######## mem_arbiter ########
<file path="src/rtl/mem_arb_pkg.sv">
// Shared types and default widths for the cache-to-memory arbiter.
// Round-robin arbitration is enabled by defining MEM_ARB_ROUND_ROBIN_EN.
package mem_arb_pkg;

  localparam int ARB_AW        = 26;
  localparam int ARB_DW        = 32;
  localparam int ARB_BURST_LEN = 4;

  typedef enum logic [1:0] {
    ST_IDLE,
    ST_CMD,
    ST_RBURST,
    ST_WBURST
  } state_e;

  typedef enum logic [1:0] {
    OWN_IC,
    OWN_DR,
    OWN_DW
  } owner_e;

endpackage

</file>
<file path="src/rtl/mem_arb_grant.sv">
// Winner selection among I-cache read, D-cache read and writeback.
// MEM_ARB_ROUND_ROBIN_EN: rotating priority, else fixed dw > dr > ic.
module mem_arb_grant
  import mem_arb_pkg::*;
(
`ifdef MEM_ARB_ROUND_ROBIN_EN
  input  logic   clk,
  input  logic   rst_n,
  input  logic   i_take,
`endif
  input  logic   i_ic_valid,
  input  logic   i_dr_valid,
  input  logic   i_dw_valid,
  output logic   o_any,
  output owner_e o_owner
);

  assign o_any = i_ic_valid | i_dr_valid | i_dw_valid;

`ifdef MEM_ARB_ROUND_ROBIN_EN
  owner_e r_last;

  always_ff @(posedge clk or negedge rst_n) begin
    if (!rst_n) begin
      r_last <= OWN_IC;
    end else if (i_take) begin
      r_last <= o_owner;
    end
  end

  // Cycle dw -> dr -> ic -> dw, starting after the last winner
  always_comb begin
    o_owner = OWN_IC;
    unique case (r_last)
      OWN_DW:
        o_owner = i_dr_valid ? OWN_DR :
                  i_ic_valid ? OWN_IC : OWN_DW;
      OWN_DR:
        o_owner = i_ic_valid ? OWN_IC :
                  i_dw_valid ? OWN_DW : OWN_DR;
      default:
        o_owner = i_dw_valid ? OWN_DW :
                  i_dr_valid ? OWN_DR : OWN_IC;
    endcase
  end
`else
  always_comb begin
    if (i_dw_valid) begin
      o_owner = OWN_DW;
    end else if (i_dr_valid) begin
      o_owner = OWN_DR;
    end else begin
      o_owner = OWN_IC;
    end
  end
`endif

endmodule

</file>
<file path="src/rtl/mem_arbiter.sv">
// Single-outstanding line-burst arbiter between caches and memory.
// MEM_ARB_ROUND_ROBIN_EN selects round-robin instead of fixed priority.
module mem_arbiter
  import mem_arb_pkg::*;
#(
  parameter int AW        = ARB_AW,
  parameter int DW        = ARB_DW,
  parameter int BURST_LEN = ARB_BURST_LEN
) (
  input  logic                  clk,
  input  logic                  rst_n,
  input  logic                  ic_req_valid,
  input  logic [AW-1:0]         ic_req_addr,
  output logic                  ic_req_ready,
  output logic                  ic_resp_valid,
  input  logic                  dr_req_valid,
  input  logic [AW-1:0]         dr_req_addr,
  output logic                  dr_req_ready,
  output logic                  dr_resp_valid,
  output logic [DW-1:0]         rd_data,
  input  logic                  dw_req_valid,
  input  logic [AW-1:0]         dw_req_addr,
  input  logic [BURST_LEN*DW-1:0] dw_req_line,
  output logic                  dw_req_ready,
  output logic                  mem_cmd_valid,
  input  logic                  mem_cmd_ready,
  output logic                  mem_cmd_write,
  output logic [AW-1:0]         mem_cmd_addr,
  output logic [DW-1:0]         mem_wdata,
  output logic                  mem_wdata_valid,
  input  logic                  mem_wdata_ready,
  input  logic [DW-1:0]         mem_rdata,
  input  logic                  mem_rdata_valid
);

  localparam int BW  = $clog2(BURST_LEN);
  localparam int OFS = $clog2(BURST_LEN * DW / 8);
  localparam logic [BW-1:0] LAST  = BW'(BURST_LEN - 1);
  localparam logic [AW-1:0] ALIGN = ~AW'((1 << OFS) - 1);

  state_e                        r_state;
  owner_e                        r_owner;
  logic [AW-1:0]                 r_addr;
  logic [BW-1:0]                 r_beat;
  logic                          r_cmd_valid;
  logic                          r_cmd_write;
  logic                          r_wvalid;
  logic [DW-1:0]                 r_rdata;
  logic                          r_ic_rv;
  logic                          r_dr_rv;
  logic [BURST_LEN-1:0][DW-1:0]  r_line;

  logic                          w_any;
  owner_e                        w_owner;
  logic                          w_take;
  logic [AW-1:0]                 w_addr;

  mem_arb_grant u_grant (
`ifdef MEM_ARB_ROUND_ROBIN_EN
    .clk        (clk),
    .rst_n      (rst_n),
    .i_take     (w_take),
`endif
    .i_ic_valid (ic_req_valid),
    .i_dr_valid (dr_req_valid),
    .i_dw_valid (dw_req_valid),
    .o_any      (w_any),
    .o_owner    (w_owner)
  );

  // Ready is gated by rst_n so every output is 0 while reset is held
  assign w_take       = rst_n & (r_state == ST_IDLE) & w_any;
  assign ic_req_ready = w_take & (w_owner == OWN_IC);
  assign dr_req_ready = w_take & (w_owner == OWN_DR);
  assign dw_req_ready = w_take & (w_owner == OWN_DW);

  always_comb begin
    w_addr = ic_req_addr;
    unique case (w_owner)
      OWN_DR:  w_addr = dr_req_addr;
      OWN_DW:  w_addr = dw_req_addr;
      default: w_addr = ic_req_addr;
    endcase
  end

  always_ff @(posedge clk or negedge rst_n) begin
    if (!rst_n) begin
      r_state     <= ST_IDLE;
      r_owner     <= OWN_IC;
      r_addr      <= '0;
      r_beat      <= '0;
      r_cmd_valid <= 1'b0;
      r_cmd_write <= 1'b0;
      r_wvalid    <= 1'b0;
      r_rdata     <= '0;
      r_ic_rv     <= 1'b0;
      r_dr_rv     <= 1'b0;
    end else begin
      r_ic_rv <= 1'b0;
      r_dr_rv <= 1'b0;
      unique case (r_state)
        ST_IDLE: begin
          if (w_any) begin
            r_owner     <= w_owner;
            r_addr      <= w_addr & ALIGN;
            r_cmd_valid <= 1'b1;
            r_cmd_write <= (w_owner == OWN_DW);
            r_state     <= ST_CMD;
          end
        end
        ST_CMD: begin
          if (mem_cmd_ready) begin
            r_cmd_valid <= 1'b0;
            r_beat      <= '0;
            if (r_cmd_write) begin
              r_wvalid <= 1'b1;
              r_state  <= ST_WBURST;
            end else begin
              r_state  <= ST_RBURST;
            end
          end
        end
        ST_RBURST: begin
          if (mem_rdata_valid) begin
            r_rdata <= mem_rdata;
            r_ic_rv <= (r_owner == OWN_IC);
            r_dr_rv <= (r_owner == OWN_DR);
            r_beat  <= r_beat + 1'b1;
            if (r_beat == LAST) begin
              r_state <= ST_IDLE;
            end
          end
        end
        ST_WBURST: begin
          if (mem_wdata_ready) begin
            r_beat <= r_beat + 1'b1;
            if (r_beat == LAST) begin
              r_wvalid <= 1'b0;
              r_state  <= ST_IDLE;
            end
          end
        end
        default: r_state <= ST_IDLE;
      endcase
    end
  end

  // Line buffer holds data only; its contents are don't-care out of WBURST
  always_ff @(posedge clk) begin
    if (dw_req_ready) begin
      r_line <= dw_req_line;
    end
  end

  assign mem_cmd_valid   = r_cmd_valid;
  assign mem_cmd_write   = r_cmd_write;
  assign mem_cmd_addr    = r_addr;
  assign mem_wdata_valid = r_wvalid;
  assign mem_wdata       = r_wvalid ? r_line[r_beat] : '0;
  assign rd_data         = r_rdata;
  assign ic_resp_valid   = r_ic_rv;
  assign dr_resp_valid   = r_dr_rv;

endmodule

</file>
<file path="config.mk">
export PLATFORM = sky130hd
export DESIGN_NAME = mem_arbiter
export DESIGN_NICKNAME = d
export VERILOG_FILES = /design/src/rtl/mem_arb_pkg.sv /design/src/rtl/mem_arb_grant.sv /design/src/rtl/mem_arbiter.sv
export SDC_FILE = /design/constraint.sdc
export NUM_CORES = 1
export LEC_CHECK = 0
export CORE_ASPECT_RATIO = 1.25
export CORE_MARGIN = 3
export CORE_UTILIZATION = 46
export DETAILED_ROUTE_END_ITERATION = 10
export PLACE_DENSITY = 0.86
export SLEW_MARGIN = 0
export SYNTH_ARGS = -nofsm -noshare
export SYNTH_HDL_FRONTEND = slang
export SYNTH_SLANG_ARGS = --single-unit
</file>
<file path="constraint.sdc">
create_clock -name clk -period 10.82 [get_ports clk]
set_input_delay 1.082 -clock clk [delete_from_list [all_inputs] [get_ports clk]]
set_output_delay 1.082 -clock clk [all_outputs]
set_load 0.03 [all_outputs]
</file>
Fig. 1: mem_arbiter, signal wires on met1
Scale: 2 px per um. Supply wires on this layer in grey.
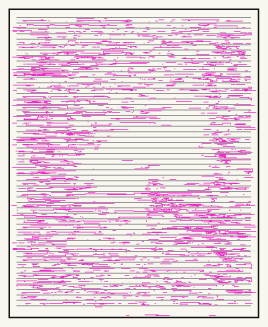
The longest straight run is 30.8 um. The layer carries 6920 um of wire. The wires run mostly horizontal. 845 nets have wire on it. The layer holds 32% of the routed length.

cells in the mapped netlist, types with 2 or more instances:
master	count
a21o_1	2
buf_2	11
nand2_1	7
mux2_1	8
mux2_2	47
dfrtp_1	65
mux2i_1	25
a21oi_1	5
edfxtp_1	128
buf_12	2
nor3b_1	2
o21ai_1	8
mux4_2	28
nor2_1	3
o21ai_0	39
buf_6	3
mux4_1	4
and2_1	33
clkbuf_1	8
nand3_1	2
buf_4	7
sequential cells by signal, summed over array words and instances (netlist names):
name / count
r_line: 128
rd_data: 32
mem_cmd_addr: 22
r_beat: 2
r_owner: 2
r_state: 2
dr_resp_valid: 1
ic_resp_valid: 1
mem_cmd_valid: 1
mem_cmd_write: 1
mem_wdata_valid: 1
logic make-up (layout without fill, tap and decap cells):
family          Yosys count  after routing
flops                   193            193
mux                     112            112
other cells               1              4
buf+inv                  34            367
fa+ha+maj                 1              1
simple gates             56             56
compound gates           58             58
area by class of cell:
type | instances | area share [%]
flip-flops and latches | 193 | 45.7
repair buffers | 334 | 27.7
multi-input cells | 231 | 19.2
clock buffers | 19 | 3.62
well taps | 220 | 2.30
clock inverters | 13 | 1.44
inverters | 1 | 0.0313
==> impl_metrics.toml <==
# yosys + openroad results
[pwr]
p_int_mw = 2.00
p_comb_mw = 1.47
switchingPower_mw = 1.16
power_density_mw_per_mm2 = 264
pwr.group.clock_mw = 0.644

[detailed_routing]
m1WireLength_mm = 6.92
vias = 5345
drt_iter0_drc = 285

[final_layout]
final_common_cell = "clkdlybuf4s50_1"
fillers = 1080
area_growth_pct = 49.9

[clock_tree]
cts_resized = 0
htreeDepth = 4
cts_sinks = 193
clock_path_buffers = 2
postCtsSetupRepairBufs = 0

[logic_synthesis]
synth.top_cell.area_share_pct = 48.1
syn-cell-area_mm2 = 0.00799
largest_area_cell = "edfxtp_1"
ys_seq_share_pct = 68.5
ys_warn_count = 0
netlist_logic_family_top = "multiplexers"
yosys.area_share.aoi_pct = 3.84

[setup_path]
worstSetupStartpointType = "input port"
crit_type = "input port to output port"
path_cells = "clkdlybuf4s50_1 -> buf_4 -> nor3_4 -> nand2b_1 -> nor4b_1 -> clkdlybuf4s50_1"
cpPeakStageDelay_ns = 0.75
rr_worst_depth = 3
slowest_stage = "clkdlybuf4s50_1"
r2r-start = "r_state[1]$_DFFE_PN0P_"
rrSetupSlack_ns = 7.87

[timing]
slew_headroom_pct = 34.4
fin_tns_setup_ns = 0
finalHoldViolations = 0
clock_skew_ns = 0.0127

[global_routing]
track_usage_pct = 22.5
use_met1_pct = 23.4

[run_status]
outcome = "complete, no violations"

[floorplan]
dieArea_mm2 = 0.0190
core_mm2 = 0.0169
die_h_um = 153

[placed_design]
preCtsSetupSlack_ns = 5.74
portBuffers = 327

######## axi_stream_slave_fifo_flat ########
Fig. 2: axi_stream_slave_fifo_flat, cell density map
Scale: 2 px per um. The die is cut into 15 by 15 equal tiles; white is low, dark blue is high, 0 to 100% covered.
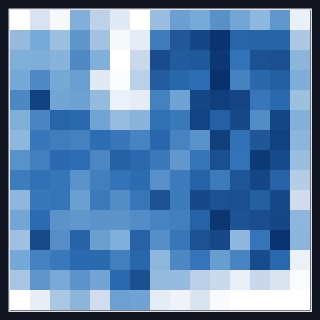
File: config.mk
export PLATFORM = sky130hd
export DESIGN_NAME = axi_stream_slave_fifo_flat
export DESIGN_NICKNAME = d
export VERILOG_FILES = /design/src/rtl/axi_stream_slave_fifo_if.sv /design/src/rtl/axi_stream_slave_fifo.sv /design/src/flat_wrapper.sv
export SDC_FILE = /design/constraint.sdc
export NUM_CORES = 1
export LEC_CHECK = 0
export CAP_MARGIN = 20
export CORE_MARGIN = 2
export CORE_UTILIZATION = 50
export DETAILED_ROUTE_END_ITERATION = 16
export HOLD_SLACK_MARGIN = 0.06
export PLACE_DENSITY = 0.75
export SLEW_MARGIN = 10
export SYNTH_ARGS = -nofsm -noshare
export SYNTH_HDL_FRONTEND = slang
export SYNTH_SLANG_ARGS = --single-unit
File: constraint.sdc
create_clock -name clk -period 5.63 [get_ports clk]
set_clock_uncertainty 0.15 [all_clocks]
set_input_delay 1.126 -clock clk [delete_from_list [all_inputs] [get_ports clk]]
set_output_delay 1.126 -clock clk [all_outputs]
set_load 0.005 [all_outputs]
File: src/rtl/axi_stream_slave_fifo_if.sv
// AXI4-Stream beat channel carried between an upstream master and the slave FIFO.
interface axi_stream_slave_fifo_if #(
    parameter int unsigned byte_width = 4
);
    logic                    tvalid;
    logic                    tready;
    logic [8*byte_width-1:0] tdata;
    logic [byte_width-1:0]   tkeep;
    logic [byte_width-1:0]   tstrb;
    logic                    tlast;

    modport master (
        output tvalid,
        output tdata,
        output tkeep,
        output tstrb,
        output tlast,
        input  tready
    );

    modport slave (
        input  tvalid,
        input  tdata,
        input  tkeep,
        input  tstrb,
        input  tlast,
        output tready
    );
endinterface

File: src/rtl/axi_stream_slave_fifo.sv
// AXI4-Stream receiver: buffers beats in a synchronous FIFO, drops null beats,
// and keeps packet/byte/null-drop statistics plus a sticky TSTRB/TKEEP error flag.
module axi_stream_slave_fifo #(
    parameter int unsigned byte_width = 4,
    parameter int unsigned depth_log2 = 2
) (
    input  logic                    clk,
    input  logic                    reset,
    axi_stream_slave_fifo_if.slave  s,
    output logic                    out_valid,
    input  logic                    out_pop,
    output logic [8*byte_width-1:0] out_data,
    output logic [byte_width-1:0]   out_keep,
    output logic [byte_width-1:0]   out_strb,
    output logic                    out_last,
    output logic [depth_log2:0]     fill_level,
    output logic [31:0]             pkt_count,
    output logic [31:0]             byte_count,
    output logic [15:0]             null_drop_count,
    output logic                    proto_err
);
    localparam int unsigned depth = 1 << depth_log2;
    localparam int unsigned dw    = 8 * byte_width;

    logic [dw-1:0]         mem_data [depth];
    logic [byte_width-1:0] mem_keep [depth];
    logic [byte_width-1:0] mem_strb [depth];
    logic                  mem_last [depth];

    logic [depth_log2:0]   wr_ptr;
    logic [depth_log2:0]   rd_ptr;
    logic [depth_log2-1:0] wr_idx;
    logic [depth_log2-1:0] rd_idx;

    logic full;
    logic empty;
    logic accept;
    logic is_null;
    logic store;
    logic pop;

    function automatic logic [31:0] popcount(input logic [byte_width-1:0] v);
        logic [31:0] n;
        n = '0;
        for (int unsigned i = 0; i < byte_width; i++) begin
            n = n + {31'b0, v[i]};
        end
        return n;
    endfunction

    assign wr_idx = wr_ptr[depth_log2-1:0];
    assign rd_idx = rd_ptr[depth_log2-1:0];

    assign full  = (wr_ptr[depth_log2] != rd_ptr[depth_log2]) && (wr_idx == rd_idx);
    assign empty = (wr_ptr == rd_ptr);

    // Ready depends only on reset and pointer registers, never on tvalid,
    // so a full FIFO cannot take a beat even when a pop happens in the same cycle.
    assign s.tready = !reset && !full;

    assign accept  = s.tvalid && s.tready;
    assign is_null = (s.tkeep == '0) && !s.tlast;
    assign store   = accept && !is_null;
    assign pop     = out_pop && !empty;

    assign out_valid  = !empty;
    assign out_data   = mem_data[rd_idx];
    assign out_keep   = mem_keep[rd_idx];
    assign out_strb   = mem_strb[rd_idx];
    assign out_last   = mem_last[rd_idx];
    assign fill_level = wr_ptr - rd_ptr;

    always_ff @(posedge clk) begin
        if (store) begin
            mem_data[wr_idx] <= s.tdata;
            mem_keep[wr_idx] <= s.tkeep;
            mem_strb[wr_idx] <= s.tstrb;
            mem_last[wr_idx] <= s.tlast;
        end
    end

    always_ff @(posedge clk) begin
        if (reset) begin
            wr_ptr <= '0;
            rd_ptr <= '0;
        end else begin
            if (store) begin
                wr_ptr <= wr_ptr + 1'b1;
            end
            if (pop) begin
                rd_ptr <= rd_ptr + 1'b1;
            end
        end
    end

    always_ff @(posedge clk) begin
        if (reset) begin
            pkt_count       <= '0;
            byte_count      <= '0;
            null_drop_count <= '0;
            proto_err       <= 1'b0;
        end else if (accept) begin
            if (s.tlast) begin
                pkt_count <= pkt_count + 32'd1;
            end
            byte_count <= byte_count + popcount(s.tkeep);
            if (is_null && (null_drop_count != '1)) begin
                null_drop_count <= null_drop_count + 16'd1;
            end
            if ((s.tstrb & ~s.tkeep) != '0) begin
                proto_err <= 1'b1;
            end
        end
    end
endmodule

File: src/flat_wrapper.sv
// flat-port wrapper written by rule: the top's interface ports become plain ports
module axi_stream_slave_fifo_flat 
#(
    parameter int unsigned byte_width = 4,
    parameter int unsigned depth_log2 = 2
)
  (clk, reset, out_valid, out_pop, out_data, out_keep, out_strb, out_last, fill_level, pkt_count, byte_count, null_drop_count, proto_err, s_tvalid, s_tdata, s_tkeep, s_tstrb, s_tlast, s_tready);
  axi_stream_slave_fifo_if #(.byte_width(byte_width)) s_i ();
  input  logic clk;
  input  logic reset;
  output logic out_valid;
  input  logic out_pop;
  output logic [8*byte_width-1:0] out_data;
  output logic [byte_width-1:0] out_keep;
  output logic [byte_width-1:0] out_strb;
  output logic out_last;
  output logic [depth_log2:0] fill_level;
  output logic [31:0] pkt_count;
  output logic [31:0] byte_count;
  output logic [15:0] null_drop_count;
  output logic proto_err;
  input wire logic [$bits(s_i.tvalid)-1:0] s_tvalid;
  input wire logic [$bits(s_i.tdata)-1:0] s_tdata;
  input wire logic [$bits(s_i.tkeep)-1:0] s_tkeep;
  input wire logic [$bits(s_i.tstrb)-1:0] s_tstrb;
  input wire logic [$bits(s_i.tlast)-1:0] s_tlast;
  output wire logic [$bits(s_i.tready)-1:0] s_tready;
  assign s_i.tvalid = s_tvalid;
  assign s_i.tdata = s_tdata;
  assign s_i.tkeep = s_tkeep;
  assign s_i.tstrb = s_tstrb;
  assign s_i.tlast = s_tlast;
  assign s_tready = s_i.tready;
  axi_stream_slave_fifo #(.byte_width(byte_width), .depth_log2(depth_log2)) u_core (.clk(clk), .reset(reset), .s(s_i), .out_valid(out_valid), .out_pop(out_pop), .out_data(out_data), .out_keep(out_keep), .out_strb(out_strb), .out_last(out_last), .fill_level(fill_level), .pkt_count(pkt_count), .byte_count(byte_count), .null_drop_count(null_drop_count), .proto_err(proto_err));
endmodule
==> impl_metrics.toml <==
# yosys + openroad results
[pwr]
p_int_mw = 3.35
switchingPower_mw = 0.920
p_comb_share_pct = 10.2
pwr.group.clock_mw = 1.79
p_total_mw = 4.27

[timing]
finalClockPeriodUsage_pct = 74.2
holdWs_ns = 0.337

[setup_path]
reg2reg_to = "u_core.mem_data[3][1]$_DFFE_PP_"
worstSetupStartpointType = "input port"

[clock_tree]
clock_path_buffers = 3
cts_buffers = 26
cts_sinks = 253

[logic_synthesis]
xor_share_pct = 1.04
synthMuxAreaShare_pct = 10.4
ys_cells = 767
edf_count = 164
synthCells = 767
top_cell = "edfxtp_1"
synth_cell_type_count = 60
numSynthFlops = 253
syn_nets = 830
ys_warn_count = 0

[global_routing]
grt_pass1_vias = 7223
grt.busiest_layer = "met2"

[floorplan]
num_rows = 53
core_mm2 = 0.0210

[detailed_routing]
via_per_inst = 5.93
wl_per_cell_um = 19.1
vias = 7311
wl_met3_mm = 1.61

[final_layout]
signal_buffers = 184
largest_register_ff_count = 128
final_cell_count_no_fill = 1233
flop_area_mm2 = 0.00671
most-common-layout-cells = "170 x clkdlybuf4s50_1, 164 x edfxtp_1, 87 x dfxtp_1"
utilization_pct = 64.6
largest-register = "u_core.mem_data"

[run_status]
outcome = "complete, no violations"

[placed_design]
preCtsSetupSlack_ns = 0.964
Notes on Fig. 2 above:
The fullest tile reaches 99%. The mean over all tiles is 59%. 3.6% of the tiles are nearly empty. 32% of the tiles are over 75% full.

-- worst max-delay path, cell delays in order --
cell	delay [ns]
clkdlybuf4s50_1	0.58
inv_1	0.09
ha_1	0.28
inv_1	0.04
fa_1	0.43
inv_1	0.07
ha_1	0.17
inv_1	0.07
fa_1	0.40
nor2b_1	0.13
o221ai_1	0.13
buf_4	0.24
or4_1	0.53
a21oi_1	0.17
-- worst min path at each step --
stage	end	slack, ns	start	depth (start not counted)
after floorplan	u_core.proto_err$_SDFFE_PP0P_	0.31	u_core.proto_err$_SDFFE_PP0P_	1
after global placement	u_core.pkt_count[31]$_SDFFE_PP0P_	0.32	u_core.pkt_count[31]$_SDFFE_PP0P_	2
after detailed placement	u_core.pkt_count[31]$_SDFFE_PP0P_	0.33	u_core.pkt_count[31]$_SDFFE_PP0P_	2
after CTS	u_core.pkt_count[31]$_SDFFE_PP0P_	0.34	u_core.pkt_count[31]$_SDFFE_PP0P_	2
after global routing	u_core.pkt_count[31]$_SDFFE_PP0P_	0.37	u_core.pkt_count[31]$_SDFFE_PP0P_	2
final	u_core.pkt_count[31]$_SDFFE_PP0P_	0.34	u_core.pkt_count[31]$_SDFFE_PP0P_	2

######## attn_flash_sched ########
Fig. 3: attn_flash_sched, cell density map
Scale: 1.5 px per um. The die is cut into 17 by 25 equal tiles; white is low, dark blue is high, 0 to 100% covered.
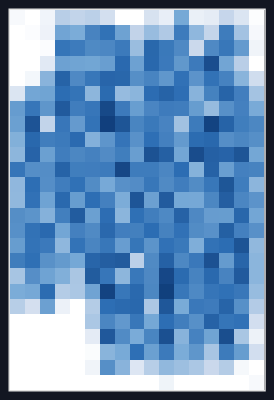
Fig. 4: attn_flash_sched, clock nets
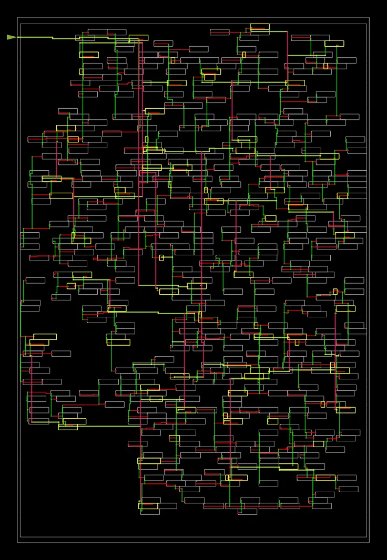
<file path="config.mk">
export PLATFORM = sky130hd
export DESIGN_NAME = attn_flash_sched
export DESIGN_NICKNAME = d
export VERILOG_FILES = /design/src/rtl/attn_pkg.sv /design/src/rtl/attn_ml_regfile.sv /design/src/rtl/attn_flash_sched.sv
export SDC_FILE = /design/constraint.sdc
export NUM_CORES = 1
export LEC_CHECK = 0
export CAP_MARGIN = 5
export CORE_ASPECT_RATIO = 1.5
export CORE_MARGIN = 1
export CORE_UTILIZATION = 49
export DETAILED_ROUTE_END_ITERATION = 12
export PLACE_DENSITY = 0.67
export SYNTH_ARGS = -nofsm -noshare
export SYNTH_HDL_FRONTEND = slang
export SYNTH_SLANG_ARGS = --single-unit
</file>
<file path="constraint.sdc">
create_clock -name I_CLK -period 17.3 [get_ports I_CLK]
set_input_delay 4.325 -clock I_CLK [delete_from_list [all_inputs] [get_ports I_CLK]]
set_output_delay 4.325 -clock I_CLK [all_outputs]
set_load 0.03 [all_outputs]
</file>
<file path="src/rtl/attn_pkg.sv">
// Shared types and constants for the tiled flash-attention scheduler.
// SA opcodes, one-hot FSM states and the running-max reset value.
package attn_pkg;

    localparam int OP_W = 2;
    localparam logic [7:0] M_INIT = 8'h80;

    typedef enum logic [OP_W-1:0] {
        OP_QK    = 2'd0,
        OP_SCALE = 2'd1,
        OP_PV    = 2'd2
    } sa_op_e;

    typedef enum logic [10:0] {
        StIdle  = 11'b000_0000_0001,
        StClrMl = 11'b000_0000_0010,
        StQkIss = 11'b000_0000_0100,
        StQkWt  = 11'b000_0000_1000,
        StScIss = 11'b000_0001_0000,
        StScWt  = 11'b000_0010_0000,
        StSmRun = 11'b000_0100_0000,
        StPvIss = 11'b000_1000_0000,
        StPvWt  = 11'b001_0000_0000,
        StWb    = 11'b010_0000_0000,
        StDone  = 11'b100_0000_0000
    } sched_state_e;

endpackage

</file>
<file path="src/rtl/attn_ml_regfile.sv">
// Per-row running max (m) and running sum (l) storage for one query tile.
// Synchronous write, asynchronous read, single-cycle bulk clear.
module attn_ml_regfile
    import attn_pkg::*;
#(
    parameter int unsigned SA  = 16,
    parameter int unsigned M_W = 8,
    parameter int unsigned L_W = 16,
    parameter logic [M_W-1:0] M_RST = M_W'(M_INIT)
) (
    input  logic                   clk,
    input  logic                   rst,
    input  logic                   clr,
    input  logic                   we,
    input  logic [$clog2(SA)-1:0]  row,
    input  logic [M_W-1:0]         m_wr,
    input  logic [L_W-1:0]         l_wr,
    output logic [M_W-1:0]         m_rd,
    output logic [L_W-1:0]         l_rd
);

    logic [M_W-1:0] m_q [SA];
    logic [L_W-1:0] l_q [SA];

    always_ff @(posedge clk or posedge rst) begin
        if (rst) begin
            for (int i = 0; i < int'(SA); i++) begin
                m_q[i] <= M_RST;
                l_q[i] <= '0;
            end
        end else if (clr) begin
            for (int i = 0; i < int'(SA); i++) begin
                m_q[i] <= M_RST;
                l_q[i] <= '0;
            end
        end else if (we) begin
            m_q[row] <= m_wr;
            l_q[row] <= l_wr;
        end
    end

    assign m_rd = m_q[row];
    assign l_rd = l_q[row];

endmodule

</file>
<file path="src/rtl/attn_flash_sched.sv">
// Tiled flash-attention sequencer: walks q tiles, k tiles and D_K slices, issuing SA ops and
// softmax rows while keeping per-row running max/sum across k tiles. Tile indices only.
module attn_flash_sched
    import attn_pkg::*;
#(
    parameter int unsigned SA            = 16,
    parameter int unsigned D_K           = 128,
    parameter int unsigned MAX_SEQ_TILES = 8,
    parameter int unsigned M_W           = 8,
    parameter int unsigned L_W           = 16,
    localparam int unsigned TW       = $clog2(MAX_SEQ_TILES + 1),
    localparam int unsigned DK_TILES = D_K / SA,
    localparam int unsigned DKW      = $clog2(DK_TILES),
    localparam int unsigned RW       = $clog2(SA)
) (
    input  logic            I_CLK,
    input  logic            I_ASYN_RST,
    input  logic            I_ATTN_START,
    input  logic [TW-1:0]   I_SEQ_TILES,
    input  logic            I_CAUSAL,
    output logic            O_SA_START,
    output logic [OP_W-1:0] O_SA_OP,
    output logic [TW-2:0]   O_SA_Q_TILE,
    output logic [TW-2:0]   O_SA_K_TILE,
    output logic [DKW-1:0]  O_SA_DK_TILE,
    output logic            O_SA_ACC,
    output logic [7:0]      O_M_DIM,
    input  logic            I_SA_VLD,
    output logic            O_SM_START,
    output logic [RW-1:0]   O_SM_ROW,
    output logic [M_W-1:0]  O_SM_M_IN,
    output logic [L_W-1:0]  O_SM_L_IN,
    input  logic            I_SM_VLD,
    input  logic [M_W-1:0]  I_SM_M_OUT,
    input  logic [L_W-1:0]  I_SM_L_OUT,
    output logic            O_WB_VLD,
    output logic            O_BUSY,
    output logic            O_DONE
);

    localparam logic [7:0] MDIM_QK = 8'(D_K);
    localparam logic [7:0] MDIM_SA = 8'(SA);

    sched_state_e  state_q;
    sa_op_e        sa_op_q;
    logic [TW-1:0] seq_q;
    logic          causal_q;
    logic [TW-2:0] qi_q, kj_q;
    logic [DKW-1:0] dk_q;
    logic [RW-1:0] row_q;
    logic [7:0]    m_dim_q;
    logic          sa_start_q, sm_start_q, wb_vld_q, busy_q, done_q;

    logic [TW-1:0] seq_clamp;
    logic          qi_last, kj_last, dk_last, row_last;

    assign seq_clamp = (I_SEQ_TILES > TW'(MAX_SEQ_TILES)) ? TW'(MAX_SEQ_TILES) : I_SEQ_TILES;
    assign qi_last   = ({1'b0, qi_q} == seq_q - TW'(1));
    // Causal mode stops at the diagonal; otherwise the last k tile is the last sequence tile.
    assign kj_last   = causal_q ? (kj_q == qi_q) : ({1'b0, kj_q} == seq_q - TW'(1));
    assign dk_last   = (dk_q == DKW'(DK_TILES - 1));
    assign row_last  = (row_q == RW'(SA - 1));

    always_ff @(posedge I_CLK or posedge I_ASYN_RST) begin
        if (I_ASYN_RST) begin
            state_q    <= StIdle;
            sa_op_q    <= OP_QK;
            seq_q      <= '0;
            causal_q   <= 1'b0;
            qi_q       <= '0;
            kj_q       <= '0;
            dk_q       <= '0;
            row_q      <= '0;
            m_dim_q    <= MDIM_QK;
            sa_start_q <= 1'b0;
            sm_start_q <= 1'b0;
            wb_vld_q   <= 1'b0;
            busy_q     <= 1'b0;
            done_q     <= 1'b0;
        end else begin
            sa_start_q <= 1'b0;
            wb_vld_q   <= 1'b0;
            done_q     <= 1'b0;
            unique case (state_q)
                StIdle: begin
                    if (I_ATTN_START) begin
                        seq_q    <= seq_clamp;
                        causal_q <= I_CAUSAL;
                        qi_q     <= '0;
                        busy_q   <= 1'b1;
                        state_q  <= StClrMl;
                    end
                end
                StClrMl: begin
                    kj_q <= '0;
                    dk_q <= '0;
                    if (seq_q == '0) begin
                        busy_q  <= 1'b0;
                        done_q  <= 1'b1;
                        state_q <= StDone;
                    end else begin
                        sa_start_q <= 1'b1;
                        sa_op_q    <= OP_QK;
                        m_dim_q    <= MDIM_QK;
                        state_q    <= StQkIss;
                    end
                end
                StQkIss: state_q <= StQkWt;
                StQkWt: begin
                    if (I_SA_VLD) begin
                        sa_start_q <= 1'b1;
                        sa_op_q    <= OP_SCALE;
                        m_dim_q    <= MDIM_SA;
                        state_q    <= StScIss;
                    end
                end
                StScIss: state_q <= StScWt;
                StScWt: begin
                    if (I_SA_VLD) begin
                        row_q      <= '0;
                        sm_start_q <= 1'b1;
                        state_q    <= StSmRun;
                    end
                end
                StSmRun: begin
                    if (I_SM_VLD) begin
                        if (row_last) begin
                            sm_start_q <= 1'b0;
                            dk_q       <= '0;
                            sa_start_q <= 1'b1;
                            sa_op_q    <= OP_PV;
                            m_dim_q    <= MDIM_SA;
                            state_q    <= StPvIss;
                        end else begin
                            row_q <= row_q + 1'b1;
                        end
                    end
                end
                StPvIss: state_q <= StPvWt;
                StPvWt: begin
                    if (I_SA_VLD) begin
                        if (!dk_last) begin
                            dk_q       <= dk_q + 1'b1;
                            sa_start_q <= 1'b1;
                            state_q    <= StPvIss;
                        end else if (kj_last) begin
                            dk_q     <= '0;
                            wb_vld_q <= 1'b1;
                            state_q  <= StWb;
                        end else begin
                            kj_q       <= kj_q + 1'b1;
                            sa_start_q <= 1'b1;
                            sa_op_q    <= OP_QK;
                            m_dim_q    <= MDIM_QK;
                            state_q    <= StQkIss;
                        end
                    end
                end
                StWb: begin
                    if (!dk_last) begin
                        dk_q     <= dk_q + 1'b1;
                        wb_vld_q <= 1'b1;
                    end else if (qi_last) begin
                        busy_q  <= 1'b0;
                        done_q  <= 1'b1;
                        state_q <= StDone;
                    end else begin
                        qi_q    <= qi_q + 1'b1;
                        state_q <= StClrMl;
                    end
                end
                StDone: state_q <= StIdle;
                default: state_q <= StIdle;
            endcase
        end
    end

    attn_ml_regfile #(
        .SA  (SA),
        .M_W (M_W),
        .L_W (L_W)
    ) u_ml (
        .clk  (I_CLK),
        .rst  (I_ASYN_RST),
        .clr  (state_q == StClrMl),
        .we   ((state_q == StSmRun) && I_SM_VLD),
        .row  (row_q),
        .m_wr (I_SM_M_OUT),
        .l_wr (I_SM_L_OUT),
        .m_rd (O_SM_M_IN),
        .l_rd (O_SM_L_IN)
    );

    assign O_SA_START   = sa_start_q;
    assign O_SA_OP      = sa_op_q;
    assign O_SA_Q_TILE  = qi_q;
    assign O_SA_K_TILE  = kj_q;
    assign O_SA_DK_TILE = dk_q;
    assign O_SA_ACC     = (kj_q != '0);
    assign O_M_DIM      = m_dim_q;
    assign O_SM_START   = sm_start_q;
    assign O_SM_ROW     = row_q;
    assign O_WB_VLD     = wb_vld_q;
    assign O_BUSY       = busy_q;
    assign O_DONE       = done_q;

endmodule
</file>
==> impl_metrics.toml <==
# yosys + openroad results
[final_layout]
clkbuf_count = 61
design_area_mm2 = 0.0231
sh_comb_area_pct = 39.7
most-common-layout-cells = "794 x nand2_1, 400 x dfrtp_1, 352 x a21oi_1"
n_all_inverters = 19

[setup_path]
cp.buffers_inverters = 3
path_cells = "buf_4 -> buf_4 -> mux4_2 -> mux4_2 -> clkdlybuf4s50_1"
rrSetupSlack_ns = 13.05
cpPeakStageDelay_ns = 0.82

[run_status]
outcome = "complete, no violations"

[worst_hold_path]
holdPathStages = 2

[logic_synthesis]
synth.top_cell.area_share_pct = 49.0
synthMuxAreaShare_pct = 13.8
common_cells = "804 x nand2_1, 404 x dfrtp_1, 352 x a21oi_1"
largest_area_cell = "dfrtp_1"
ys_seq_share_pct = 51.3
ys_sh_simple_pct = 18.7
synth_adder_area_share_pct = 0.606

[pwr]
p_leak_nw = 9.75

[placed_design]
dpl.hpwl_mm = 37.7
placed_area_mm2 = 0.0216

[timing]
setup_slack_ns = 8.40
finalClockPeriodUsage_pct = 51.4
holdWs_ns = 0.489

[detailed_routing]
wl_met3_mm = 5.83
drt_iter0_drc = 2139
wl_met2_mm = 31.8
vias = 16526
m1WireLength_mm = 24.2

[clock_tree]
postCtsSetupRepairBufs = 0
insertion_delay_ns = 0.57

[floorplan]
n_tap_cell = 558
die_x_um = 170

[global_routing]
gr-total-overflow = 0
Notes on Fig. 3 above:
17% of the tiles are over 75% full. The mean over all tiles is 52%. The fullest tile reaches 94%. The emptiest ninth of the die: south-west. 12% of the tiles are nearly empty.
core area: 0.0413 mm2
floorplan utilization: 49.9%
Core Util, Final: 55.9%

Notes on Fig. 4 above:
sequential cell count: 422
skew final: 0.0182 ns
Power Clock: 1.00 mW

==> registers in the layout, summed over array words and instances, names as in the netlist, 2 cells and up <==
register and count:
O_SA_K_TILE 3, O_M_DIM 2, state_q 11, u_ml.l_q 256
seq_q 4, u_ml.m_q 128, O_SA_Q_TILE 3, O_SM_ROW 4
O_SA_DK_TILE 3, O_SA_OP 2
==> power by group <==
part / total, mW / internal [mW] / leakage [nW] / switching [mW]
clock: 1.00 / 0.595 / 0.755 / 0.407
combinational: 0.361 / 0.114 / 3.20 / 0.247
sequential: 1.06 / 1.02 / 5.79 / 0.0358
total: 2.42 / 1.73 / 9.75 / 0.689
==> worst max-delay path by stage <==
stage	end	startpoint	depth (start not counted)
3_3_place_gp	O_SM_L_IN[10]	O_SM_ROW[0]$_DFFE_PP0P_	5
5_1_grt	O_SM_L_IN[13]	O_SM_ROW[0]$_DFFE_PP0P_	5
6_report	O_SM_L_IN[10]	O_SM_ROW[0]$_DFFE_PP0P_	5
3_5_place_dp	O_SM_L_IN[10]	O_SM_ROW[0]$_DFFE_PP0P_	5
2_1_floorplan	O_BUSY$_DFFE_PP0P_	I_ASYN_RST	1
4_1_cts	O_SM_L_IN[10]	O_SM_ROW[0]$_DFFE_PP0P_	5

######## vtl_raster_timing ########
Fig. 5: vtl_raster_timing, signal wires on met1
Scale: 3 px per um. Supply wires on this layer in grey.
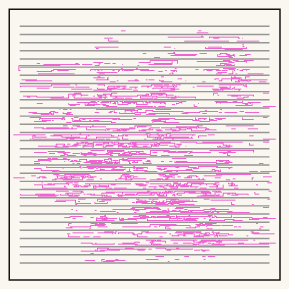
Fig. 6: vtl_raster_timing, cell density map
Scale: 4 px per um. The die is cut into 9 by 9 equal tiles; white is low, dark blue is high, 0 to 100% covered.
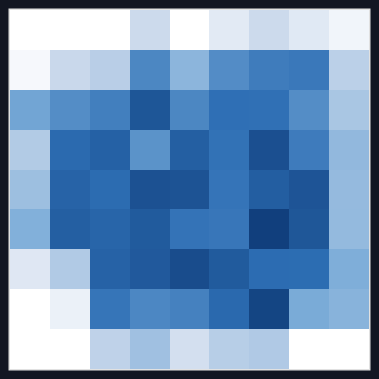
## src/rtl/vtl_raster_timing.sv

```systemverilog
`default_nettype none
// ============================================================================
// Module  : vtl_raster_timing
// Brief   : Raster timing generator producing sync/blank/border/active flags,
//           active-area coordinates, fetch strobes, a line interrupt and a
//           divided CPU clock.
// Revision: 1.0 - initial release
// ============================================================================
module vtl_raster_timing #(
  parameter int HSW     = 67,
  parameter int HBP     = 71,
  parameter int HLB     = 64,
  parameter int HACT    = 640,
  parameter int HRB     = 94,
  parameter int HFP     = 10,
  parameter int VSW     = 2,
  parameter int VTB     = 68,
  parameter int VACT    = 192,
  parameter int VTOT    = 312,
  parameter int CPU_DIV = 4
) (
  input  logic       F14M,
  input  logic       reset,
  input  logic [1:0] fetch_sel,
  input  logic [5:0] fetch_lead,
  input  logic [9:0] irq_line,
  input  logic       irq_en,
  input  logic       irq_ack,
  output logic       hsync,
  output logic       vsync,
  output logic       blank,
  output logic       border,
  output logic       active,
  output logic [9:0] xcnt,
  output logic [9:0] ycnt,
  output logic       line_start,
  output logic       fetch_stb,
  output logic       frame_start,
  output logic       irq,
  output logic       CPUCK
);

  localparam int CW   = 11;
  localparam int DW   = 8;
  localparam int HTOT = HSW + HBP + HLB + HACT + HRB + HFP;

  localparam logic [CW-1:0] c_one        = CW'(1);
  localparam logic [CW-1:0] c_htot_m1    = CW'(HTOT - 1);
  localparam logic [CW-1:0] c_vtot_m1    = CW'(VTOT - 1);
  localparam logic [CW-1:0] c_vtot       = CW'(VTOT);
  localparam logic [CW-1:0] c_hsw        = CW'(HSW);
  localparam logic [CW-1:0] c_hblank_end = CW'(HSW + HBP);
  localparam logic [CW-1:0] c_hact_st    = CW'(HSW + HBP + HLB);
  localparam logic [CW-1:0] c_hact_end   = CW'(HSW + HBP + HLB + HACT);
  localparam logic [CW-1:0] c_hblank_st  = CW'(HSW + HBP + HLB + HACT + HRB);
  localparam logic [CW-1:0] c_vsw        = CW'(VSW);
  localparam logic [CW-1:0] c_vtb        = CW'(VTB);
  localparam logic [CW-1:0] c_vact_end   = CW'(VTB + VACT);
  localparam logic [9:0]    c_xoff       = 10'(HSW + HBP + HLB);
  localparam logic [9:0]    c_yoff       = 10'(VTB);
  localparam logic [DW-1:0] c_div_one    = DW'(1);
  localparam logic [DW-1:0] c_div_half_m1 = DW'(CPU_DIV / 2 - 1);

  logic [CW-1:0] hcnt_q, hcnt_d;
  logic [CW-1:0] vcnt_q, vcnt_d;
  logic [1:0]    sel_q;
  logic [5:0]    lead_q;
  logic [DW-1:0] div_q;
  logic          cpuck_q;
  logic          hsync_q, vsync_q, blank_q, border_q, active_q;
  logic [9:0]    xcnt_q, ycnt_q;
  logic          line_start_q, fetch_stb_q, frame_start_q, irq_q;

  logic          w_line0;
  logic [1:0]    w_sel;
  logic [5:0]    w_lead;
  logic [CW-1:0] w_lead_ext;
  logic [CW-1:0] w_ls_pos;
  logic [9:0]    w_x, w_y;
  logic          w_hact, w_vact, w_active, w_blank;
  logic          w_fetch_hit;
  logic          w_irq_set;

  always_comb begin
    hcnt_d = hcnt_q + c_one;
    vcnt_d = vcnt_q;
    if (hcnt_q == c_htot_m1) begin
      hcnt_d = '0;
      vcnt_d = (vcnt_q == c_vtot_m1) ? '0 : vcnt_q + c_one;
    end
  end

  // Line settings latch at hcnt=0, but that same clock already uses the new value.
  assign w_line0    = (hcnt_q == '0);
  assign w_sel      = w_line0 ? fetch_sel  : sel_q;
  assign w_lead     = w_line0 ? fetch_lead : lead_q;
  assign w_lead_ext = {{(CW-6){1'b0}}, w_lead};
  assign w_ls_pos   = (w_lead_ext > c_hact_st) ? '0 : c_hact_st - w_lead_ext;

  assign w_x      = hcnt_q[9:0] - c_xoff;
  assign w_y      = vcnt_q[9:0] - c_yoff;
  assign w_hact   = (hcnt_q >= c_hact_st) && (hcnt_q < c_hact_end);
  assign w_vact   = (vcnt_q >= c_vtb) && (vcnt_q < c_vact_end);
  assign w_active = w_hact && w_vact;
  assign w_blank  = (hcnt_q < c_hblank_end) || (hcnt_q >= c_hblank_st) ||
                    (vcnt_q < c_vsw);

  always_comb begin
    w_fetch_hit = &w_x[2:0];
    case (w_sel)
      2'd1:    w_fetch_hit = &w_x[3:0];
      2'd2:    w_fetch_hit = &w_x[4:0];
      default: w_fetch_hit = &w_x[2:0];
    endcase
  end

  assign w_irq_set = irq_en && w_line0 && (vcnt_q == {1'b0, irq_line}) &&
                     ({1'b0, irq_line} < c_vtot);

  always_ff @(posedge F14M) begin
    if (reset) begin
      hcnt_q        <= '0;
      vcnt_q        <= '0;
      sel_q         <= '0;
      lead_q        <= '0;
      hsync_q       <= 1'b0;
      vsync_q       <= 1'b0;
      blank_q       <= 1'b1;
      border_q      <= 1'b0;
      active_q      <= 1'b0;
      xcnt_q        <= '0;
      ycnt_q        <= '0;
      line_start_q  <= 1'b0;
      fetch_stb_q   <= 1'b0;
      frame_start_q <= 1'b0;
      irq_q         <= 1'b0;
      div_q         <= '0;
      cpuck_q       <= 1'b0;
    end else begin
      hcnt_q <= hcnt_d;
      vcnt_q <= vcnt_d;
      if (w_line0) begin
        sel_q  <= fetch_sel;
        lead_q <= fetch_lead;
      end

      hsync_q       <= (hcnt_q >= c_hsw);
      vsync_q       <= (vcnt_q >= c_vsw);
      blank_q       <= w_blank;
      border_q      <= !w_blank && !w_active;
      active_q      <= w_active;
      xcnt_q        <= w_x;
      ycnt_q        <= w_y;
      line_start_q  <= (hcnt_q == w_ls_pos);
      fetch_stb_q   <= w_hact && w_fetch_hit;
      frame_start_q <= w_line0 && (vcnt_q == '0);

      // Disable dominates, then set beats a coincident acknowledge.
      if (!irq_en)
        irq_q <= 1'b0;
      else if (w_irq_set)
        irq_q <= 1'b1;
      else if (irq_ack)
        irq_q <= 1'b0;

      if (div_q == c_div_half_m1) begin
        div_q   <= '0;
        cpuck_q <= ~cpuck_q;
      end else begin
        div_q <= div_q + c_div_one;
      end
    end
  end

  assign hsync       = hsync_q;
  assign vsync       = vsync_q;
  assign blank       = blank_q;
  assign border      = border_q;
  assign active      = active_q;
  assign xcnt        = xcnt_q;
  assign ycnt        = ycnt_q;
  assign line_start  = line_start_q;
  assign fetch_stb   = fetch_stb_q;
  assign frame_start = frame_start_q;
  assign irq         = irq_q;
  assign CPUCK       = cpuck_q;

endmodule
`default_nettype wire

```

## config.mk

```make
export PLATFORM = sky130hd
export DESIGN_NAME = vtl_raster_timing
export DESIGN_NICKNAME = d
export VERILOG_FILES = /design/src/rtl/vtl_raster_timing.sv
export SDC_FILE = /design/constraint.sdc
export NUM_CORES = 1
export LEC_CHECK = 0
export ABC_AREA = 0
export CORE_MARGIN = 3
export CORE_UTILIZATION = 50
export CTS_BUF_LIST = sky130_fd_sc_hd__clkbuf_4 sky130_fd_sc_hd__clkbuf_8
export CTS_CLUSTER_SIZE = 12
export DETAILED_ROUTE_END_ITERATION = 12
export PLACE_DENSITY = 0.82
export SYNTH_ARGS = -nofsm -noshare
export SYNTH_HDL_FRONTEND = slang
export SYNTH_SLANG_ARGS = --single-unit
```

## constraint.sdc

```tcl
create_clock -name F14M -period 3 [get_ports F14M]
set_input_delay 0.9 -clock F14M [delete_from_list [all_inputs] [get_ports F14M]]
set_output_delay 0.9 -clock F14M [all_outputs]
set_load 0.02 [all_outputs]
```

==> impl_metrics.toml <==
# yosys + openroad results
[final_layout]
fillers = 574
utilization_pct = 64.8

[timing]
finalHoldViolations = 0
slew_headroom_pct = 60.8

[clock_tree]
cts_sinks = 68
cts_buffers = 9
postCtsSetupRepairBufs = 0

[global_routing]
grt_start_max_net_pins = 16

[placed_design]
dpl.hpwl_mm = 5.65
dp_cells = 528

[logic_synthesis]
synth_adder_area_share_pct = 6.78
edf_count = 0

[setup_path]
path_depth = 9
rr_worst_depth = 9
path_max_fanout = 9
cp.buffers_inverters = 1

[floorplan]
die_h_um = 89.8

[pwr]
clock_power_share_pct = 39.0
p_int_mw = 1.57

[detailed_routing]
drt_wl_total_mm = 7.61
wl_met2_mm = 3.49

[run_status]
outcome = "complete, no violations"
Notes on Fig. 5 above:
The longest straight run is 20.7 um. 431 nets have wire on it.

Notes on Fig. 6 above:
11% of the tiles are nearly empty. The mean over all tiles is 51%. The densest ninth of the die: centre. The fullest tile reaches 94%.

-- registers in the layout (all words and copies together), names as in the netlist --
register,count
hcnt_q,11
vcnt_q,11
xcnt,10
ycnt,10
div_q,8
lead_q,6
sel_q,2
CPUCK,1
active,1
blank,1
border,1
fetch_stb,1
frame_start,1
hsync,1
irq,1
line_start,1
vsync,1
-- cell type report --
class	instances	area share [%]
inverters	20	1.76
multi-input cells	287	44.8
flip-flops and latches	68	32.0
repair buffers	60	13.6
well taps	93	2.73
clock buffers	10	3.09
clock inverters	6	2.09
-- path summary, 6_finish.rpt --
path / start / end
worst min register to register: div_q[0]$_SDFF_PP0_ / div_q[0]$_SDFF_PP0_
worst min-delay path: div_q[0]$_SDFF_PP0_ / div_q[0]$_SDFF_PP0_
worst max register to register: hcnt_q[8]$_SDFF_PP0_ / line_start$_SDFF_PP0_
worst max-delay path: hcnt_q[8]$_SDFF_PP0_ / line_start$_SDFF_PP0_
-- power groups by stage --
stage	sequential (mW)	combinational, mW	clock, mW
6_report	0.962	0.320	0.820
3_5_place_dp	0.982	0.319	0
2_1_floorplan	1.00	0.182	0
3_3_place_gp	0.980	0.308	0
5_1_grt	0.966	0.350	0.881
4_1_cts	0.962	0.321	0.838

######## mem_stage_access_unit ########
[src/rtl/mips_mem_pkg.sv]
// Shared definitions for the MEM-stage access unit: access sizes, FSM encoding,
// big-endian byte-lane constants and the load extension helper.
package mips_mem_pkg;

   localparam logic [1:0] MEM_SIZE_BYTE = 2'b00;
   localparam logic [1:0] MEM_SIZE_HALF = 2'b01;
   localparam logic [1:0] MEM_SIZE_WORD = 2'b10;

   typedef enum logic [1:0] {
      ST_IDLE = 2'd0,
      ST_WAIT = 2'd1,
      ST_DONE = 2'd2
   } acc_state_e;

   // Lane 0 is the most significant byte; enables shift right as the offset grows.
   localparam logic [3:0] BE_BYTE_LANE0 = 4'b1000;
   localparam logic [3:0] BE_HALF_LANE0 = 4'b1100;
   localparam logic [3:0] BE_WORD_ALL   = 4'b1111;

   function automatic logic [31:0] extend_field(input logic [15:0] field,
                                                input logic        is_half,
                                                input logic        signe);
      logic fill;
      if (is_half) begin
         fill = signe & field[15];
         return {{16{fill}}, field};
      end else begin
         fill = signe & field[7];
         return {{24{fill}}, field[7:0]};
      end
   endfunction

endpackage

[src/rtl/mem_lane_align.sv]
// Combinational lane steering: store-data replication and byte enables, plus load
// lane extraction with sign/zero extension. Misaligned offsets are aligned down.
module mem_lane_align
   import mips_mem_pkg::*;
(
   input  logic [1:0]  size_i,
   input  logic        signe_i,
   input  logic [1:0]  off_i,
   input  logic [31:0] wdata_i,
   input  logic [31:0] rdata_i,
   output logic [3:0]  be_o,
   output logic [31:0] wdata_o,
   output logic [31:0] load_o
);

   logic [7:0]  byte_s;
   logic [15:0] half_s;

   // Lane selection per access size; reserved size falls through to word.
   always_comb begin
      be_o    = BE_WORD_ALL;
      wdata_o = wdata_i;
      load_o  = rdata_i;
      byte_s  = 8'h00;
      half_s  = 16'h0000;
      case (size_i)
         MEM_SIZE_BYTE: begin
            be_o    = BE_BYTE_LANE0 >> off_i;
            wdata_o = {4{wdata_i[7:0]}};
            case (off_i)
               2'd0:    byte_s = rdata_i[31:24];
               2'd1:    byte_s = rdata_i[23:16];
               2'd2:    byte_s = rdata_i[15:8];
               default: byte_s = rdata_i[7:0];
            endcase
            load_o  = extend_field({8'h00, byte_s}, 1'b0, signe_i);
         end
         MEM_SIZE_HALF: begin
            be_o    = BE_HALF_LANE0 >> {off_i[1], 1'b0};
            wdata_o = {2{wdata_i[15:0]}};
            if (off_i[1]) begin
               half_s = rdata_i[15:0];
            end else begin
               half_s = rdata_i[31:16];
            end
            load_o  = extend_field(half_s, 1'b1, signe_i);
         end
         default: begin
            be_o    = BE_WORD_ALL;
            wdata_o = wdata_i;
            load_o  = rdata_i;
         end
      endcase
   end

endmodule

[src/rtl/mem_stage_access_unit.sv]
// MEM-stage controller: runs one req/ack data-bus transaction per memory instruction and
// stalls the pipeline meanwhile. Define MEM_MISALIGN_TRAP_EN to trap misaligned half/word.
module mem_stage_access_unit
   import mips_mem_pkg::*;
#(
   parameter int unsigned ADDR_W      = 9,
   parameter int unsigned TIMEOUT_CYC = 15
) (
   input  logic              Clk,
   input  logic              Reset,
   input  logic              MEM_ENABLE,
   input  logic              MEM_READWRITE,
   input  logic [1:0]        MEM_SIZE,
   input  logic              MEM_SIGNE,
   input  logic [ADDR_W-1:0] MEM_ADDRESS,
   input  logic [31:0]       MEM_WDATA,
   input  logic              BUS_ACK,
   input  logic [31:0]       BUS_RDATA,
   output logic              BUS_REQ,
   output logic              BUS_WE,
   output logic [ADDR_W-1:0] BUS_ADDR,
   output logic [3:0]        BUS_BE,
   output logic [31:0]       BUS_WDATA,
   output logic              MEM_STALL,
   output logic [31:0]       LOAD_DATA,
   output logic              ACC_DONE,
   output logic              BUS_ERR,
   output logic              ADDR_ERR
);

   localparam int unsigned CNT_W = (TIMEOUT_CYC == 0) ? 1 : $clog2(TIMEOUT_CYC + 1);
   // Counter value seen on the last permitted WAIT cycle.
   localparam logic [CNT_W-1:0] CNT_LAST = (TIMEOUT_CYC == 0) ? '0 : CNT_W'(TIMEOUT_CYC - 1);

   acc_state_e        state_q, state_d;
   logic [ADDR_W-1:0] addr_q, addr_d;
   logic [31:0]       wdata_q, wdata_d;
   logic [1:0]        size_q, size_d;
   logic              rw_q, rw_d;
   logic              signe_q, signe_d;
   logic [CNT_W-1:0]  cnt_q, cnt_d;
   logic [31:0]       load_q, load_d;
   logic              bus_err_q, bus_err_d;
   logic              addr_err_q, addr_err_d;
   logic              stall_s;
   logic              misalign_s;
   logic              in_wait_s;
   logic [3:0]        be_s;
   logic [31:0]       wdata_s;
   logic [31:0]       load_fmt_s;

`ifdef MEM_MISALIGN_TRAP_EN
   always_comb begin
      misalign_s = 1'b0;
      case (MEM_SIZE)
         MEM_SIZE_BYTE: misalign_s = 1'b0;
         MEM_SIZE_HALF: misalign_s = MEM_ADDRESS[0];
         default:       misalign_s = (MEM_ADDRESS[1:0] != 2'b00);
      endcase
   end
`else
   assign misalign_s = 1'b0;
`endif

   mem_lane_align u_lane (
      .size_i  (size_q),
      .signe_i (signe_q),
      .off_i   (addr_q[1:0]),
      .wdata_i (wdata_q),
      .rdata_i (BUS_RDATA),
      .be_o    (be_s),
      .wdata_o (wdata_s),
      .load_o  (load_fmt_s)
   );

   always_ff @(posedge Clk or posedge Reset) begin
      if (Reset) begin
         state_q    <= ST_IDLE;
         addr_q     <= '0;
         wdata_q    <= 32'h0000_0000;
         size_q     <= 2'b00;
         rw_q       <= 1'b0;
         signe_q    <= 1'b0;
         cnt_q      <= '0;
         load_q     <= 32'h0000_0000;
         bus_err_q  <= 1'b0;
         addr_err_q <= 1'b0;
      end else begin
         state_q    <= state_d;
         addr_q     <= addr_d;
         wdata_q    <= wdata_d;
         size_q     <= size_d;
         rw_q       <= rw_d;
         signe_q    <= signe_d;
         cnt_q      <= cnt_d;
         load_q     <= load_d;
         bus_err_q  <= bus_err_d;
         addr_err_q <= addr_err_d;
      end
   end

   always_comb begin
      state_d    = state_q;
      addr_d     = addr_q;
      wdata_d    = wdata_q;
      size_d     = size_q;
      rw_d       = rw_q;
      signe_d    = signe_q;
      cnt_d      = cnt_q;
      load_d     = load_q;
      bus_err_d  = 1'b0;
      addr_err_d = 1'b0;
      stall_s    = 1'b0;
      case (state_q)
         ST_IDLE: begin
            if (MEM_ENABLE) begin
               stall_s = 1'b1;
               addr_d  = MEM_ADDRESS;
               wdata_d = MEM_WDATA;
               size_d  = MEM_SIZE;
               rw_d    = MEM_READWRITE;
               signe_d = MEM_SIGNE;
               cnt_d   = '0;
               if (misalign_s) begin
                  state_d    = ST_DONE;
                  addr_err_d = 1'b1;
               end else begin
                  state_d = ST_WAIT;
               end
            end else begin
               stall_s = 1'b0;
            end
         end
         ST_WAIT: begin
            stall_s = 1'b1;
            // ACK takes priority over a timeout landing in the same cycle.
            if (BUS_ACK) begin
               state_d = ST_DONE;
               if (!rw_q) begin
                  load_d = load_fmt_s;
               end else begin
                  load_d = load_q;
               end
            end else if ((TIMEOUT_CYC != 0) && (cnt_q == CNT_LAST)) begin
               state_d   = ST_DONE;
               bus_err_d = 1'b1;
               if (!rw_q) begin
                  load_d = 32'h0000_0000;
               end else begin
                  load_d = load_q;
               end
            end else begin
               cnt_d = cnt_q + CNT_W'(1);
            end
         end
         ST_DONE: begin
            state_d = ST_IDLE;
         end
         default: begin
            state_d = ST_IDLE;
         end
      endcase
   end

   assign in_wait_s = (state_q == ST_WAIT);
   assign BUS_REQ   = in_wait_s;
   assign BUS_WE    = in_wait_s & rw_q;
   assign BUS_ADDR  = in_wait_s ? {addr_q[ADDR_W-1:2], 2'b00} : '0;
   assign BUS_BE    = in_wait_s ? be_s : 4'h0;
   assign BUS_WDATA = (in_wait_s && rw_q) ? wdata_s : 32'h0000_0000;
   assign MEM_STALL = stall_s;
   assign LOAD_DATA = load_q;
   assign ACC_DONE  = (state_q == ST_DONE);
   assign BUS_ERR   = bus_err_q;
   assign ADDR_ERR  = addr_err_q;

endmodule

[config.mk]
export PLATFORM = sky130hd
export DESIGN_NAME = mem_stage_access_unit
export DESIGN_NICKNAME = d
export VERILOG_FILES = /design/src/rtl/mips_mem_pkg.sv /design/src/rtl/mem_lane_align.sv /design/src/rtl/mem_stage_access_unit.sv
export SDC_FILE = /design/constraint.sdc
export NUM_CORES = 1
export LEC_CHECK = 0
export ABC_AREA = 1
export CORE_ASPECT_RATIO = 1.5
export CORE_MARGIN = 2
export CORE_UTILIZATION = 46
export CTS_BUF_LIST = sky130_fd_sc_hd__clkbuf_8
export DETAILED_ROUTE_END_ITERATION = 8
export PLACE_DENSITY = 0.84
export RECOVER_POWER = 25
export SYNTH_ARGS = -nofsm -noshare
export SYNTH_HDL_FRONTEND = slang
export SYNTH_SLANG_ARGS = --single-unit
[constraint.sdc]
create_clock -name Clk -period 3.6 [get_ports Clk]
set_clock_uncertainty 0.15 [all_clocks]
set_input_delay 0.72 -clock Clk [delete_from_list [all_inputs] [get_ports Clk]]
set_output_delay 0.72 -clock Clk [all_outputs]
set_load 0.02 [all_outputs]
Fig. 7: mem_stage_access_unit, signal wires on met1
Scale: 2 px per um. Supply wires on this layer in grey.
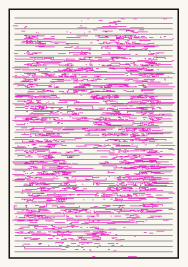
The layer holds 39% of the routed length. The longest straight run is 28.5 um. The layer carries 5180 um of wire.

Fig. 8: mem_stage_access_unit, clock nets
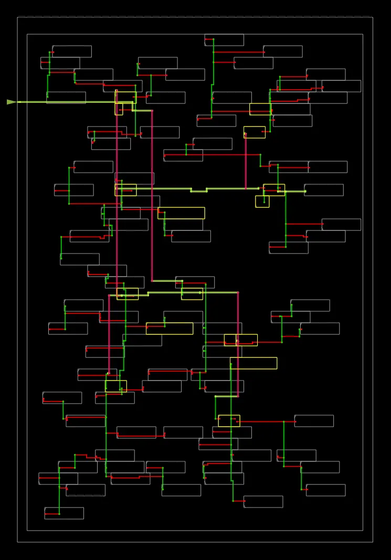
sequential cell count: 84
Num Clock Sinks: 84
Clock buffer cells: 10

Fig. 9: mem_stage_access_unit, routed clock nets over the placement
Scale: 3 px per um.
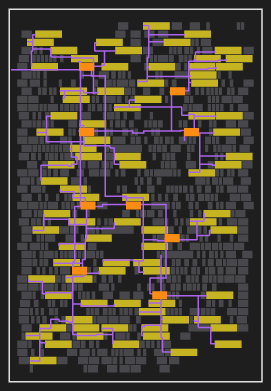
cells driving clock nets: drawn in orange, count 9. clock wires: drawn in purple, length 1050 um. flip-flops: drawn in yellow, count 84.
Position of the flops: all over the die. There are 10 routed clock nets.

==> impl_metrics.toml <==
# yosys + openroad results
[logic_synthesis]
ys_chip_area_mm2 = 0.00439
edf_count = 0
ys_seq_share_pct = 47.9
common_cells = "217 x nand2_1, 84 x dfrtp_1, 74 x nor2_1"
topCellsByArea = "dfrtp_1 48%, nand2_1 19%, nor2_1 6.3%, o21ai_0 4.7%, a21oi_1 4.0%"
ys_warn_count = 0
synth.top_cell.area_share_pct = 47.9
synth_cell_type_count = 28

[setup_path]
crit_type = "flip-flop to output port"
slowest_stage = "clkdlybuf4s50_1"

[timing]
fmax_ghz = 0.318
finalClockPeriodUsage_pct = 87.4
min_period_ns = 3.15
holdWs_ns = 0.338
rsz0062_at_grt = "no"
setup_viol = 0
slew_headroom_pct = 6.13

[detailed_routing]
firstDrtPassIters = 5
m1WireLength_mm = 5.18
vias = 4528

[placed_design]
preCtsSetupSlack_ns = 0.701
placed_area_mm2 = 0.00603

[final_layout]
diodes = 0
drive_gt1_share_pct = 6.11
design_area_mm2 = 0.00628
final_common_cell = "nand2_1"

[pwr]
seqPwrFrac_pct = 33.5
p_comb_mw = 2.31

[run_status]
outcome = "complete, no violations"

[global_routing]
gr-total-overflow = 0
grt_use_met2_pct = 47.1
[cells by family (layout without fill, tap and decap cells)]
group           Yosys count  in the layout  share of synthesized area [%]
fa+ha+maj                 2              2                          0.570
simple gates            336            336                           31.3
other cells               1              3                         0.0854
buf+inv                  80            232                           8.29
compound gates           96             96                           11.8
flops                    84             84                           47.9
[how the worst max path moves through the flow]
stage          cells past startpoint                       end                   start  slack (ns)
2_1_floorplan                      1         BUS_ERR$_DFF_PP0_                   Reset        0.56
3_3_place_gp                       4                 MEM_STALL              MEM_ENABLE        0.73
3_5_place_dp                       9  LOAD_DATA[7]$_DFFE_PP0P_                 BUS_ACK        0.70
4_1_cts                            6             BUS_WDATA[30]  state_q[1]$_DFFE_PP0P_        0.42
5_1_grt                            5             BUS_WDATA[30]   size_q[1]$_DFFE_PP0P_        0.27
6_report                           6             BUS_WDATA[30]  state_q[1]$_DFFE_PP0P_        0.45
[layout make-up]
cell class	count	area (um2)	area share, %
Sequential cell	84	2100	33.5
Multi-Input combinational cell	437	1930	30.8
Timing Repair Buffer	169	1680	26.8
Inverter	47	178	2.83
Tap cell	112	140	2.23
Clock buffer	10	138	2.19
Clock inverter	6	111	1.77

######## proc_reset_sequencer ########
Fig. 10: proc_reset_sequencer, metal 3
Scale: 6 px per um. Cells faint in the background.
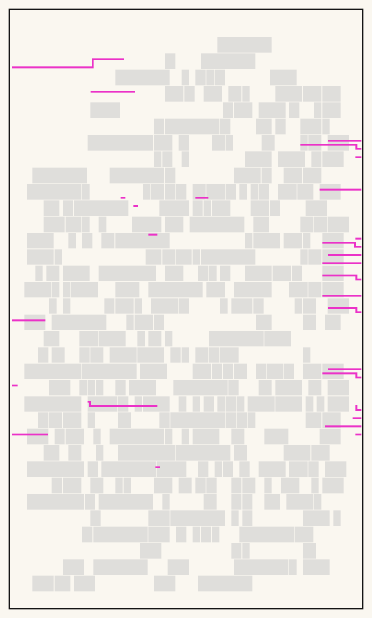
Fig. 11: proc_reset_sequencer, signal wires on met1
Scale: 4 px per um. Supply wires on this layer in grey.
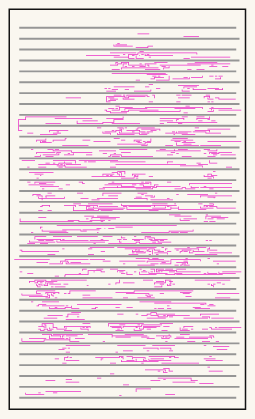
`src/rtl/proc_reset_sequencer.sv`:
```
// Reset / clock-enable sequencer: hold all channels, release them staggered, then run.
// Optional RSTSEQ_SEQ_COUNT_EN adds seq_count, a saturating count of completed sequences.
module proc_reset_sequencer #(
  parameter int NUM_CH      = 4,
  parameter int HOLD_CYCLES = 2,
  parameter int STAGGER     = 1,
  parameter int PERIOD_W    = 16
) (
  input  logic                clk,
  input  logic                reset,
  input  logic                start,
  input  logic [PERIOD_W-1:0] period,
  output logic [NUM_CH-1:0]   ch_rst,
  output logic [NUM_CH-1:0]   ch_ce,
  output logic                busy,
  output logic                done
`ifdef RSTSEQ_SEQ_COUNT_EN
  ,output logic [7:0]         seq_count
`endif
);

  localparam int HOLD_W   = $clog2(HOLD_CYCLES + 1);
  localparam int REL_W    = $clog2((NUM_CH - 1) * STAGGER + 2);
  localparam int REL_LAST = (NUM_CH - 1) * STAGGER + 1;

  typedef enum logic [1:0] {
    ST_IDLE,
    ST_ASSERT,
    ST_RELEASE,
    ST_RUN
  } state_t;

  state_t              state, state_nx;
  logic [HOLD_W-1:0]   hold_cnt, hold_nx;
  logic [REL_W-1:0]    rel_cnt, rel_nx;
  logic [PERIOD_W-1:0] per_cnt, per_nx;
  logic [NUM_CH-1:0]   rst_nx, ce_nx;
  logic                busy_nx, done_nx;

  always_ff @(posedge clk or negedge reset) begin
    if (!reset) begin
      state    <= ST_ASSERT;
      hold_cnt <= '0;
      rel_cnt  <= '0;
      per_cnt  <= '0;
      ch_rst   <= '1;
      ch_ce    <= '0;
      busy     <= 1'b1;
      done     <= 1'b0;
    end else begin
      state    <= state_nx;
      hold_cnt <= hold_nx;
      rel_cnt  <= rel_nx;
      per_cnt  <= per_nx;
      ch_rst   <= rst_nx;
      ch_ce    <= ce_nx;
      busy     <= busy_nx;
      done     <= done_nx;
    end
  end

  always_comb begin
    state_nx = state;
    hold_nx  = hold_cnt;
    rel_nx   = rel_cnt;
    per_nx   = per_cnt;
    rst_nx   = ch_rst;
    ce_nx    = ch_ce;
    busy_nx  = busy;
    done_nx  = 1'b0;
    unique case (state)
      ST_ASSERT: begin
        rst_nx  = '1;
        ce_nx   = '0;
        busy_nx = 1'b1;
        per_nx  = '0;
        if (hold_cnt == HOLD_W'(HOLD_CYCLES - 1)) begin
          state_nx = ST_RELEASE;
          hold_nx  = '0;
          rel_nx   = '0;
        end else begin
          hold_nx = hold_cnt + HOLD_W'(1);
        end
      end
      ST_RELEASE: begin
        busy_nx = 1'b1;
        for (int unsigned i = 0; i < NUM_CH; i++) begin
          if (rel_cnt == REL_W'(i * STAGGER)) rst_nx[i] = 1'b0;
        end
        // Enable trails the registered reset by one cycle per channel.
        ce_nx = ~ch_rst;
        if (rel_cnt == REL_W'(REL_LAST)) begin
          state_nx = ST_RUN;
          busy_nx  = 1'b0;
          done_nx  = 1'b1;
          per_nx   = '0;
          rel_nx   = '0;
        end else begin
          rel_nx = rel_cnt + REL_W'(1);
        end
      end
      ST_RUN, ST_IDLE: begin
        rst_nx  = '0;
        ce_nx   = '1;
        busy_nx = 1'b0;
        // >= so a period shortened below the running count still expires.
        if (start || (state == ST_RUN && period != '0 &&
                      per_cnt >= period - PERIOD_W'(1))) begin
          state_nx = ST_ASSERT;
          hold_nx  = '0;
          per_nx   = '0;
          rst_nx   = '1;
          ce_nx    = '0;
          busy_nx  = 1'b1;
        end else if (period == '0) begin
          state_nx = ST_IDLE;
          per_nx   = '0;
        end else if (state == ST_IDLE) begin
          state_nx = ST_RUN;
          per_nx   = '0;
        end else begin
          per_nx = per_cnt + PERIOD_W'(1);
        end
      end
      default: begin
        state_nx = ST_ASSERT;
        hold_nx  = '0;
        rst_nx   = '1;
        ce_nx    = '0;
        busy_nx  = 1'b1;
      end
    endcase
  end

`ifdef RSTSEQ_SEQ_COUNT_EN
  always_ff @(posedge clk or negedge reset) begin
    if (!reset) begin
      seq_count <= '0;
    end else if (done_nx && seq_count != 8'hFF) begin
      seq_count <= seq_count + 8'd1;
    end
  end
`endif

endmodule

```
`config.mk`:
```
export PLATFORM = sky130hd
export DESIGN_NAME = proc_reset_sequencer
export DESIGN_NICKNAME = d
export VERILOG_FILES = /design/src/rtl/proc_reset_sequencer.sv
export SDC_FILE = /design/constraint.sdc
export NUM_CORES = 1
export LEC_CHECK = 0
export ABC_CLOCK_PERIOD_IN_PS = 6800
export CAP_MARGIN = 20
export CORE_ASPECT_RATIO = 1.75
export CORE_MARGIN = 2
export CORE_UTILIZATION = 47
export DETAILED_ROUTE_END_ITERATION = 10
export MAX_ROUTING_LAYER = met4
export PLACE_DENSITY = 0.71
export SLEW_MARGIN = 20
export SYNTH_ARGS = -nofsm -noshare
export SYNTH_HDL_FRONTEND = slang
export SYNTH_SLANG_ARGS = --single-unit
```
`constraint.sdc`:
```
create_clock -name clk -period 6.8 [get_ports clk]
set_clock_uncertainty 0.1 [all_clocks]
set_input_delay 1.36 -clock clk [delete_from_list [all_inputs] [get_ports clk]]
set_output_delay 1.36 -clock clk [all_outputs]
set_load 0.005 [all_outputs]
```
==> impl_metrics.toml <==
# yosys + openroad results
[run_status]
outcome = "complete, but fails checks"
violations = "DRC"

[final_layout]
drive_gt1_share_pct = 7.03
nonClkBufAreaFrac_pct = 10.2
most-common-layout-cells = "41 x nand2_1, 29 x ha_1, 28 x clkdlybuf4s50_1"
seq_cells = 33
largest_class = "logic gates"
clkbuf_count = 6

[clock_tree]
clock_path_buffers = 2
postCtsSetupRepairBufs = 0

[timing]
worst_pin_slew_ns = 0.975
slew_violations = 0
rsz0062_at_grt = "no"

[logic_synthesis]
synthCells = 284
ys_cells = 284
ys_sh_simple_pct = 26.5
synthMuxAreaShare_pct = 0.458
ys_chip_area_mm2 = 0.00246
common_cells = "41 x nand2_1, 29 x ha_1, 27 x dfrtp_1"
syn_nets = 332
ys_seq_share_pct = 33.9

[detailed_routing]
via_per_inst = 6.04
drt_iter0_drc = 68
drc = 6
firstDrtPassIters = 7

[floorplan]
n_tap_cell = 54
ios = 29

[worst_hold_path]
hp-class = "flip-flop to flip-flop"

[global_routing]
gr-total-overflow = 0
grt_pass1_wl_mm = 9.74

[setup_path]
path_max_fanout = 25
worstSetupStartpointType = "input port"
worstPathRequired_ns = 6.91
slowest_stage = "o211a_1"

[pwr]
p_total_mw = 0.957
Notes on Fig. 10 above:
The layer carries 137 um of wire. The longest straight run is 13.3 um. 23 nets have wire on it. The layer holds 2.4% of the routed length.

Notes on Fig. 11 above:
The wires run mostly horizontal. The layer carries 2340 um of wire. 317 nets have wire on it. The layer holds 41% of the routed length. The longest straight run is 29.9 um.
DRT Wirelength: 5.73 mm
met1 Use GR: 23.2%
via count: 2215

state kept, by name, summed over array words and instances (netlist names):
name	cells
per_cnt	16
ch_rst	4
hold_cnt	2
state	2
ch_ce	4
busy	1
rel_cnt	3
done	1
final timing paths:
| check | from | to | slack (ns) | depth (start not counted) |
|---|---|---|---|---|
| worst max register to register | per_cnt[9]$_DFFE_PN0P_ | state[0]$_DFFE_PN1P_ | 3.53 | 7 |
| worst min register to register | hold_cnt[1]$_DFFE_PN0P_ | hold_cnt[1]$_DFFE_PN0P_ | 0.42 | 1 |
| worst max-delay path | period[2] | state[0]$_DFFE_PN1P_ | 1.08 | 14 |
| worst min-delay path | hold_cnt[1]$_DFFE_PN0P_ | hold_cnt[1]$_DFFE_PN0P_ | 0.42 | 1 |
| min in group asynchronous | reset | ch_ce[3]$_DFF_PN0_ | 1.37 | 2 |
| max in group asynchronous | reset | state[0]$_DFFE_PN1P_ | 4.88 | 2 |
power breakdown:
group          internal [mW]  switching (mW)
logic                  0.191           0.279
clock network          0.109          0.0726
registers              0.262          0.0438
metal layers:
metal / share of wire (%) / GRT usage, %
met1: 41 / 23.2
met2: 55 / 40.5
met3: 2.4 / 2.47
met4: 1.4 / 7.34
met5: 0 / -

######## noise_sequencer_flat ########
Fig. 12: noise_sequencer_flat, routed clock nets over the placement
Scale: 6 px per um.
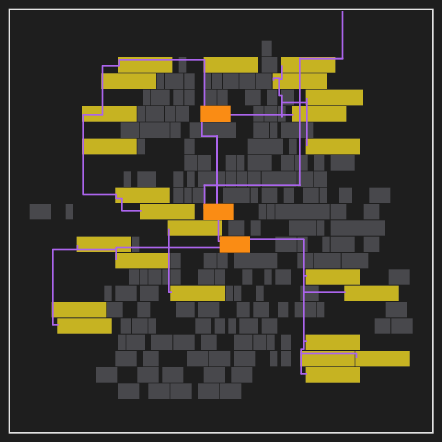
Fig. 13: noise_sequencer_flat, metal 3
Scale: 6 px per um. Cells faint in the background.
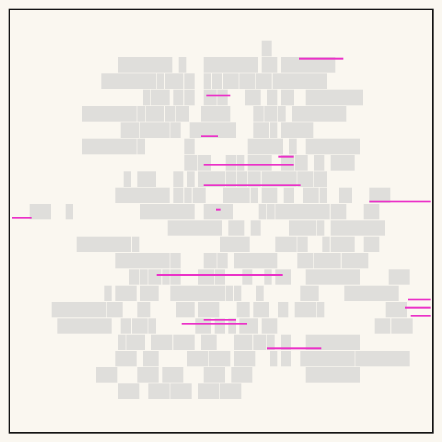
Fig. 14: noise_sequencer_flat, signal wires on met1
Scale: 4 px per um. Supply wires on this layer in grey.
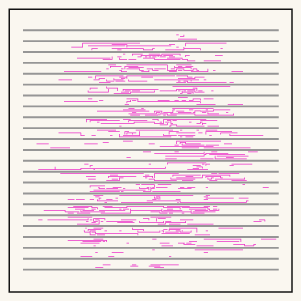
==> config.mk <==
export PLATFORM = sky130hd
export DESIGN_NAME = noise_sequencer_flat
export DESIGN_NICKNAME = d
export VERILOG_FILES = /design/src/rtl/noise_sequencer_pkg.sv /design/src/rtl/noise_sequencer_if.sv /design/src/rtl/noise_sequencer_tick_timer.sv /design/src/rtl/noise_sequencer.sv /design/src/flat_wrapper.sv
export SDC_FILE = /design/constraint.sdc
export NUM_CORES = 1
export LEC_CHECK = 0
export CAP_MARGIN = 20
export CORE_MARGIN = 3
export CORE_UTILIZATION = 35
export DETAILED_ROUTE_END_ITERATION = 10
export GPL_TIMING_DRIVEN = 0
export PLACE_DENSITY = 0.62
export SLEW_MARGIN = 5
export SYNTH_ARGS = -nofsm -noshare
export SYNTH_HDL_FRONTEND = slang
export SYNTH_SLANG_ARGS = --single-unit
export TNS_END_PERCENT = 30
==> constraint.sdc <==
create_clock -name clk -period 2.1 [get_ports clk]
set_input_delay 0.315 -clock clk [delete_from_list [all_inputs] [get_ports clk]]
set_output_delay 0.315 -clock clk [all_outputs]
set_load 0.05 [all_outputs]
==> src/rtl/noise_sequencer_pkg.sv <==
// Shared numitron definitions: sequencer state encoding and display sizing
// constants used by the noise, sequencer and display blocks.
`timescale 1ns/1ps
package numitron_pkg;

  localparam int N_DIGITS_DEF = 8;
  localparam int SEG_W        = 7;

  typedef enum logic [1:0] {
    IDLE,
    SCRAMBLE,
    SETTLE,
    DONE
  } seq_state_t;

endpackage

==> src/rtl/noise_sequencer_if.sv <==
// Control/status bundle between the timebase/trigger source (master) and
// the noise sequencer (slave).
//   tick, trig, digit_mask : master -> slave
//   noise_sel, noise_en, busy, done : slave -> master
`timescale 1ns/1ps
interface noise_sequencer_if
  import numitron_pkg::*;
#(
  parameter int N_DIGITS = N_DIGITS_DEF
) ();

  logic                tick;
  logic                trig;
  logic [N_DIGITS-1:0] digit_mask;
  logic [N_DIGITS-1:0] noise_sel;
  logic                noise_en;
  logic                busy;
  logic                done;

  modport master (
    output tick, trig, digit_mask,
    input  noise_sel, noise_en, busy, done
  );

  modport slave (
    input  tick, trig, digit_mask,
    output noise_sel, noise_en, busy, done
  );

endinterface

==> src/rtl/noise_sequencer_tick_timer.sv <==
// Tick-enable counter. Counts ticks from 0 and pulses expire on the tick
// that reaches limit, wrapping back to 0 on that same edge so it can be
// used for repeated intervals without an explicit clear.
//   clk, rst : clock, async active-high reset
//   clr      : synchronous clear (wins over tick)
//   tick     : count enable
//   limit    : interval length in ticks (>= 1)
//   expire   : combinational, high on the terminal tick
`timescale 1ns/1ps
module tick_timer #(
  parameter int CNT_W = 12
) (
  input  logic             clk,
  input  logic             rst,
  input  logic             clr,
  input  logic             tick,
  input  logic [CNT_W-1:0] limit,
  output logic             expire
);

  logic [CNT_W-1:0] cnt_q, cnt_d;

  // expire must not depend on clr: callers derive clr from expire.
  assign expire = tick && (cnt_q == (limit - CNT_W'(1)));

  always_comb begin
    cnt_d = cnt_q;
    if (clr) begin
      cnt_d = '0;
    end else if (tick) begin
      cnt_d = expire ? '0 : cnt_q + CNT_W'(1);
    end
  end

  always_ff @(posedge clk or posedge rst) begin
    if (rst) begin
      cnt_q <= '0;
    end else begin
      cnt_q <= cnt_d;
    end
  end

endmodule

==> src/rtl/noise_sequencer.sv <==
// Scramble-then-settle controller for the numitron noise datapath. On a
// manual or periodic trigger every selected digit shows LFSR noise for
// SCRAMBLE_TICKS ticks, then digits lock back to data one at a time, lowest
// index first, every STEP_TICKS ticks.
//   clk, rst : clock, async active-high reset
//   bus      : tick/trig/digit_mask in; noise_sel/noise_en/busy/done out
//
// state    | meaning
// IDLE     | waiting for trig or auto-trigger; period timer runs
// SCRAMBLE | all captured digits show noise
// SETTLE   | one digit locks to data per STEP_TICKS ticks
// DONE     | one-cycle done pulse, then back to IDLE
`timescale 1ns/1ps
module noise_sequencer
  import numitron_pkg::*;
#(
  parameter int N_DIGITS       = N_DIGITS_DEF,
  parameter int CNT_W          = 12,
  parameter int SCRAMBLE_TICKS = 200,
  parameter int STEP_TICKS     = 50,
  parameter int AUTO_PERIOD    = 0
) (
  input logic              clk,
  input logic              rst,
  noise_sequencer_if.slave bus
);

  localparam logic [CNT_W-1:0] SCR_LIM  = CNT_W'(SCRAMBLE_TICKS);
  localparam logic [CNT_W-1:0] STEP_LIM = CNT_W'(STEP_TICKS);
  localparam logic [CNT_W-1:0] AUTO_LIM = CNT_W'(AUTO_PERIOD);

  seq_state_t          state_q, state_d;
  logic [N_DIGITS-1:0] sel_q, sel_d;
  logic                busy_q, busy_d;
  logic                en_q, en_d;
  logic                done_q, done_d;

  logic             in_run;
  logic             start;
  logic             seq_clr, seq_tick, seq_exp;
  logic [CNT_W-1:0] seq_limit;
  logic             auto_clr, auto_tick, auto_exp, auto_fire;

  assign in_run = (state_q == SCRAMBLE) || (state_q == SETTLE);

  // One timer serves both run phases; the limit follows the state and the
  // count restarts from 0 on the SCRAMBLE->SETTLE edge (that tick is spent).
  assign seq_limit = (state_q == SCRAMBLE) ? SCR_LIM : STEP_LIM;
  assign seq_tick  = bus.tick && in_run;
  assign seq_clr   = !in_run || ((state_q == SCRAMBLE) && seq_exp);

  assign auto_tick = bus.tick && (state_q == IDLE);
  assign auto_fire = (AUTO_PERIOD != 0) && auto_exp;
  assign start     = (state_q == IDLE) && (bus.trig || auto_fire);
  assign auto_clr  = (state_q != IDLE) || start;

  tick_timer #(.CNT_W(CNT_W)) u_seq_timer (
    .clk    (clk),
    .rst    (rst),
    .clr    (seq_clr),
    .tick   (seq_tick),
    .limit  (seq_limit),
    .expire (seq_exp)
  );

  tick_timer #(.CNT_W(CNT_W)) u_auto_timer (
    .clk    (clk),
    .rst    (rst),
    .clr    (auto_clr),
    .tick   (auto_tick),
    .limit  (AUTO_LIM),
    .expire (auto_exp)
  );

  always_comb begin
    state_d = state_q;
    sel_d   = sel_q;
    case (state_q)
      IDLE: begin
        if (start) begin
          sel_d   = bus.digit_mask;
          state_d = (bus.digit_mask == '0) ? DONE : SCRAMBLE;
        end
      end
      SCRAMBLE: begin
        if (seq_exp) state_d = SETTLE;
      end
      SETTLE: begin
        if (seq_exp) begin
          // drop the lowest set bit; masked-off digits cost no steps
          sel_d = sel_q & (sel_q - N_DIGITS'(1));
          if (sel_d == '0) state_d = DONE;
        end
      end
      DONE: begin
        state_d = IDLE;
      end
      default: begin
        state_d = IDLE;
      end
    endcase
    busy_d = (state_d == SCRAMBLE) || (state_d == SETTLE);
    en_d   = busy_d;
    done_d = (state_d == DONE);
  end

  always_ff @(posedge clk or posedge rst) begin
    if (rst) begin
      state_q <= IDLE;
      sel_q   <= '0;
      busy_q  <= 1'b0;
      en_q    <= 1'b0;
      done_q  <= 1'b0;
    end else begin
      state_q <= state_d;
      sel_q   <= sel_d;
      busy_q  <= busy_d;
      en_q    <= en_d;
      done_q  <= done_d;
    end
  end

  assign bus.noise_sel = sel_q;
  assign bus.noise_en  = en_q;
  assign bus.busy      = busy_q;
  assign bus.done      = done_q;

endmodule

==> src/flat_wrapper.sv <==
// flat-port wrapper written by rule: the top's interface ports become plain ports
module noise_sequencer_flat import numitron_pkg::*;
#(
  parameter int N_DIGITS       = N_DIGITS_DEF,
  parameter int CNT_W          = 12,
  parameter int SCRAMBLE_TICKS = 200,
  parameter int STEP_TICKS     = 50,
  parameter int AUTO_PERIOD    = 0
)
  (clk, rst, bus_tick, bus_trig, bus_digit_mask, bus_noise_sel, bus_noise_en, bus_busy, bus_done);
  noise_sequencer_if #(.N_DIGITS(N_DIGITS)) bus_i ();
  input logic clk;
  input logic rst;
  input wire logic [$bits(bus_i.tick)-1:0] bus_tick;
  input wire logic [$bits(bus_i.trig)-1:0] bus_trig;
  input wire logic [$bits(bus_i.digit_mask)-1:0] bus_digit_mask;
  output wire logic [$bits(bus_i.noise_sel)-1:0] bus_noise_sel;
  output wire logic [$bits(bus_i.noise_en)-1:0] bus_noise_en;
  output wire logic [$bits(bus_i.busy)-1:0] bus_busy;
  output wire logic [$bits(bus_i.done)-1:0] bus_done;
  assign bus_i.tick = bus_tick;
  assign bus_i.trig = bus_trig;
  assign bus_i.digit_mask = bus_digit_mask;
  assign bus_noise_sel = bus_i.noise_sel;
  assign bus_noise_en = bus_i.noise_en;
  assign bus_busy = bus_i.busy;
  assign bus_done = bus_i.done;
  noise_sequencer #(.N_DIGITS(N_DIGITS), .CNT_W(CNT_W), .SCRAMBLE_TICKS(SCRAMBLE_TICKS), .STEP_TICKS(STEP_TICKS), .AUTO_PERIOD(AUTO_PERIOD)) u_core (.clk(clk), .rst(rst), .bus(bus_i));
endmodule
==> impl_metrics.toml <==
# yosys + openroad results
[run_status]
outcome = "complete, but fails checks"
violations = "setup timing"

[placed_design]
dpl.hpwl_mm = 2.45

[logic_synthesis]
numSynthFlops = 24
synth.top_cell.area_share_pct = 41.5
ys_chip_area_mm2 = 0.00145
edf_count = 0
avgSynthCellArea_um2 = 9.35
topCellsByArea = "dfrtp_1 41%, ha_1 4.3%, o21ai_0 4.1%, inv_1 3.4%, a21oi_1 3.1%"
top_cell = "dfrtp_1"
synthCells = 155

[setup_path]
cp-end-kind = "flip-flop"
reg2reg_to = "u_core.bus.busy$_DFF_PP0_"
rrSetupSlack_ns = -0.17
crit_type = "flip-flop to flip-flop"
crit_family = "simple AND/OR/NAND/NOR gates"
crit_path_end = "u_core.bus.busy$_DFF_PP0_"
path_max_fanout = 5
r2r-start = "u_core.state_q[0]$_DFF_PP0_"

[global_routing]
grt_start_max_net_pins = 25
track_usage_pct = 14.0
use_met3_pct = 2.30

[clock_tree]
htreeDepth = 1
cts_buffers = 3
cts-root-buf = "clkbuf_8"

[pwr]
p_int_mw = 1.30
p_comb_share_pct = 60.9
power_density_mw_per_mm2 = 1350
vdd_drop_max_uv = 628
switchingPower_mw = 1.23
seqPwrFrac_pct = 28.7
clock_power_share_pct = 10.4

[floorplan]
initial_utilization_pct = 37.9

[final_layout]
area_growth_pct = 28.9

[timing]
min_period_ns = 2.27
worst_pin_slew_ns = 0.903
setup_slack_ns = -0.172
clock_skew_ns = 0.00193
setup_viol = 3

[detailed_routing]
wl_met3_um = 114
wl_per_cell_um = 14.2
drc = 0
## Picture notes: Fig. 12
clock wires: drawn in purple, length 294 um. cells driving clock nets: drawn in orange, count 3. flip-flops: drawn in yellow, count 24.
There are 4 routed clock nets.

## Picture notes: Fig. 13
14 nets have wire on it. The layer holds 3.5% of the routed length. The layer carries 115 um of wire. The longest straight run is 20.7 um.

## Picture notes: Fig. 14
The layer carries 1590 um of wire. The wires run mostly horizontal.
DRT Wirelength: 3.31 mm
met1 Use GR: 19.6%
via count: 1258

flip-flops by register name, summed over array words and instances (netlist names):
signal	cells
u_core.bus.busy	1
u_core.bus.done	1
u_core.bus.noise_sel	8
u_core.state_q	2
u_core.u_seq_timer.cnt_q	12
final cells by class:
type                    count  area [um2]
multi-input cells         111         813
fillers                   343        1960
clock buffers               3        41.3
repair buffers             27         258
inverters                  13        48.8
plain buffers               7        45.0
well taps                  48        60.1
flip-flops and latches     24         602
through the flow:
step | cell area, um2 | total power, mW
global route | 1870 | 2.72
detailed placement | 1740 | 2.11
finish | 1870 | 2.53
floorplan | 1460 | 1.70
CTS | 1820 | 2.41
global placement | 1740 | 2.09
cells by family (layout without fill, tap and decap cells):
logic type	count (synthesis)	after routing	synth area share, %
AOI/OAI and AO/OA	47	47	21.7
DFF	24	24	41.5
xor gates and xnor gates	5	5	3.02
adders and majority gates	6	6	5.01
and+or+nand+nor	53	53	22.4
buffers and inverters	20	50	6.48
repair_timing:
| item | in CTS | in global routing |
|---|---|---|
| endpoints found under the setup margin | 11 | 12 |
| hold buffers | 0 | 0 |
| gates cloned | 0 | 0 |
| buffers inserted | 4 | 1 |
| gates resized | 1 | 11 |
| pin swaps | 3 | 3 |

######## alu_issue_ctrl ########
Fig. 15: alu_issue_ctrl, signal wires on met1
Scale: 2 px per um. Supply wires on this layer in grey.
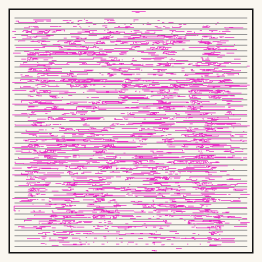
Fig. 16: alu_issue_ctrl, cell density map
Scale: 3 px per um. The die is cut into 12 by 12 equal tiles; white is low, dark blue is high, 0 to 100% covered.
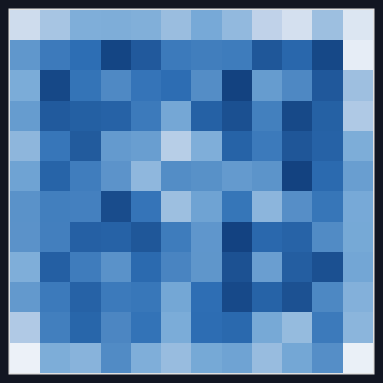
### src/rtl/alu_issue_ctrl.sv
// rtl/alu_issue_ctrl.sv - ALU op decode and operand select with a skid-buffered valid/ready EX register
// Main register feeds the ALU directly; one skid entry absorbs the op accepted while EX is stalled.
module alu_issue_ctrl #(
    parameter int DATA_W   = 32,
    parameter int ILLCNT_W = 8
) (
    input  logic                clk,
    input  logic                reset,
    input  logic                in_valid,
    output logic                in_ready,
    input  logic [1:0]          alu_op,
    input  logic [5:0]          funct,
    input  logic                alu_src,
    input  logic [DATA_W-1:0]   rs_data,
    input  logic [DATA_W-1:0]   rt_data,
    input  logic [DATA_W-1:0]   imm,
    output logic                out_valid,
    input  logic                out_ready,
    output logic [DATA_W-1:0]   operand_A,
    output logic [DATA_W-1:0]   operand_B,
    output logic [3:0]          operation,
    output logic                illegal,
    output logic [ILLCNT_W-1:0] illegal_cnt
);

    typedef struct packed {
        logic [DATA_W-1:0] a;
        logic [DATA_W-1:0] b;
        logic [3:0]        op;
        logic              ill;
    } entry_t;

    entry_t                main_q, main_d;
    entry_t                skid_q, skid_d;
    logic                  main_v_q, main_v_d;
    logic                  skid_v_q, skid_v_d;
    logic [ILLCNT_W-1:0]   illegal_cnt_q, illegal_cnt_d;

    entry_t                new_entry;
    logic [3:0]            dec_op;
    logic                  dec_ill;
    logic                  acc;
    logic                  cons;

    always_comb begin
        dec_op  = 4'b0000;
        dec_ill = 1'b0;
        case (alu_op)
            2'b00: dec_op = 4'b0010;
            2'b01: dec_op = 4'b0110;
            2'b11: dec_op = 4'b0111;
            default: begin
                case (funct)
                    6'b100000: dec_op = 4'b0010;
                    6'b100010: dec_op = 4'b0110;
                    6'b100100: dec_op = 4'b0000;
                    6'b100101: dec_op = 4'b0001;
                    6'b100111: dec_op = 4'b1100;
                    6'b101010: dec_op = 4'b0111;
                    default:   dec_ill = 1'b1;
                endcase
            end
        endcase
    end

    always_comb begin
        new_entry.a   = rs_data;
        new_entry.b   = alu_src ? imm : rt_data;
        new_entry.op  = dec_op;
        new_entry.ill = dec_ill;
    end

    // in_ready comes straight from the skid flop, so out_ready never reaches it combinationally
    assign in_ready = ~skid_v_q;
    assign acc      = in_valid & in_ready;
    assign cons     = main_v_q & out_ready;

    always_comb begin
        main_d        = main_q;
        main_v_d      = main_v_q;
        skid_d        = skid_q;
        skid_v_d      = skid_v_q;
        illegal_cnt_d = illegal_cnt_q;

        if (!main_v_q || cons) begin
            if (skid_v_q) begin
                main_d   = skid_q;
                main_v_d = 1'b1;
                skid_v_d = 1'b0;
            end else if (acc) begin
                main_d   = new_entry;
                main_v_d = 1'b1;
            end else begin
                main_v_d = 1'b0;
            end
        end else if (acc) begin
            skid_d   = new_entry;
            skid_v_d = 1'b1;
        end

        if (acc && dec_ill && (illegal_cnt_q != {ILLCNT_W{1'b1}})) begin
            illegal_cnt_d = illegal_cnt_q + ILLCNT_W'(1);
        end
    end

    always_ff @(posedge clk or posedge reset) begin
        if (reset) begin
            main_q        <= '0;
            main_v_q      <= 1'b0;
            skid_q        <= '0;
            skid_v_q      <= 1'b0;
            illegal_cnt_q <= '0;
        end else begin
            main_q        <= main_d;
            main_v_q      <= main_v_d;
            skid_q        <= skid_d;
            skid_v_q      <= skid_v_d;
            illegal_cnt_q <= illegal_cnt_d;
        end
    end

    assign out_valid   = main_v_q;
    assign operand_A   = main_q.a;
    assign operand_B   = main_q.b;
    assign operation   = main_q.op;
    assign illegal     = main_q.ill;
    assign illegal_cnt = illegal_cnt_q;

endmodule

### config.mk
export PLATFORM = sky130hd
export DESIGN_NAME = alu_issue_ctrl
export DESIGN_NICKNAME = d
export VERILOG_FILES = /design/src/rtl/alu_issue_ctrl.sv
export SDC_FILE = /design/constraint.sdc
export NUM_CORES = 1
export LEC_CHECK = 0
export CAP_MARGIN = 10
export CORE_MARGIN = 2
export CORE_UTILIZATION = 48
export CTS_CLUSTER_SIZE = 12
export DETAILED_ROUTE_END_ITERATION = 7
export GPL_TIMING_DRIVEN = 0
export PLACE_DENSITY_LB_ADDON = 0.05
export SETUP_SLACK_MARGIN = 0.3
export SLEW_MARGIN = 10
export SYNTH_ARGS = -nofsm -noshare
export SYNTH_HDL_FRONTEND = slang
export SYNTH_SLANG_ARGS = --single-unit
### constraint.sdc
create_clock -name clk -period 7.06 [get_ports clk]
set_input_delay 1.412 -clock clk [delete_from_list [all_inputs] [get_ports clk]]
set_output_delay 1.412 -clock clk [all_outputs]
set_load 0.01 [all_outputs]
==> impl_metrics.toml <==
# yosys + openroad results
[logic_synthesis]
topCellsByArea = "dfrtp_1 56%, nand2_1 12%, mux2i_1 9.9%, o21ai_0 7.7%, a21oi_1 2.7%"
synth-main-ff-cell = "dfrtp_1"
top_cell = "nand2_1"
synth_cell_type_count = 39
yosys.area_share.aoi_pct = 12.0
xor_share_pct = 0.933

[setup_path]
cpPeakStageDelay_ns = 0.59
path_cells = "buf_2 -> inv_1 -> clkdlybuf4s50_1"
crit_family = "buffers and inverters"
r2r-start = "skid_v_q$_DFFE_PP0P_"

[global_routing]
use_met3_pct = 6.95
grt.busiest_layer = "met2"

[final_layout]
num-nets-final = 1012
n_all_inverters = 5
seq_cells = 148

[timing]
fmax_ghz = 0.325
worst_pin_slew_ns = 0.606
setup_slack_ns = 3.98
setup_viol = 0
finalHoldViolations = 0

[clock_tree]
cts_buffers = 17
path_clk_slew_ns = 0.06
cts_resized = 0

[run_status]
outcome = "complete, no violations"

[placed_design]
preCtsSetupSlack_ns = 3.66
portBuffers = 186

[floorplan]
core_mm2 = 0.0133
dieArea_mm2 = 0.0146
initial_utilization_pct = 49.4

[worst_hold_path]
hold_start = "skid_q[50]$_DFFE_PP0P_"
## Picture notes: Fig. 15
The wires run mostly horizontal. The layer carries 7730 um of wire. The layer holds 42% of the routed length.
via count: 5772
DRT Wirelength: 18.3 mm
met1 Use GR: 33.7%

## Picture notes: Fig. 16
The fullest tile reaches 93%. 29% of the tiles are over 75% full. The mean over all tiles is 62%.

[layout by cell type, fill, tap and decap left out, types with 2 or more instances in the layout]
master           count
clkbuf_1            26
clkinv_4             2
buf_2               17
nor3_1               2
inv_1                4
clkbuf_16           17
clkdlybuf4s50_1    186
clkinvlp_4           3
nor4_2               2
nand3b_1             2
a31oi_1              2
and2b_2              2
nor2_1              38
o31ai_1              2
buf_1                3
nand3_1              4
mux2i_1             65
xor2_1               6
dfrtp_1            148
nor2b_1              2
clkinv_2             2
o21ai_0            101
o21ai_1              3
nand2b_1             2
bufinv_16            6
nand2_1            211
a21oi_1             36
[power by group through the flow]
stage	logic, mW	clock network [mW]	registers, mW
2_1_floorplan	0.242	0	1.16
3_3_place_gp	0.595	0	1.13
3_5_place_dp	0.616	0	1.14
4_1_cts	0.621	1.04	1.13
5_1_grt	0.677	1.07	1.15
6_report	0.615	1.03	1.13
[worst min-delay path, stage by stage, from the launching register on]
cell and delay, ns:
dfrtp_1 0.34, nand2_1 0.05, nand2_1 0.06

######## pc_sequencer_flat ########
Fig. 17: pc_sequencer_flat, cell density map
Scale: 6 px per um. The die is cut into 6 by 6 equal tiles; white is low, dark blue is high, 0 to 100% covered.
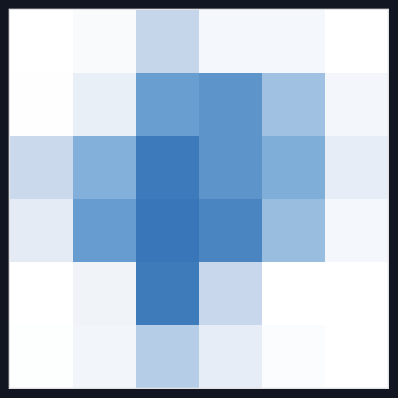
Fig. 18: pc_sequencer_flat, routed clock nets over the placement
Scale: 6 px per um.
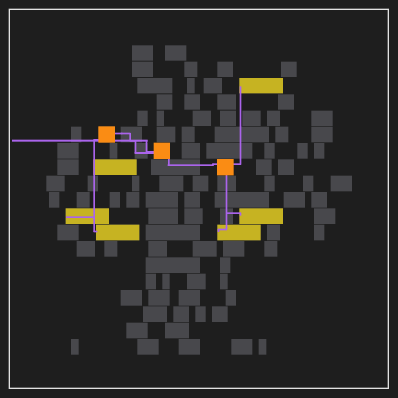
`src/rtl/pc_seq_if.sv`:
```
// pc_sequencer request/response bundle.
// The fetch-control side is the master; the sequencer is the slave.
interface pc_seq_if #(
    parameter int PC_WIDTH = 6
);
    logic                stall;
    logic                branch;
    logic [PC_WIDTH-1:0] branch_off;
    logic                jump;
    logic [PC_WIDTH-1:0] jump_tgt;
    logic                call;
    logic                ret;
    logic [PC_WIDTH-1:0] pc_out;
    logic [PC_WIDTH-1:0] pc_next;
    logic                ras_ovf;
    logic                ras_unf;

    modport master (
        output stall, branch, branch_off, jump, jump_tgt, call, ret,
        input  pc_out, pc_next, ras_ovf, ras_unf
    );

    modport slave (
        input  stall, branch, branch_off, jump, jump_tgt, call, ret,
        output pc_out, pc_next, ras_ovf, ras_unf
    );
endinterface

```
`src/rtl/pc_sequencer.sv`:
```
// Program-counter sequencer: hold/step/branch/jump/return next-PC select.
// Define PC_RAS_EN to build the circular return-address stack.
module pc_sequencer #(
    parameter int PC_WIDTH  = 6,
    parameter int RESET_PC  = 0,
    parameter int STEP      = 1,
    parameter int RAS_DEPTH = 4
) (
    input logic     clk,
    input logic     rst,
    pc_seq_if.slave bus
);
    typedef logic [PC_WIDTH-1:0] pc_t;

    localparam pc_t RST_PC = pc_t'(RESET_PC);
    localparam pc_t STEP_W = pc_t'(STEP);

    pc_t pc_q;
    pc_t pc_d;
    pc_t seq_pc;
    pc_t br_pc;

    assign seq_pc = pc_q + STEP_W;
    assign br_pc  = pc_q + bus.branch_off;

`ifdef PC_RAS_EN
    localparam int PTR_W = $clog2(RAS_DEPTH);

    typedef logic [PTR_W-1:0] ptr_t;
    typedef logic [PTR_W:0]   cnt_t;

    localparam cnt_t FULL = cnt_t'(RAS_DEPTH);

    pc_t  ras_q [RAS_DEPTH];
    pc_t  ras_d [RAS_DEPTH];
    ptr_t ptr_q, ptr_d;
    ptr_t top_idx;
    cnt_t cnt_q, cnt_d;
    logic ovf_q, ovf_d;
    logic unf_q, unf_d;

    // ptr_q is the next write slot, so the top sits just below it
    assign top_idx = ptr_q - ptr_t'(1);

    always_comb begin
        pc_d  = seq_pc;
        ras_d = ras_q;
        ptr_d = ptr_q;
        cnt_d = cnt_q;
        ovf_d = ovf_q;
        unf_d = unf_q;
        if (bus.stall) begin
            pc_d = pc_q;
        end else if (bus.ret) begin
            if (cnt_q == '0) begin
                unf_d = 1'b1;
            end else begin
                pc_d  = ras_q[top_idx];
                ptr_d = top_idx;
                cnt_d = cnt_q - cnt_t'(1);
            end
        end else if (bus.jump) begin
            pc_d = bus.jump_tgt;
            if (bus.call) begin
                // when full, ptr_q already points at the oldest entry
                ras_d[ptr_q] = seq_pc;
                ptr_d        = ptr_q + ptr_t'(1);
                if (cnt_q == FULL) ovf_d = 1'b1;
                else               cnt_d = cnt_q + cnt_t'(1);
            end
        end else if (bus.branch) begin
            pc_d = br_pc;
        end
    end

    always_ff @(posedge clk) begin
        if (!rst) begin
            ptr_q <= '0;
            cnt_q <= '0;
            ovf_q <= 1'b0;
            unf_q <= 1'b0;
        end else begin
            ptr_q <= ptr_d;
            cnt_q <= cnt_d;
            ovf_q <= ovf_d;
            unf_q <= unf_d;
        end
    end

    always_ff @(posedge clk) begin
        ras_q <= ras_d;
    end

    assign bus.ras_ovf = ovf_q;
    assign bus.ras_unf = unf_q;
`else
    localparam int unused_depth = RAS_DEPTH;

    logic unused_ras;

    assign unused_ras = &{1'b0, bus.call, bus.ret};

    always_comb begin
        pc_d = seq_pc;
        if (bus.stall)       pc_d = pc_q;
        else if (bus.jump)   pc_d = bus.jump_tgt;
        else if (bus.branch) pc_d = br_pc;
    end

    assign bus.ras_ovf = 1'b0;
    assign bus.ras_unf = 1'b0;
`endif

    always_ff @(posedge clk) begin
        if (!rst) pc_q <= RST_PC;
        else      pc_q <= pc_d;
    end

    assign bus.pc_out  = pc_q;
    assign bus.pc_next = rst ? pc_d : RST_PC;
endmodule

```
`src/flat_wrapper.sv`:
```
// flat-port wrapper written by rule: the top's interface ports become plain ports
module pc_sequencer_flat 
#(
    parameter int PC_WIDTH  = 6,
    parameter int RESET_PC  = 0,
    parameter int STEP      = 1,
    parameter int RAS_DEPTH = 4
)
  (clk, rst, bus_stall, bus_branch, bus_branch_off, bus_jump, bus_jump_tgt, bus_call, bus_ret, bus_pc_out, bus_pc_next, bus_ras_ovf, bus_ras_unf);
  pc_seq_if #(.PC_WIDTH(PC_WIDTH)) bus_i ();
  input logic clk;
  input logic rst;
  input wire logic [$bits(bus_i.stall)-1:0] bus_stall;
  input wire logic [$bits(bus_i.branch)-1:0] bus_branch;
  input wire logic [$bits(bus_i.branch_off)-1:0] bus_branch_off;
  input wire logic [$bits(bus_i.jump)-1:0] bus_jump;
  input wire logic [$bits(bus_i.jump_tgt)-1:0] bus_jump_tgt;
  input wire logic [$bits(bus_i.call)-1:0] bus_call;
  input wire logic [$bits(bus_i.ret)-1:0] bus_ret;
  output wire logic [$bits(bus_i.pc_out)-1:0] bus_pc_out;
  output wire logic [$bits(bus_i.pc_next)-1:0] bus_pc_next;
  output wire logic [$bits(bus_i.ras_ovf)-1:0] bus_ras_ovf;
  output wire logic [$bits(bus_i.ras_unf)-1:0] bus_ras_unf;
  assign bus_i.stall = bus_stall;
  assign bus_i.branch = bus_branch;
  assign bus_i.branch_off = bus_branch_off;
  assign bus_i.jump = bus_jump;
  assign bus_i.jump_tgt = bus_jump_tgt;
  assign bus_i.call = bus_call;
  assign bus_i.ret = bus_ret;
  assign bus_pc_out = bus_i.pc_out;
  assign bus_pc_next = bus_i.pc_next;
  assign bus_ras_ovf = bus_i.ras_ovf;
  assign bus_ras_unf = bus_i.ras_unf;
  pc_sequencer #(.PC_WIDTH(PC_WIDTH), .RESET_PC(RESET_PC), .STEP(STEP), .RAS_DEPTH(RAS_DEPTH)) u_core (.clk(clk), .rst(rst), .bus(bus_i));
endmodule
```
`config.mk`:
```
export PLATFORM = sky130hd
export DESIGN_NAME = pc_sequencer_flat
export DESIGN_NICKNAME = d
export VERILOG_FILES = /design/src/rtl/pc_seq_if.sv /design/src/rtl/pc_sequencer.sv /design/src/flat_wrapper.sv
export SDC_FILE = /design/constraint.sdc
export NUM_CORES = 1
export LEC_CHECK = 0
export ABC_CLOCK_PERIOD_IN_PS = 2850
export CELL_PAD_IN_SITES_DETAIL_PLACEMENT = 1
export CELL_PAD_IN_SITES_GLOBAL_PLACEMENT = 2
export CORE_MARGIN = 5
export CORE_UTILIZATION = 18
export CTS_CLUSTER_SIZE = 24
export DETAILED_ROUTE_END_ITERATION = 12
export PLACE_DENSITY = 0.77
export SLEW_MARGIN = 20
export SYNTH_ARGS = -nofsm -noshare
export SYNTH_HDL_FRONTEND = slang
export SYNTH_SLANG_ARGS = --single-unit
export TNS_END_PERCENT = 20
```
`constraint.sdc`:
```
create_clock -name clk -period 2.85 [get_ports clk]
set_input_delay 0.7125 -clock clk [delete_from_list [all_inputs] [get_ports clk]]
set_output_delay 0.7125 -clock clk [all_outputs]
set_load 0.005 [all_outputs]
```
==> impl_metrics.toml <==
# yosys + openroad results
[clock_tree]
path_clk_slew_ns = 0.04
cts-root-buf = "clkbuf_4"
clock_path_buffers = 2
postCtsSetupRepairBufs = 5

[timing]
slew_violations = 0
setup_viol = 4
setup_slack_ns = -0.0976

[final_layout]
signal_buffers = 41
area_growth_pct = 96.8

[setup_path]
r2r-start = "u_core.bus.pc_out[0]$_DFF_P_"
cp-startpoint = "bus_branch_off[0]"
slowest_stage = "fa_2"

[run_status]
outcome = "complete, but fails checks"
violations = "setup timing"

[global_routing]
grt_pass1_vias = 673
grt_pass1_wl_mm = 3.10

[logic_synthesis]
syn-cell-area_um2 = 504

[pwr]
power_density_mw_per_mm2 = 317
About Fig. 17:
The fullest tile reaches 72%. 22% of the tiles are nearly empty. The mean over all tiles is 24%.
core area: 0.00271 mm2
floorplan utilization: 18.6%
Core Util, Final: 36.6%

About Fig. 18:
cells driving clock nets: drawn in orange, count 3. clock wires: drawn in purple, length 102 um. flip-flops: drawn in yellow, count 6.
There are 4 routed clock nets.
Clk pwr share: 24.7%
skew final: 0.00137 ns

==> layer usage <==
layer	track usage, %	wire, um	vias up	part of all wire, %
met5	0	0	-	0
met4	1.86	25	0	1.4
met3	4.86	129	2	7.1
met2	18.3	985	21	54
met1	9.39	680	259	37
li1	-	-	289	-
==> metrics by stage <==
step / hold slack (ns) / instance area, um2
3_3_place_gp: 0.626 / 848
3_5_place_dp: 0.635 / 848
5_1_grt: 0.688 / 992
2_1_floorplan: 0.625 / 508
4_1_cts: 0.658 / 977
6_report: 0.653 / 992
==> power breakdown <==
| group | switching, mW | internal (mW) |
|---|---|---|
| clock | 0.0303 | 0.0476 |
| combinational | 0.0535 | 0.0840 |
| sequential | 0.00864 | 0.0908 |
==> layout by cell type, fill, tap and decap left out, drive strengths merged <==
cell type / instances
o21ai: 6
xor2: 3
xnor2: 2
clkdlybuf4s15: 1
dlygate4sd2: 3
a31oi: 1
clkbuf: 3
nand2: 6
and3: 2
nor2: 1
a21oi: 5
conb: 2
nor2b: 1
nand4: 1
and2: 7
o311a: 1
clkdlybuf4s50: 16
dfxtp: 6
nand2b: 3
mux2i: 2
buf: 21
fa: 1
ha: 5
a21o: 2

######## controle_enchimento ########
Fig. 19: controle_enchimento, signal wires on met1
Scale: 8 px per um. Supply wires on this layer in grey.
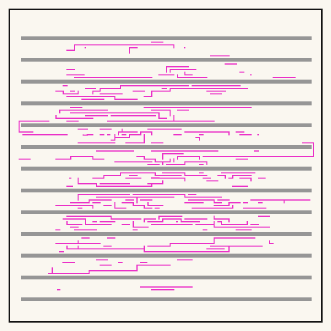
Fig. 20: controle_enchimento, metal 3
Scale: 12 px per um. Cells faint in the background.
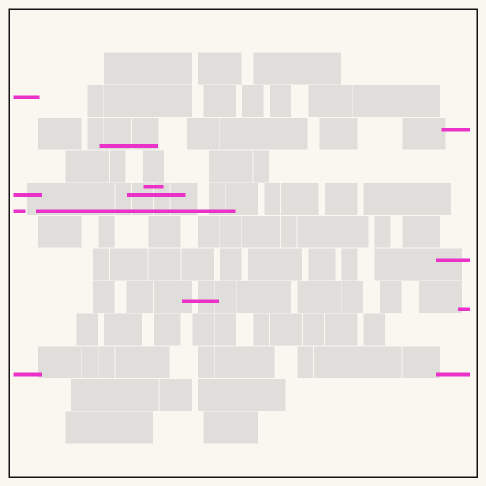
==> src/rtl/controle_enchimento.sv <==
// Fill-sequence controller feeding the 7-line fill-level bar decoder (level q + blink square wave).
// Optional drain state ESVAZIANDO is enabled by defining ESVAZIAR_EN.
module controle_enchimento #(
  parameter int unsigned TICKS_POR_NIVEL = 4,
  parameter int unsigned BLINK_DIV       = 2,
  parameter int unsigned NIVEL_MAX       = 6
) (
  input  logic       clk,
  input  logic       reset,
  input  logic       iniciar,
  input  logic       parar,
  output logic [3:0] q,
  output logic       frequenciapiscar,
  output logic       enchendo,
  output logic       cheio
);

  localparam int unsigned TW = (TICKS_POR_NIVEL > 1) ? $clog2(TICKS_POR_NIVEL) : 1;
  localparam int unsigned BW = (BLINK_DIV > 1) ? $clog2(BLINK_DIV) : 1;
  localparam logic [TW-1:0] TICK_FIM  = TW'(TICKS_POR_NIVEL - 1);
  localparam logic [BW-1:0] BLINK_FIM = BW'(BLINK_DIV - 1);
  localparam logic [3:0]    Q_MAX     = 4'(NIVEL_MAX);

`ifdef ESVAZIAR_EN
  typedef enum logic [2:0] {OCIOSO, ENCHENDO, PAUSADO, CHEIO, ESVAZIANDO} estado_t;
`else
  typedef enum logic [1:0] {OCIOSO, ENCHENDO, PAUSADO, CHEIO} estado_t;
`endif

  estado_t       estado, estado_n;
  logic [TW-1:0] tick, tick_n, tick_run;
  logic [BW-1:0] blink, blink_n, blink_run;
  logic [3:0]    q_n;
  logic          pisca_n, pisca_run, tick_fim, blink_fim;

  // Free-running step values shared by the filling and draining states
  always_comb begin
    tick_fim  = (tick == TICK_FIM);
    blink_fim = (blink == BLINK_FIM);
    tick_run  = tick_fim ? '0 : tick + TW'(1);
    blink_run = blink_fim ? '0 : blink + BW'(1);
    pisca_run = frequenciapiscar ^ blink_fim;
  end

  // Next-state and next-output logic; blink stays cleared unless a state below keeps it running
  always_comb begin
    estado_n = estado;
    q_n      = q;
    tick_n   = tick;
    blink_n  = '0;
    pisca_n  = 1'b0;
    case (estado)
      OCIOSO: begin
        q_n    = '0;
        tick_n = '0;
        if (iniciar && !parar) estado_n = ENCHENDO;
      end
      ENCHENDO: begin
        if (parar) begin
          estado_n = PAUSADO;
        end else begin
          tick_n = tick_run;
          if (tick_fim) begin
            q_n = q + 4'd1;
            if (q_n == Q_MAX) estado_n = CHEIO;
          end
          if (estado_n == ENCHENDO) begin
            blink_n = blink_run;
            pisca_n = pisca_run;
          end
        end
      end
      PAUSADO: begin
        if (parar) begin
          estado_n = OCIOSO;
          q_n      = '0;
          tick_n   = '0;
        end else if (iniciar) begin
          estado_n = ENCHENDO;
        end
      end
      CHEIO: begin
        q_n    = Q_MAX;
        tick_n = '0;
        if (parar) begin
`ifdef ESVAZIAR_EN
          estado_n = ESVAZIANDO;
`else
          estado_n = OCIOSO;
          q_n      = '0;
`endif
        end
      end
`ifdef ESVAZIAR_EN
      ESVAZIANDO: begin
        if (iniciar) begin
          estado_n = ENCHENDO;
          tick_n   = '0;
        end else begin
          tick_n = tick_run;
          if (tick_fim) begin
            q_n = q - 4'd1;
            if (q_n == 4'd0) estado_n = OCIOSO;
          end
          if (estado_n == ESVAZIANDO) begin
            blink_n = blink_run;
            pisca_n = pisca_run;
          end
        end
      end
`endif
      default: begin
        estado_n = OCIOSO;
        q_n      = '0;
        tick_n   = '0;
      end
    endcase
  end

  // State and registered outputs; status flags decoded from the next state so they align with it
  always_ff @(posedge clk) begin
    if (reset) begin
      estado           <= OCIOSO;
      q                <= '0;
      tick             <= '0;
      blink            <= '0;
      frequenciapiscar <= 1'b0;
      enchendo         <= 1'b0;
      cheio            <= 1'b0;
    end else begin
      estado           <= estado_n;
      q                <= q_n;
      tick             <= tick_n;
      blink            <= blink_n;
      frequenciapiscar <= pisca_n;
      enchendo         <= (estado_n == ENCHENDO);
      cheio            <= (estado_n == CHEIO);
    end
  end

endmodule

==> config.mk <==
export PLATFORM = sky130hd
export DESIGN_NAME = controle_enchimento
export DESIGN_NICKNAME = d
export VERILOG_FILES = /design/src/rtl/controle_enchimento.sv
export SDC_FILE = /design/constraint.sdc
export NUM_CORES = 1
export LEC_CHECK = 0
export CORE_UTILIZATION = 45
export CTS_BUF_LIST = sky130_fd_sc_hd__clkbuf_4 sky130_fd_sc_hd__clkbuf_8
export CTS_CLUSTER_DIAMETER = 150
export DETAILED_ROUTE_END_ITERATION = 12
export MAX_ROUTING_LAYER = met4
export PLACE_DENSITY = 0.81
export SLEW_MARGIN = 20
export SYNTH_ARGS = -nofsm -noshare
export SYNTH_HDL_FRONTEND = slang
export SYNTH_SLANG_ARGS = --single-unit
export TNS_END_PERCENT = 30
==> constraint.sdc <==
create_clock -name clk -period 1.5 [get_ports clk]
set_input_delay 0.15 -clock clk [delete_from_list [all_inputs] [get_ports clk]]
set_output_delay 0.15 -clock clk [all_outputs]
set_load 0.02 [all_outputs]
==> impl_metrics.toml <==
# yosys + openroad results
[run_status]
outcome = "complete, no violations"

[final_layout]
design_area_um2 = 772
nonClkBufAreaFrac_pct = 15.9
clkbuf_count = 4
clk_share_pct = 4.70
logic_gate_count = 55
sh_comb_area_pct = 44.6
drive_gt1_share_pct = 12.6
area_growth_pct = 26.2

[pwr]
pg_seq_mw = 0.329
pwr.group.clock_mw = 0.259
p_leak_nw = 0.340
seqPwrFrac_pct = 51.8
power_density_mw_per_mm2 = 821
switching_share_pct = 22.3

[detailed_routing]
firstDrtPassIters = 4
maxUsedRoutingLayer = "met4"
wl_met2_um = 454
wl_met3_um = 44

[global_routing]
grt.busiest_layer = "met2"
track_usage_pct = 17.0
grt_use_met2_pct = 24.2

[placed_design]
dpl.hpwl_um = 829
place.gp.congestion = 0.771
placed_area_um2 = 736

[logic_synthesis]
top_cell = "dfxtp_1"
async_reset_ff_share_pct = 0
syn-cell-area_um2 = 612

[timing]
finalClockPeriodUsage_pct = 94.1
setup_viol = 0
clock_skew_ns = 0.00163
slew_headroom_pct = 71.3
rsz0062_at_grt = "no"
setup_slack_ns = 0.0891

[floorplan]
num_rows = 12
ios = 11

[setup_path]
cp-startpoint = "q[3]$_SDFFE_PP0P_"
path_max_fanout = 4
cp.buffers_inverters = 1

[job]
maxCapViolCount = 0

[clock_tree]
cts_sinks = 12
cts_tree = "done"
## Picture notes: Fig. 19
The layer holds 54% of the routed length. The wires run mostly horizontal. 81 nets have wire on it.

## Picture notes: Fig. 20
12 nets have wire on it. The layer carries 44.2 um of wire. The wires run mostly horizontal. The longest straight run is 16.3 um.
via count: 552
met3 Use GR: 3.47%
DRT Wirelength: 1.10 mm

[layout by cell type, fill, tap and decap left out, types with 2 or more instances in the layout]
master           instances
dlygate4sd2_1            2
nand3_1                  2
nor2b_1                  2
dfxtp_1                 12
clkdlybuf4s50_1          7
o21ai_0                  4
nand2_1                  7
nor2_1                   9
a21oi_1                  6
ha_1                     3
inv_1                    3
clkbuf_4                 3
nor3_1                   3
buf_4                    3
xnor2_1                  2
[state kept, by name (all words and copies together), names as in the netlist]
register          cells
enchendo              1
q                     4
blink                 1
cheio                 1
frequenciapiscar      1
tick                  2
estado                2
[final timing paths]
check	cells past startpoint	slack, ns	endpoint
worst max-delay path	1	0.09	q[3]
worst min-delay path	1	0.45	blink$_SDFF_PP0_
worst max register to register	4	0.11	q[3]$_SDFFE_PP0P_
worst min register to register	1	0.45	blink$_SDFF_PP0_
[kinds of logic (layout without fill, tap and decap cells)]
group           after synthesis  after routing  synth area share, %
simple gates                 32             32                 28.8
compound gates               18             18                 18.4
fa+ha+maj                     3              3                 6.14
flops                        12             12                 39.3
xor+xnor                      2              2                 2.86
buf+inv                       5             20                 4.50

######## key_debounce ########
Fig. 21: key_debounce, metal 3
Scale: 8 px per um. Cells faint in the background.
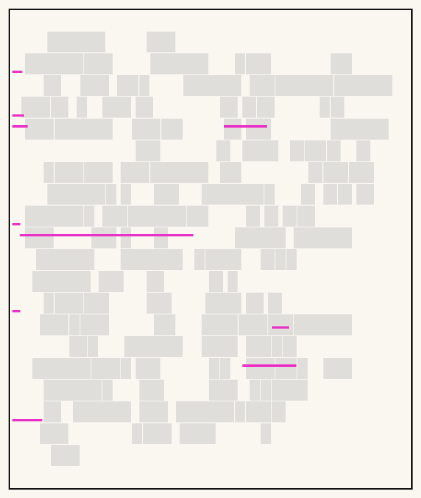
Fig. 22: key_debounce, cell density map
Scale: 6 px per um. The die is cut into 10 by 12 equal tiles; white is low, dark blue is high, 0 to 100% covered.
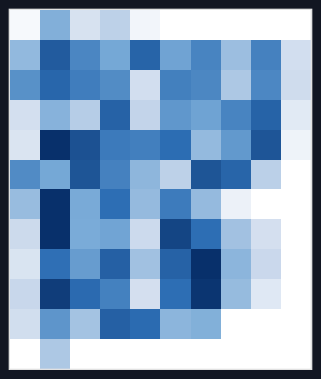
Fig. 23: key_debounce, routed clock nets over the placement
Scale: 6 px per um.
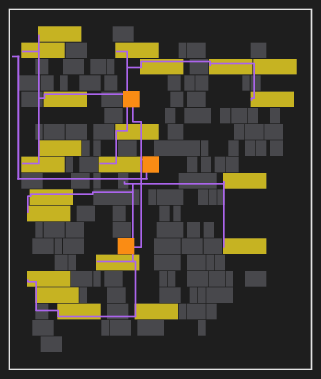
File: src/rtl/key_pkg.sv
// Shared definitions for the keypad debouncer.
// State encodings and a constant helper for counter sizing.
package key_pkg;

    typedef enum logic [1:0] {
        IDLE     = 2'd0,
        PRESS_DB = 2'd1,
        HELD     = 2'd2,
        REL_DB   = 2'd3
    } state_t;

    function automatic int max(input int a, input int b);
        return (a > b) ? a : b;
    endfunction

endpackage

File: src/rtl/key_debounce.sv
// Keypad debouncer: stable key+code for DEBOUNCE cycles yields one
// OUT_key pulse with a registered code, plus optional auto-repeat.
module key_debounce
    import key_pkg::*;
#(
    parameter int WIDTH         = 4,
    parameter int DEBOUNCE      = 16,
    parameter bit REPEAT_EN     = 1'b0,
    parameter int REPEAT_DELAY  = 1000,
    parameter int REPEAT_PERIOD = 200
) (
    input  logic             IN_clk,
    input  logic             IN_rst,
    input  logic [WIDTH-1:0] IN_value,
    input  logic             IN_key,
    output logic [WIDTH-1:0] OUT_value,
    output logic             OUT_key,
    output logic             OUT_held
);

    localparam int CW = $clog2(DEBOUNCE + 1);
    localparam int RW = $clog2(max(REPEAT_DELAY, REPEAT_PERIOD) + 1);

    localparam logic [CW-1:0] CNT_TOP = CW'(DEBOUNCE - 1);
    localparam logic [RW-1:0] DLY_TOP = RW'(REPEAT_DELAY - 1);
    localparam logic [RW-1:0] PER_TOP = RW'(REPEAT_PERIOD - 1);

    logic             key_q;
    logic [WIDTH-1:0] val_q;
    state_t           state, state_n;
    logic [WIDTH-1:0] cand, cand_n;
    logic [CW-1:0]    cnt, cnt_n;
    logic [RW-1:0]    rcnt, rcnt_n;
    logic             rfirst, rfirst_n;
    logic [WIDTH-1:0] value_n;
    logic             pulse_n;
    logic [RW-1:0]    rtop;

    assign rtop = rfirst ? DLY_TOP : PER_TOP;

    always_comb begin
        state_n  = state;
        cand_n   = cand;
        cnt_n    = cnt;
        rcnt_n   = rcnt;
        rfirst_n = rfirst;
        value_n  = OUT_value;
        pulse_n  = 1'b0;
        unique case (state)
            IDLE: begin
                if (key_q) begin
                    cand_n  = val_q;
                    cnt_n   = '0;
                    state_n = PRESS_DB;
                end
            end
            PRESS_DB: begin
                if (!key_q) begin
                    state_n = IDLE;
                end else if (val_q != cand) begin
                    cand_n = val_q;
                    cnt_n  = '0;
                end else if (cnt == CNT_TOP) begin
                    value_n  = cand;
                    pulse_n  = 1'b1;
                    rcnt_n   = '0;
                    rfirst_n = 1'b1;
                    state_n  = HELD;
                end else begin
                    cnt_n = cnt + 1'b1;
                end
            end
            HELD: begin
                if (!key_q) begin
                    cnt_n   = '0;
                    state_n = REL_DB;
                end else if (val_q != OUT_value) begin
                    cand_n  = val_q;
                    cnt_n   = '0;
                    state_n = PRESS_DB;
                end else if (rcnt == rtop) begin
                    // counter still restarts with repeat off, so it never wraps
                    pulse_n  = REPEAT_EN;
                    rcnt_n   = '0;
                    rfirst_n = 1'b0;
                end else begin
                    rcnt_n = rcnt + 1'b1;
                end
            end
            REL_DB: begin
                if (key_q && (val_q == OUT_value)) begin
                    rcnt_n   = '0;
                    rfirst_n = 1'b1;
                    state_n  = HELD;
                end else if (key_q) begin
                    cand_n  = val_q;
                    cnt_n   = '0;
                    state_n = PRESS_DB;
                end else if (cnt == CNT_TOP) begin
                    state_n = IDLE;
                end else begin
                    cnt_n = cnt + 1'b1;
                end
            end
        endcase
    end

    always_ff @(posedge IN_clk) begin
        if (IN_rst) begin
            key_q     <= 1'b0;
            val_q     <= '0;
            state     <= IDLE;
            cand      <= '0;
            cnt       <= '0;
            rcnt      <= '0;
            rfirst    <= 1'b1;
            OUT_value <= '0;
            OUT_key   <= 1'b0;
            OUT_held  <= 1'b0;
        end else begin
            key_q     <= IN_key;
            val_q     <= IN_value;
            state     <= state_n;
            cand      <= cand_n;
            cnt       <= cnt_n;
            rcnt      <= rcnt_n;
            rfirst    <= rfirst_n;
            OUT_value <= value_n;
            OUT_key   <= pulse_n;
            OUT_held  <= (state_n == HELD) || (state_n == REL_DB);
        end
    end

endmodule

File: config.mk
export PLATFORM = sky130hd
export DESIGN_NAME = key_debounce
export DESIGN_NICKNAME = d
export VERILOG_FILES = /design/src/rtl/key_pkg.sv /design/src/rtl/key_debounce.sv
export SDC_FILE = /design/constraint.sdc
export NUM_CORES = 1
export LEC_CHECK = 0
export ABC_CLOCK_PERIOD_IN_PS = 2400
export CAP_MARGIN = 20
export CELL_PAD_IN_SITES_DETAIL_PLACEMENT = 0
export CELL_PAD_IN_SITES_GLOBAL_PLACEMENT = 1
export CORE_ASPECT_RATIO = 1.2
export CORE_UTILIZATION = 41
export DETAILED_ROUTE_END_ITERATION = 8
export HOLD_SLACK_MARGIN = 0.08
export PLACE_DENSITY_LB_ADDON = 0.1
export SYNTH_ARGS = -nofsm -noshare
export SYNTH_HDL_FRONTEND = slang
export SYNTH_SLANG_ARGS = --single-unit
File: constraint.sdc
create_clock -name IN_clk -period 2.4 [get_ports IN_clk]
set_clock_uncertainty 0.1 [all_clocks]
set_input_delay 0.48 -clock IN_clk [delete_from_list [all_inputs] [get_ports IN_clk]]
set_output_delay 0.48 -clock IN_clk [all_outputs]
set_load 0.01 [all_outputs]
==> impl_metrics.toml <==
# yosys + openroad results
[final_layout]
clkbuf_count = 3
most-common-layout-cells = "21 x dfxtp_1, 13 x nand2_1, 12 x clkdlybuf4s50_1"
sh_comb_area_pct = 51.4
num-nets-final = 152
drive_gt1_share_pct = 7.25
final_common_cell = "dfxtp_1"
fillers = 252
largest_class = "logic gates"

[pwr]
power_density_mw_per_mm2 = 602
pg_seq_mw = 0.394
switchingPower_mw = 0.267
vdd_drop_max_uv = 319

[logic_synthesis]
top_cell = "dfxtp_1"
ys_cells = 125
common_cells = "21 x dfxtp_1, 13 x nand2_1, 10 x nor2_1"
edf_count = 0
ys_chip_area_mm2 = 0.00114
largest_area_cell = "dfxtp_1"
syn-cell-area_mm2 = 0.00114

[placed_design]
dpl.hpwl_mm = 1.76

[clock_tree]
htreeDepth = 1
cts_resized = 0
postCtsSetupRepairBufs = 0

[timing]
slew_violations = 0
fmax_ghz = 0.479
slew_headroom_pct = 66.5

[floorplan]
die_h_um = 59.8
n_tap_cell = 33

[setup_path]
slowest_stage = "dfxtp_1"
rr_worst_depth = 6
arrival_ns = 2.23
crit_type = "flip-flop to flip-flop"

[job]
maxCapViolCount = 0

[detailed_routing]
wl_per_cell_um = 13.5

[global_routing]
gr-total-overflow = 0

[worst_hold_path]
hold_start = "cand[2]$_SDFFE_PP0P_"

[run_status]
outcome = "complete, no violations"
## Picture notes: Fig. 21
The wires run mostly horizontal. The longest straight run is 21.4 um. 9 nets have wire on it. The layer carries 43.2 um of wire.
DRT Wirelength: 2.31 mm
met3 Use GR: 3.05%

## Picture notes: Fig. 22
The densest ninth of the die: west. 19% of the tiles are nearly empty. The fullest tile reaches 100%.
floorplan utilization: 44.2%
Core Util, Final: 51.4%
core area: 0.00258 mm2

## Picture notes: Fig. 23
flip-flops: drawn in yellow, count 21. clock wires: drawn in purple, length 278 um. cells driving clock nets: drawn in orange, count 3.
There are 4 routed clock nets.

==> state kept, by name, indices dropped and copies added, names as in the netlist <==
signal and cells:
OUT_held 1, OUT_key 1, OUT_value 4, cand 4, cnt 5, key_q 1, state 1, val_q 4
==> through the flow <==
stage	cell area, um2	setup slack [ns]	utilization, %	instances
floorplan	1140	0.502	-	125
global placement	1300	0.346	50.3	167
detailed placement	1300	0.333	50.3	167
finish	1320	0.314	51.4	171
global route	1320	0.127	51.4	171
CTS	1320	0.311	51.4	171
==> worst min-delay path: stages (launching register included) <==
cell	delay, ns
dfxtp_1	0.35
nand2_1	0.06
mux2i_1	0.05
==> cell families after synthesis <==
kind of cell	after synthesis	share of synthesized area, %
and+or+nand+nor	46	22.8
buffers and inverters	10	3.40
AOI/OAI and AO/OA	25	16.4
DFF	21	36.9
xor gates and xnor gates	9	6.91
adders and majority gates	6	6.59
muxes	8	7.03
==> layer usage <==
layer	share of wire, %	global-route usage (%)	up-vias
li1	-	-	472
met1	44	19.3	445
met2	53	33.0	12
met3	1.9	3.05	2
met4	0.86	10.2	0
met5	0	0	-


## Gallery

Signal wires on met1.
panel A
Scale: 2 px per um. Supply wires on this layer in grey.
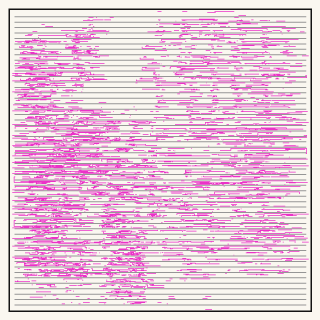
panel B
Scale: 4 px per um. Supply wires on this layer in grey.
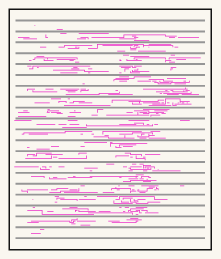
panel C
Scale: 4 px per um. Supply wires on this layer in grey.
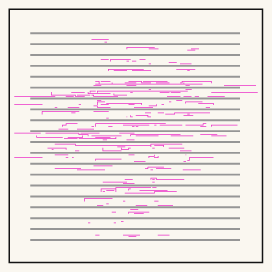
panel D
Scale: 1 px per um. Supply wires on this layer in grey.
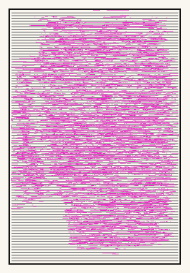
| picture | from |
|---|---|
| panel A | axi_stream_slave_fifo_flat |
| panel D | attn_flash_sched |
| panel C | pc_sequencer_flat |
| panel B | key_debounce |
The one with the largest die is panel D.
The one with the smallest die is panel B.

Key to panel D:
1993 nets have wire on it. The longest straight run is 77.7 um. The wires run mostly horizontal. The layer carries 24.2 mm of wire. The layer holds 37% of the routed length.


==> gallery <==
Cell density map.
(a)
Scale: 10 px per um. The die is cut into 8 by 8 equal tiles; white is low, dark blue is high, 0 to 100% covered.
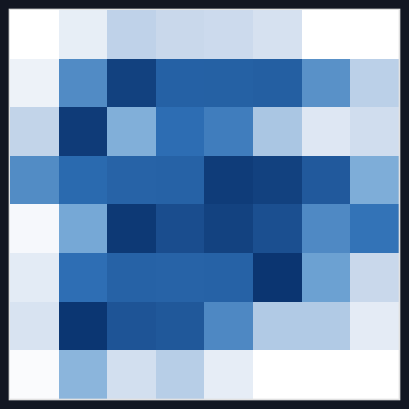
(b)
Scale: 2 px per um. The die is cut into 12 by 15 equal tiles; white is low, dark blue is high, 0 to 100% covered.
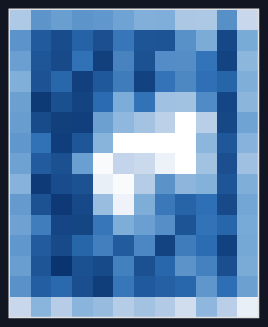
(c)
Scale: 4 px per um. The die is cut into 6 by 10 equal tiles; white is low, dark blue is high, 0 to 100% covered.
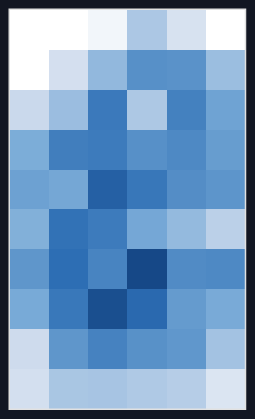
(d)
Scale: 3 px per um. The die is cut into 8 by 12 equal tiles; white is low, dark blue is high, 0 to 100% covered.
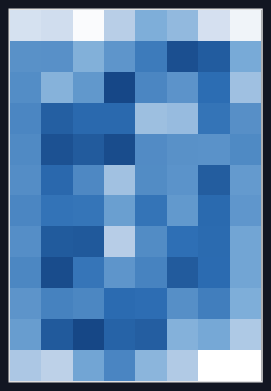
(e)
Scale: 6 px per um. The die is cut into 7 by 7 equal tiles; white is low, dark blue is high, 0 to 100% covered.
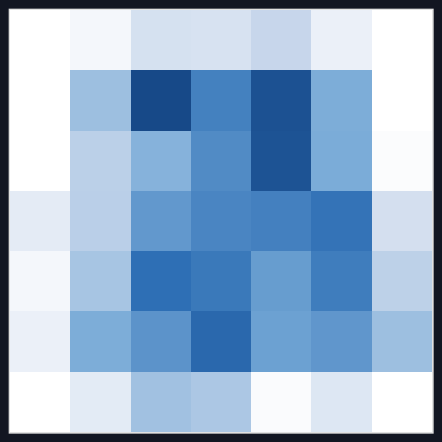
(e) is noise_sequencer_flat.
(c) is proc_reset_sequencer.
(b) is mem_arbiter.
(d) is mem_stage_access_unit.
(a) is controle_enchimento.
The one with the lowest utilization is (e).
The one with the largest die is (b).

Key to (e):
The mean over all tiles is 37%. 16% of the tiles are nearly empty. 8.2% of the tiles are over 75% full. The emptiest ninth of the die: north-west. The fullest tile reaches 90%.

Power figures rest on the tool's default switching activity, not on a simulated workload.
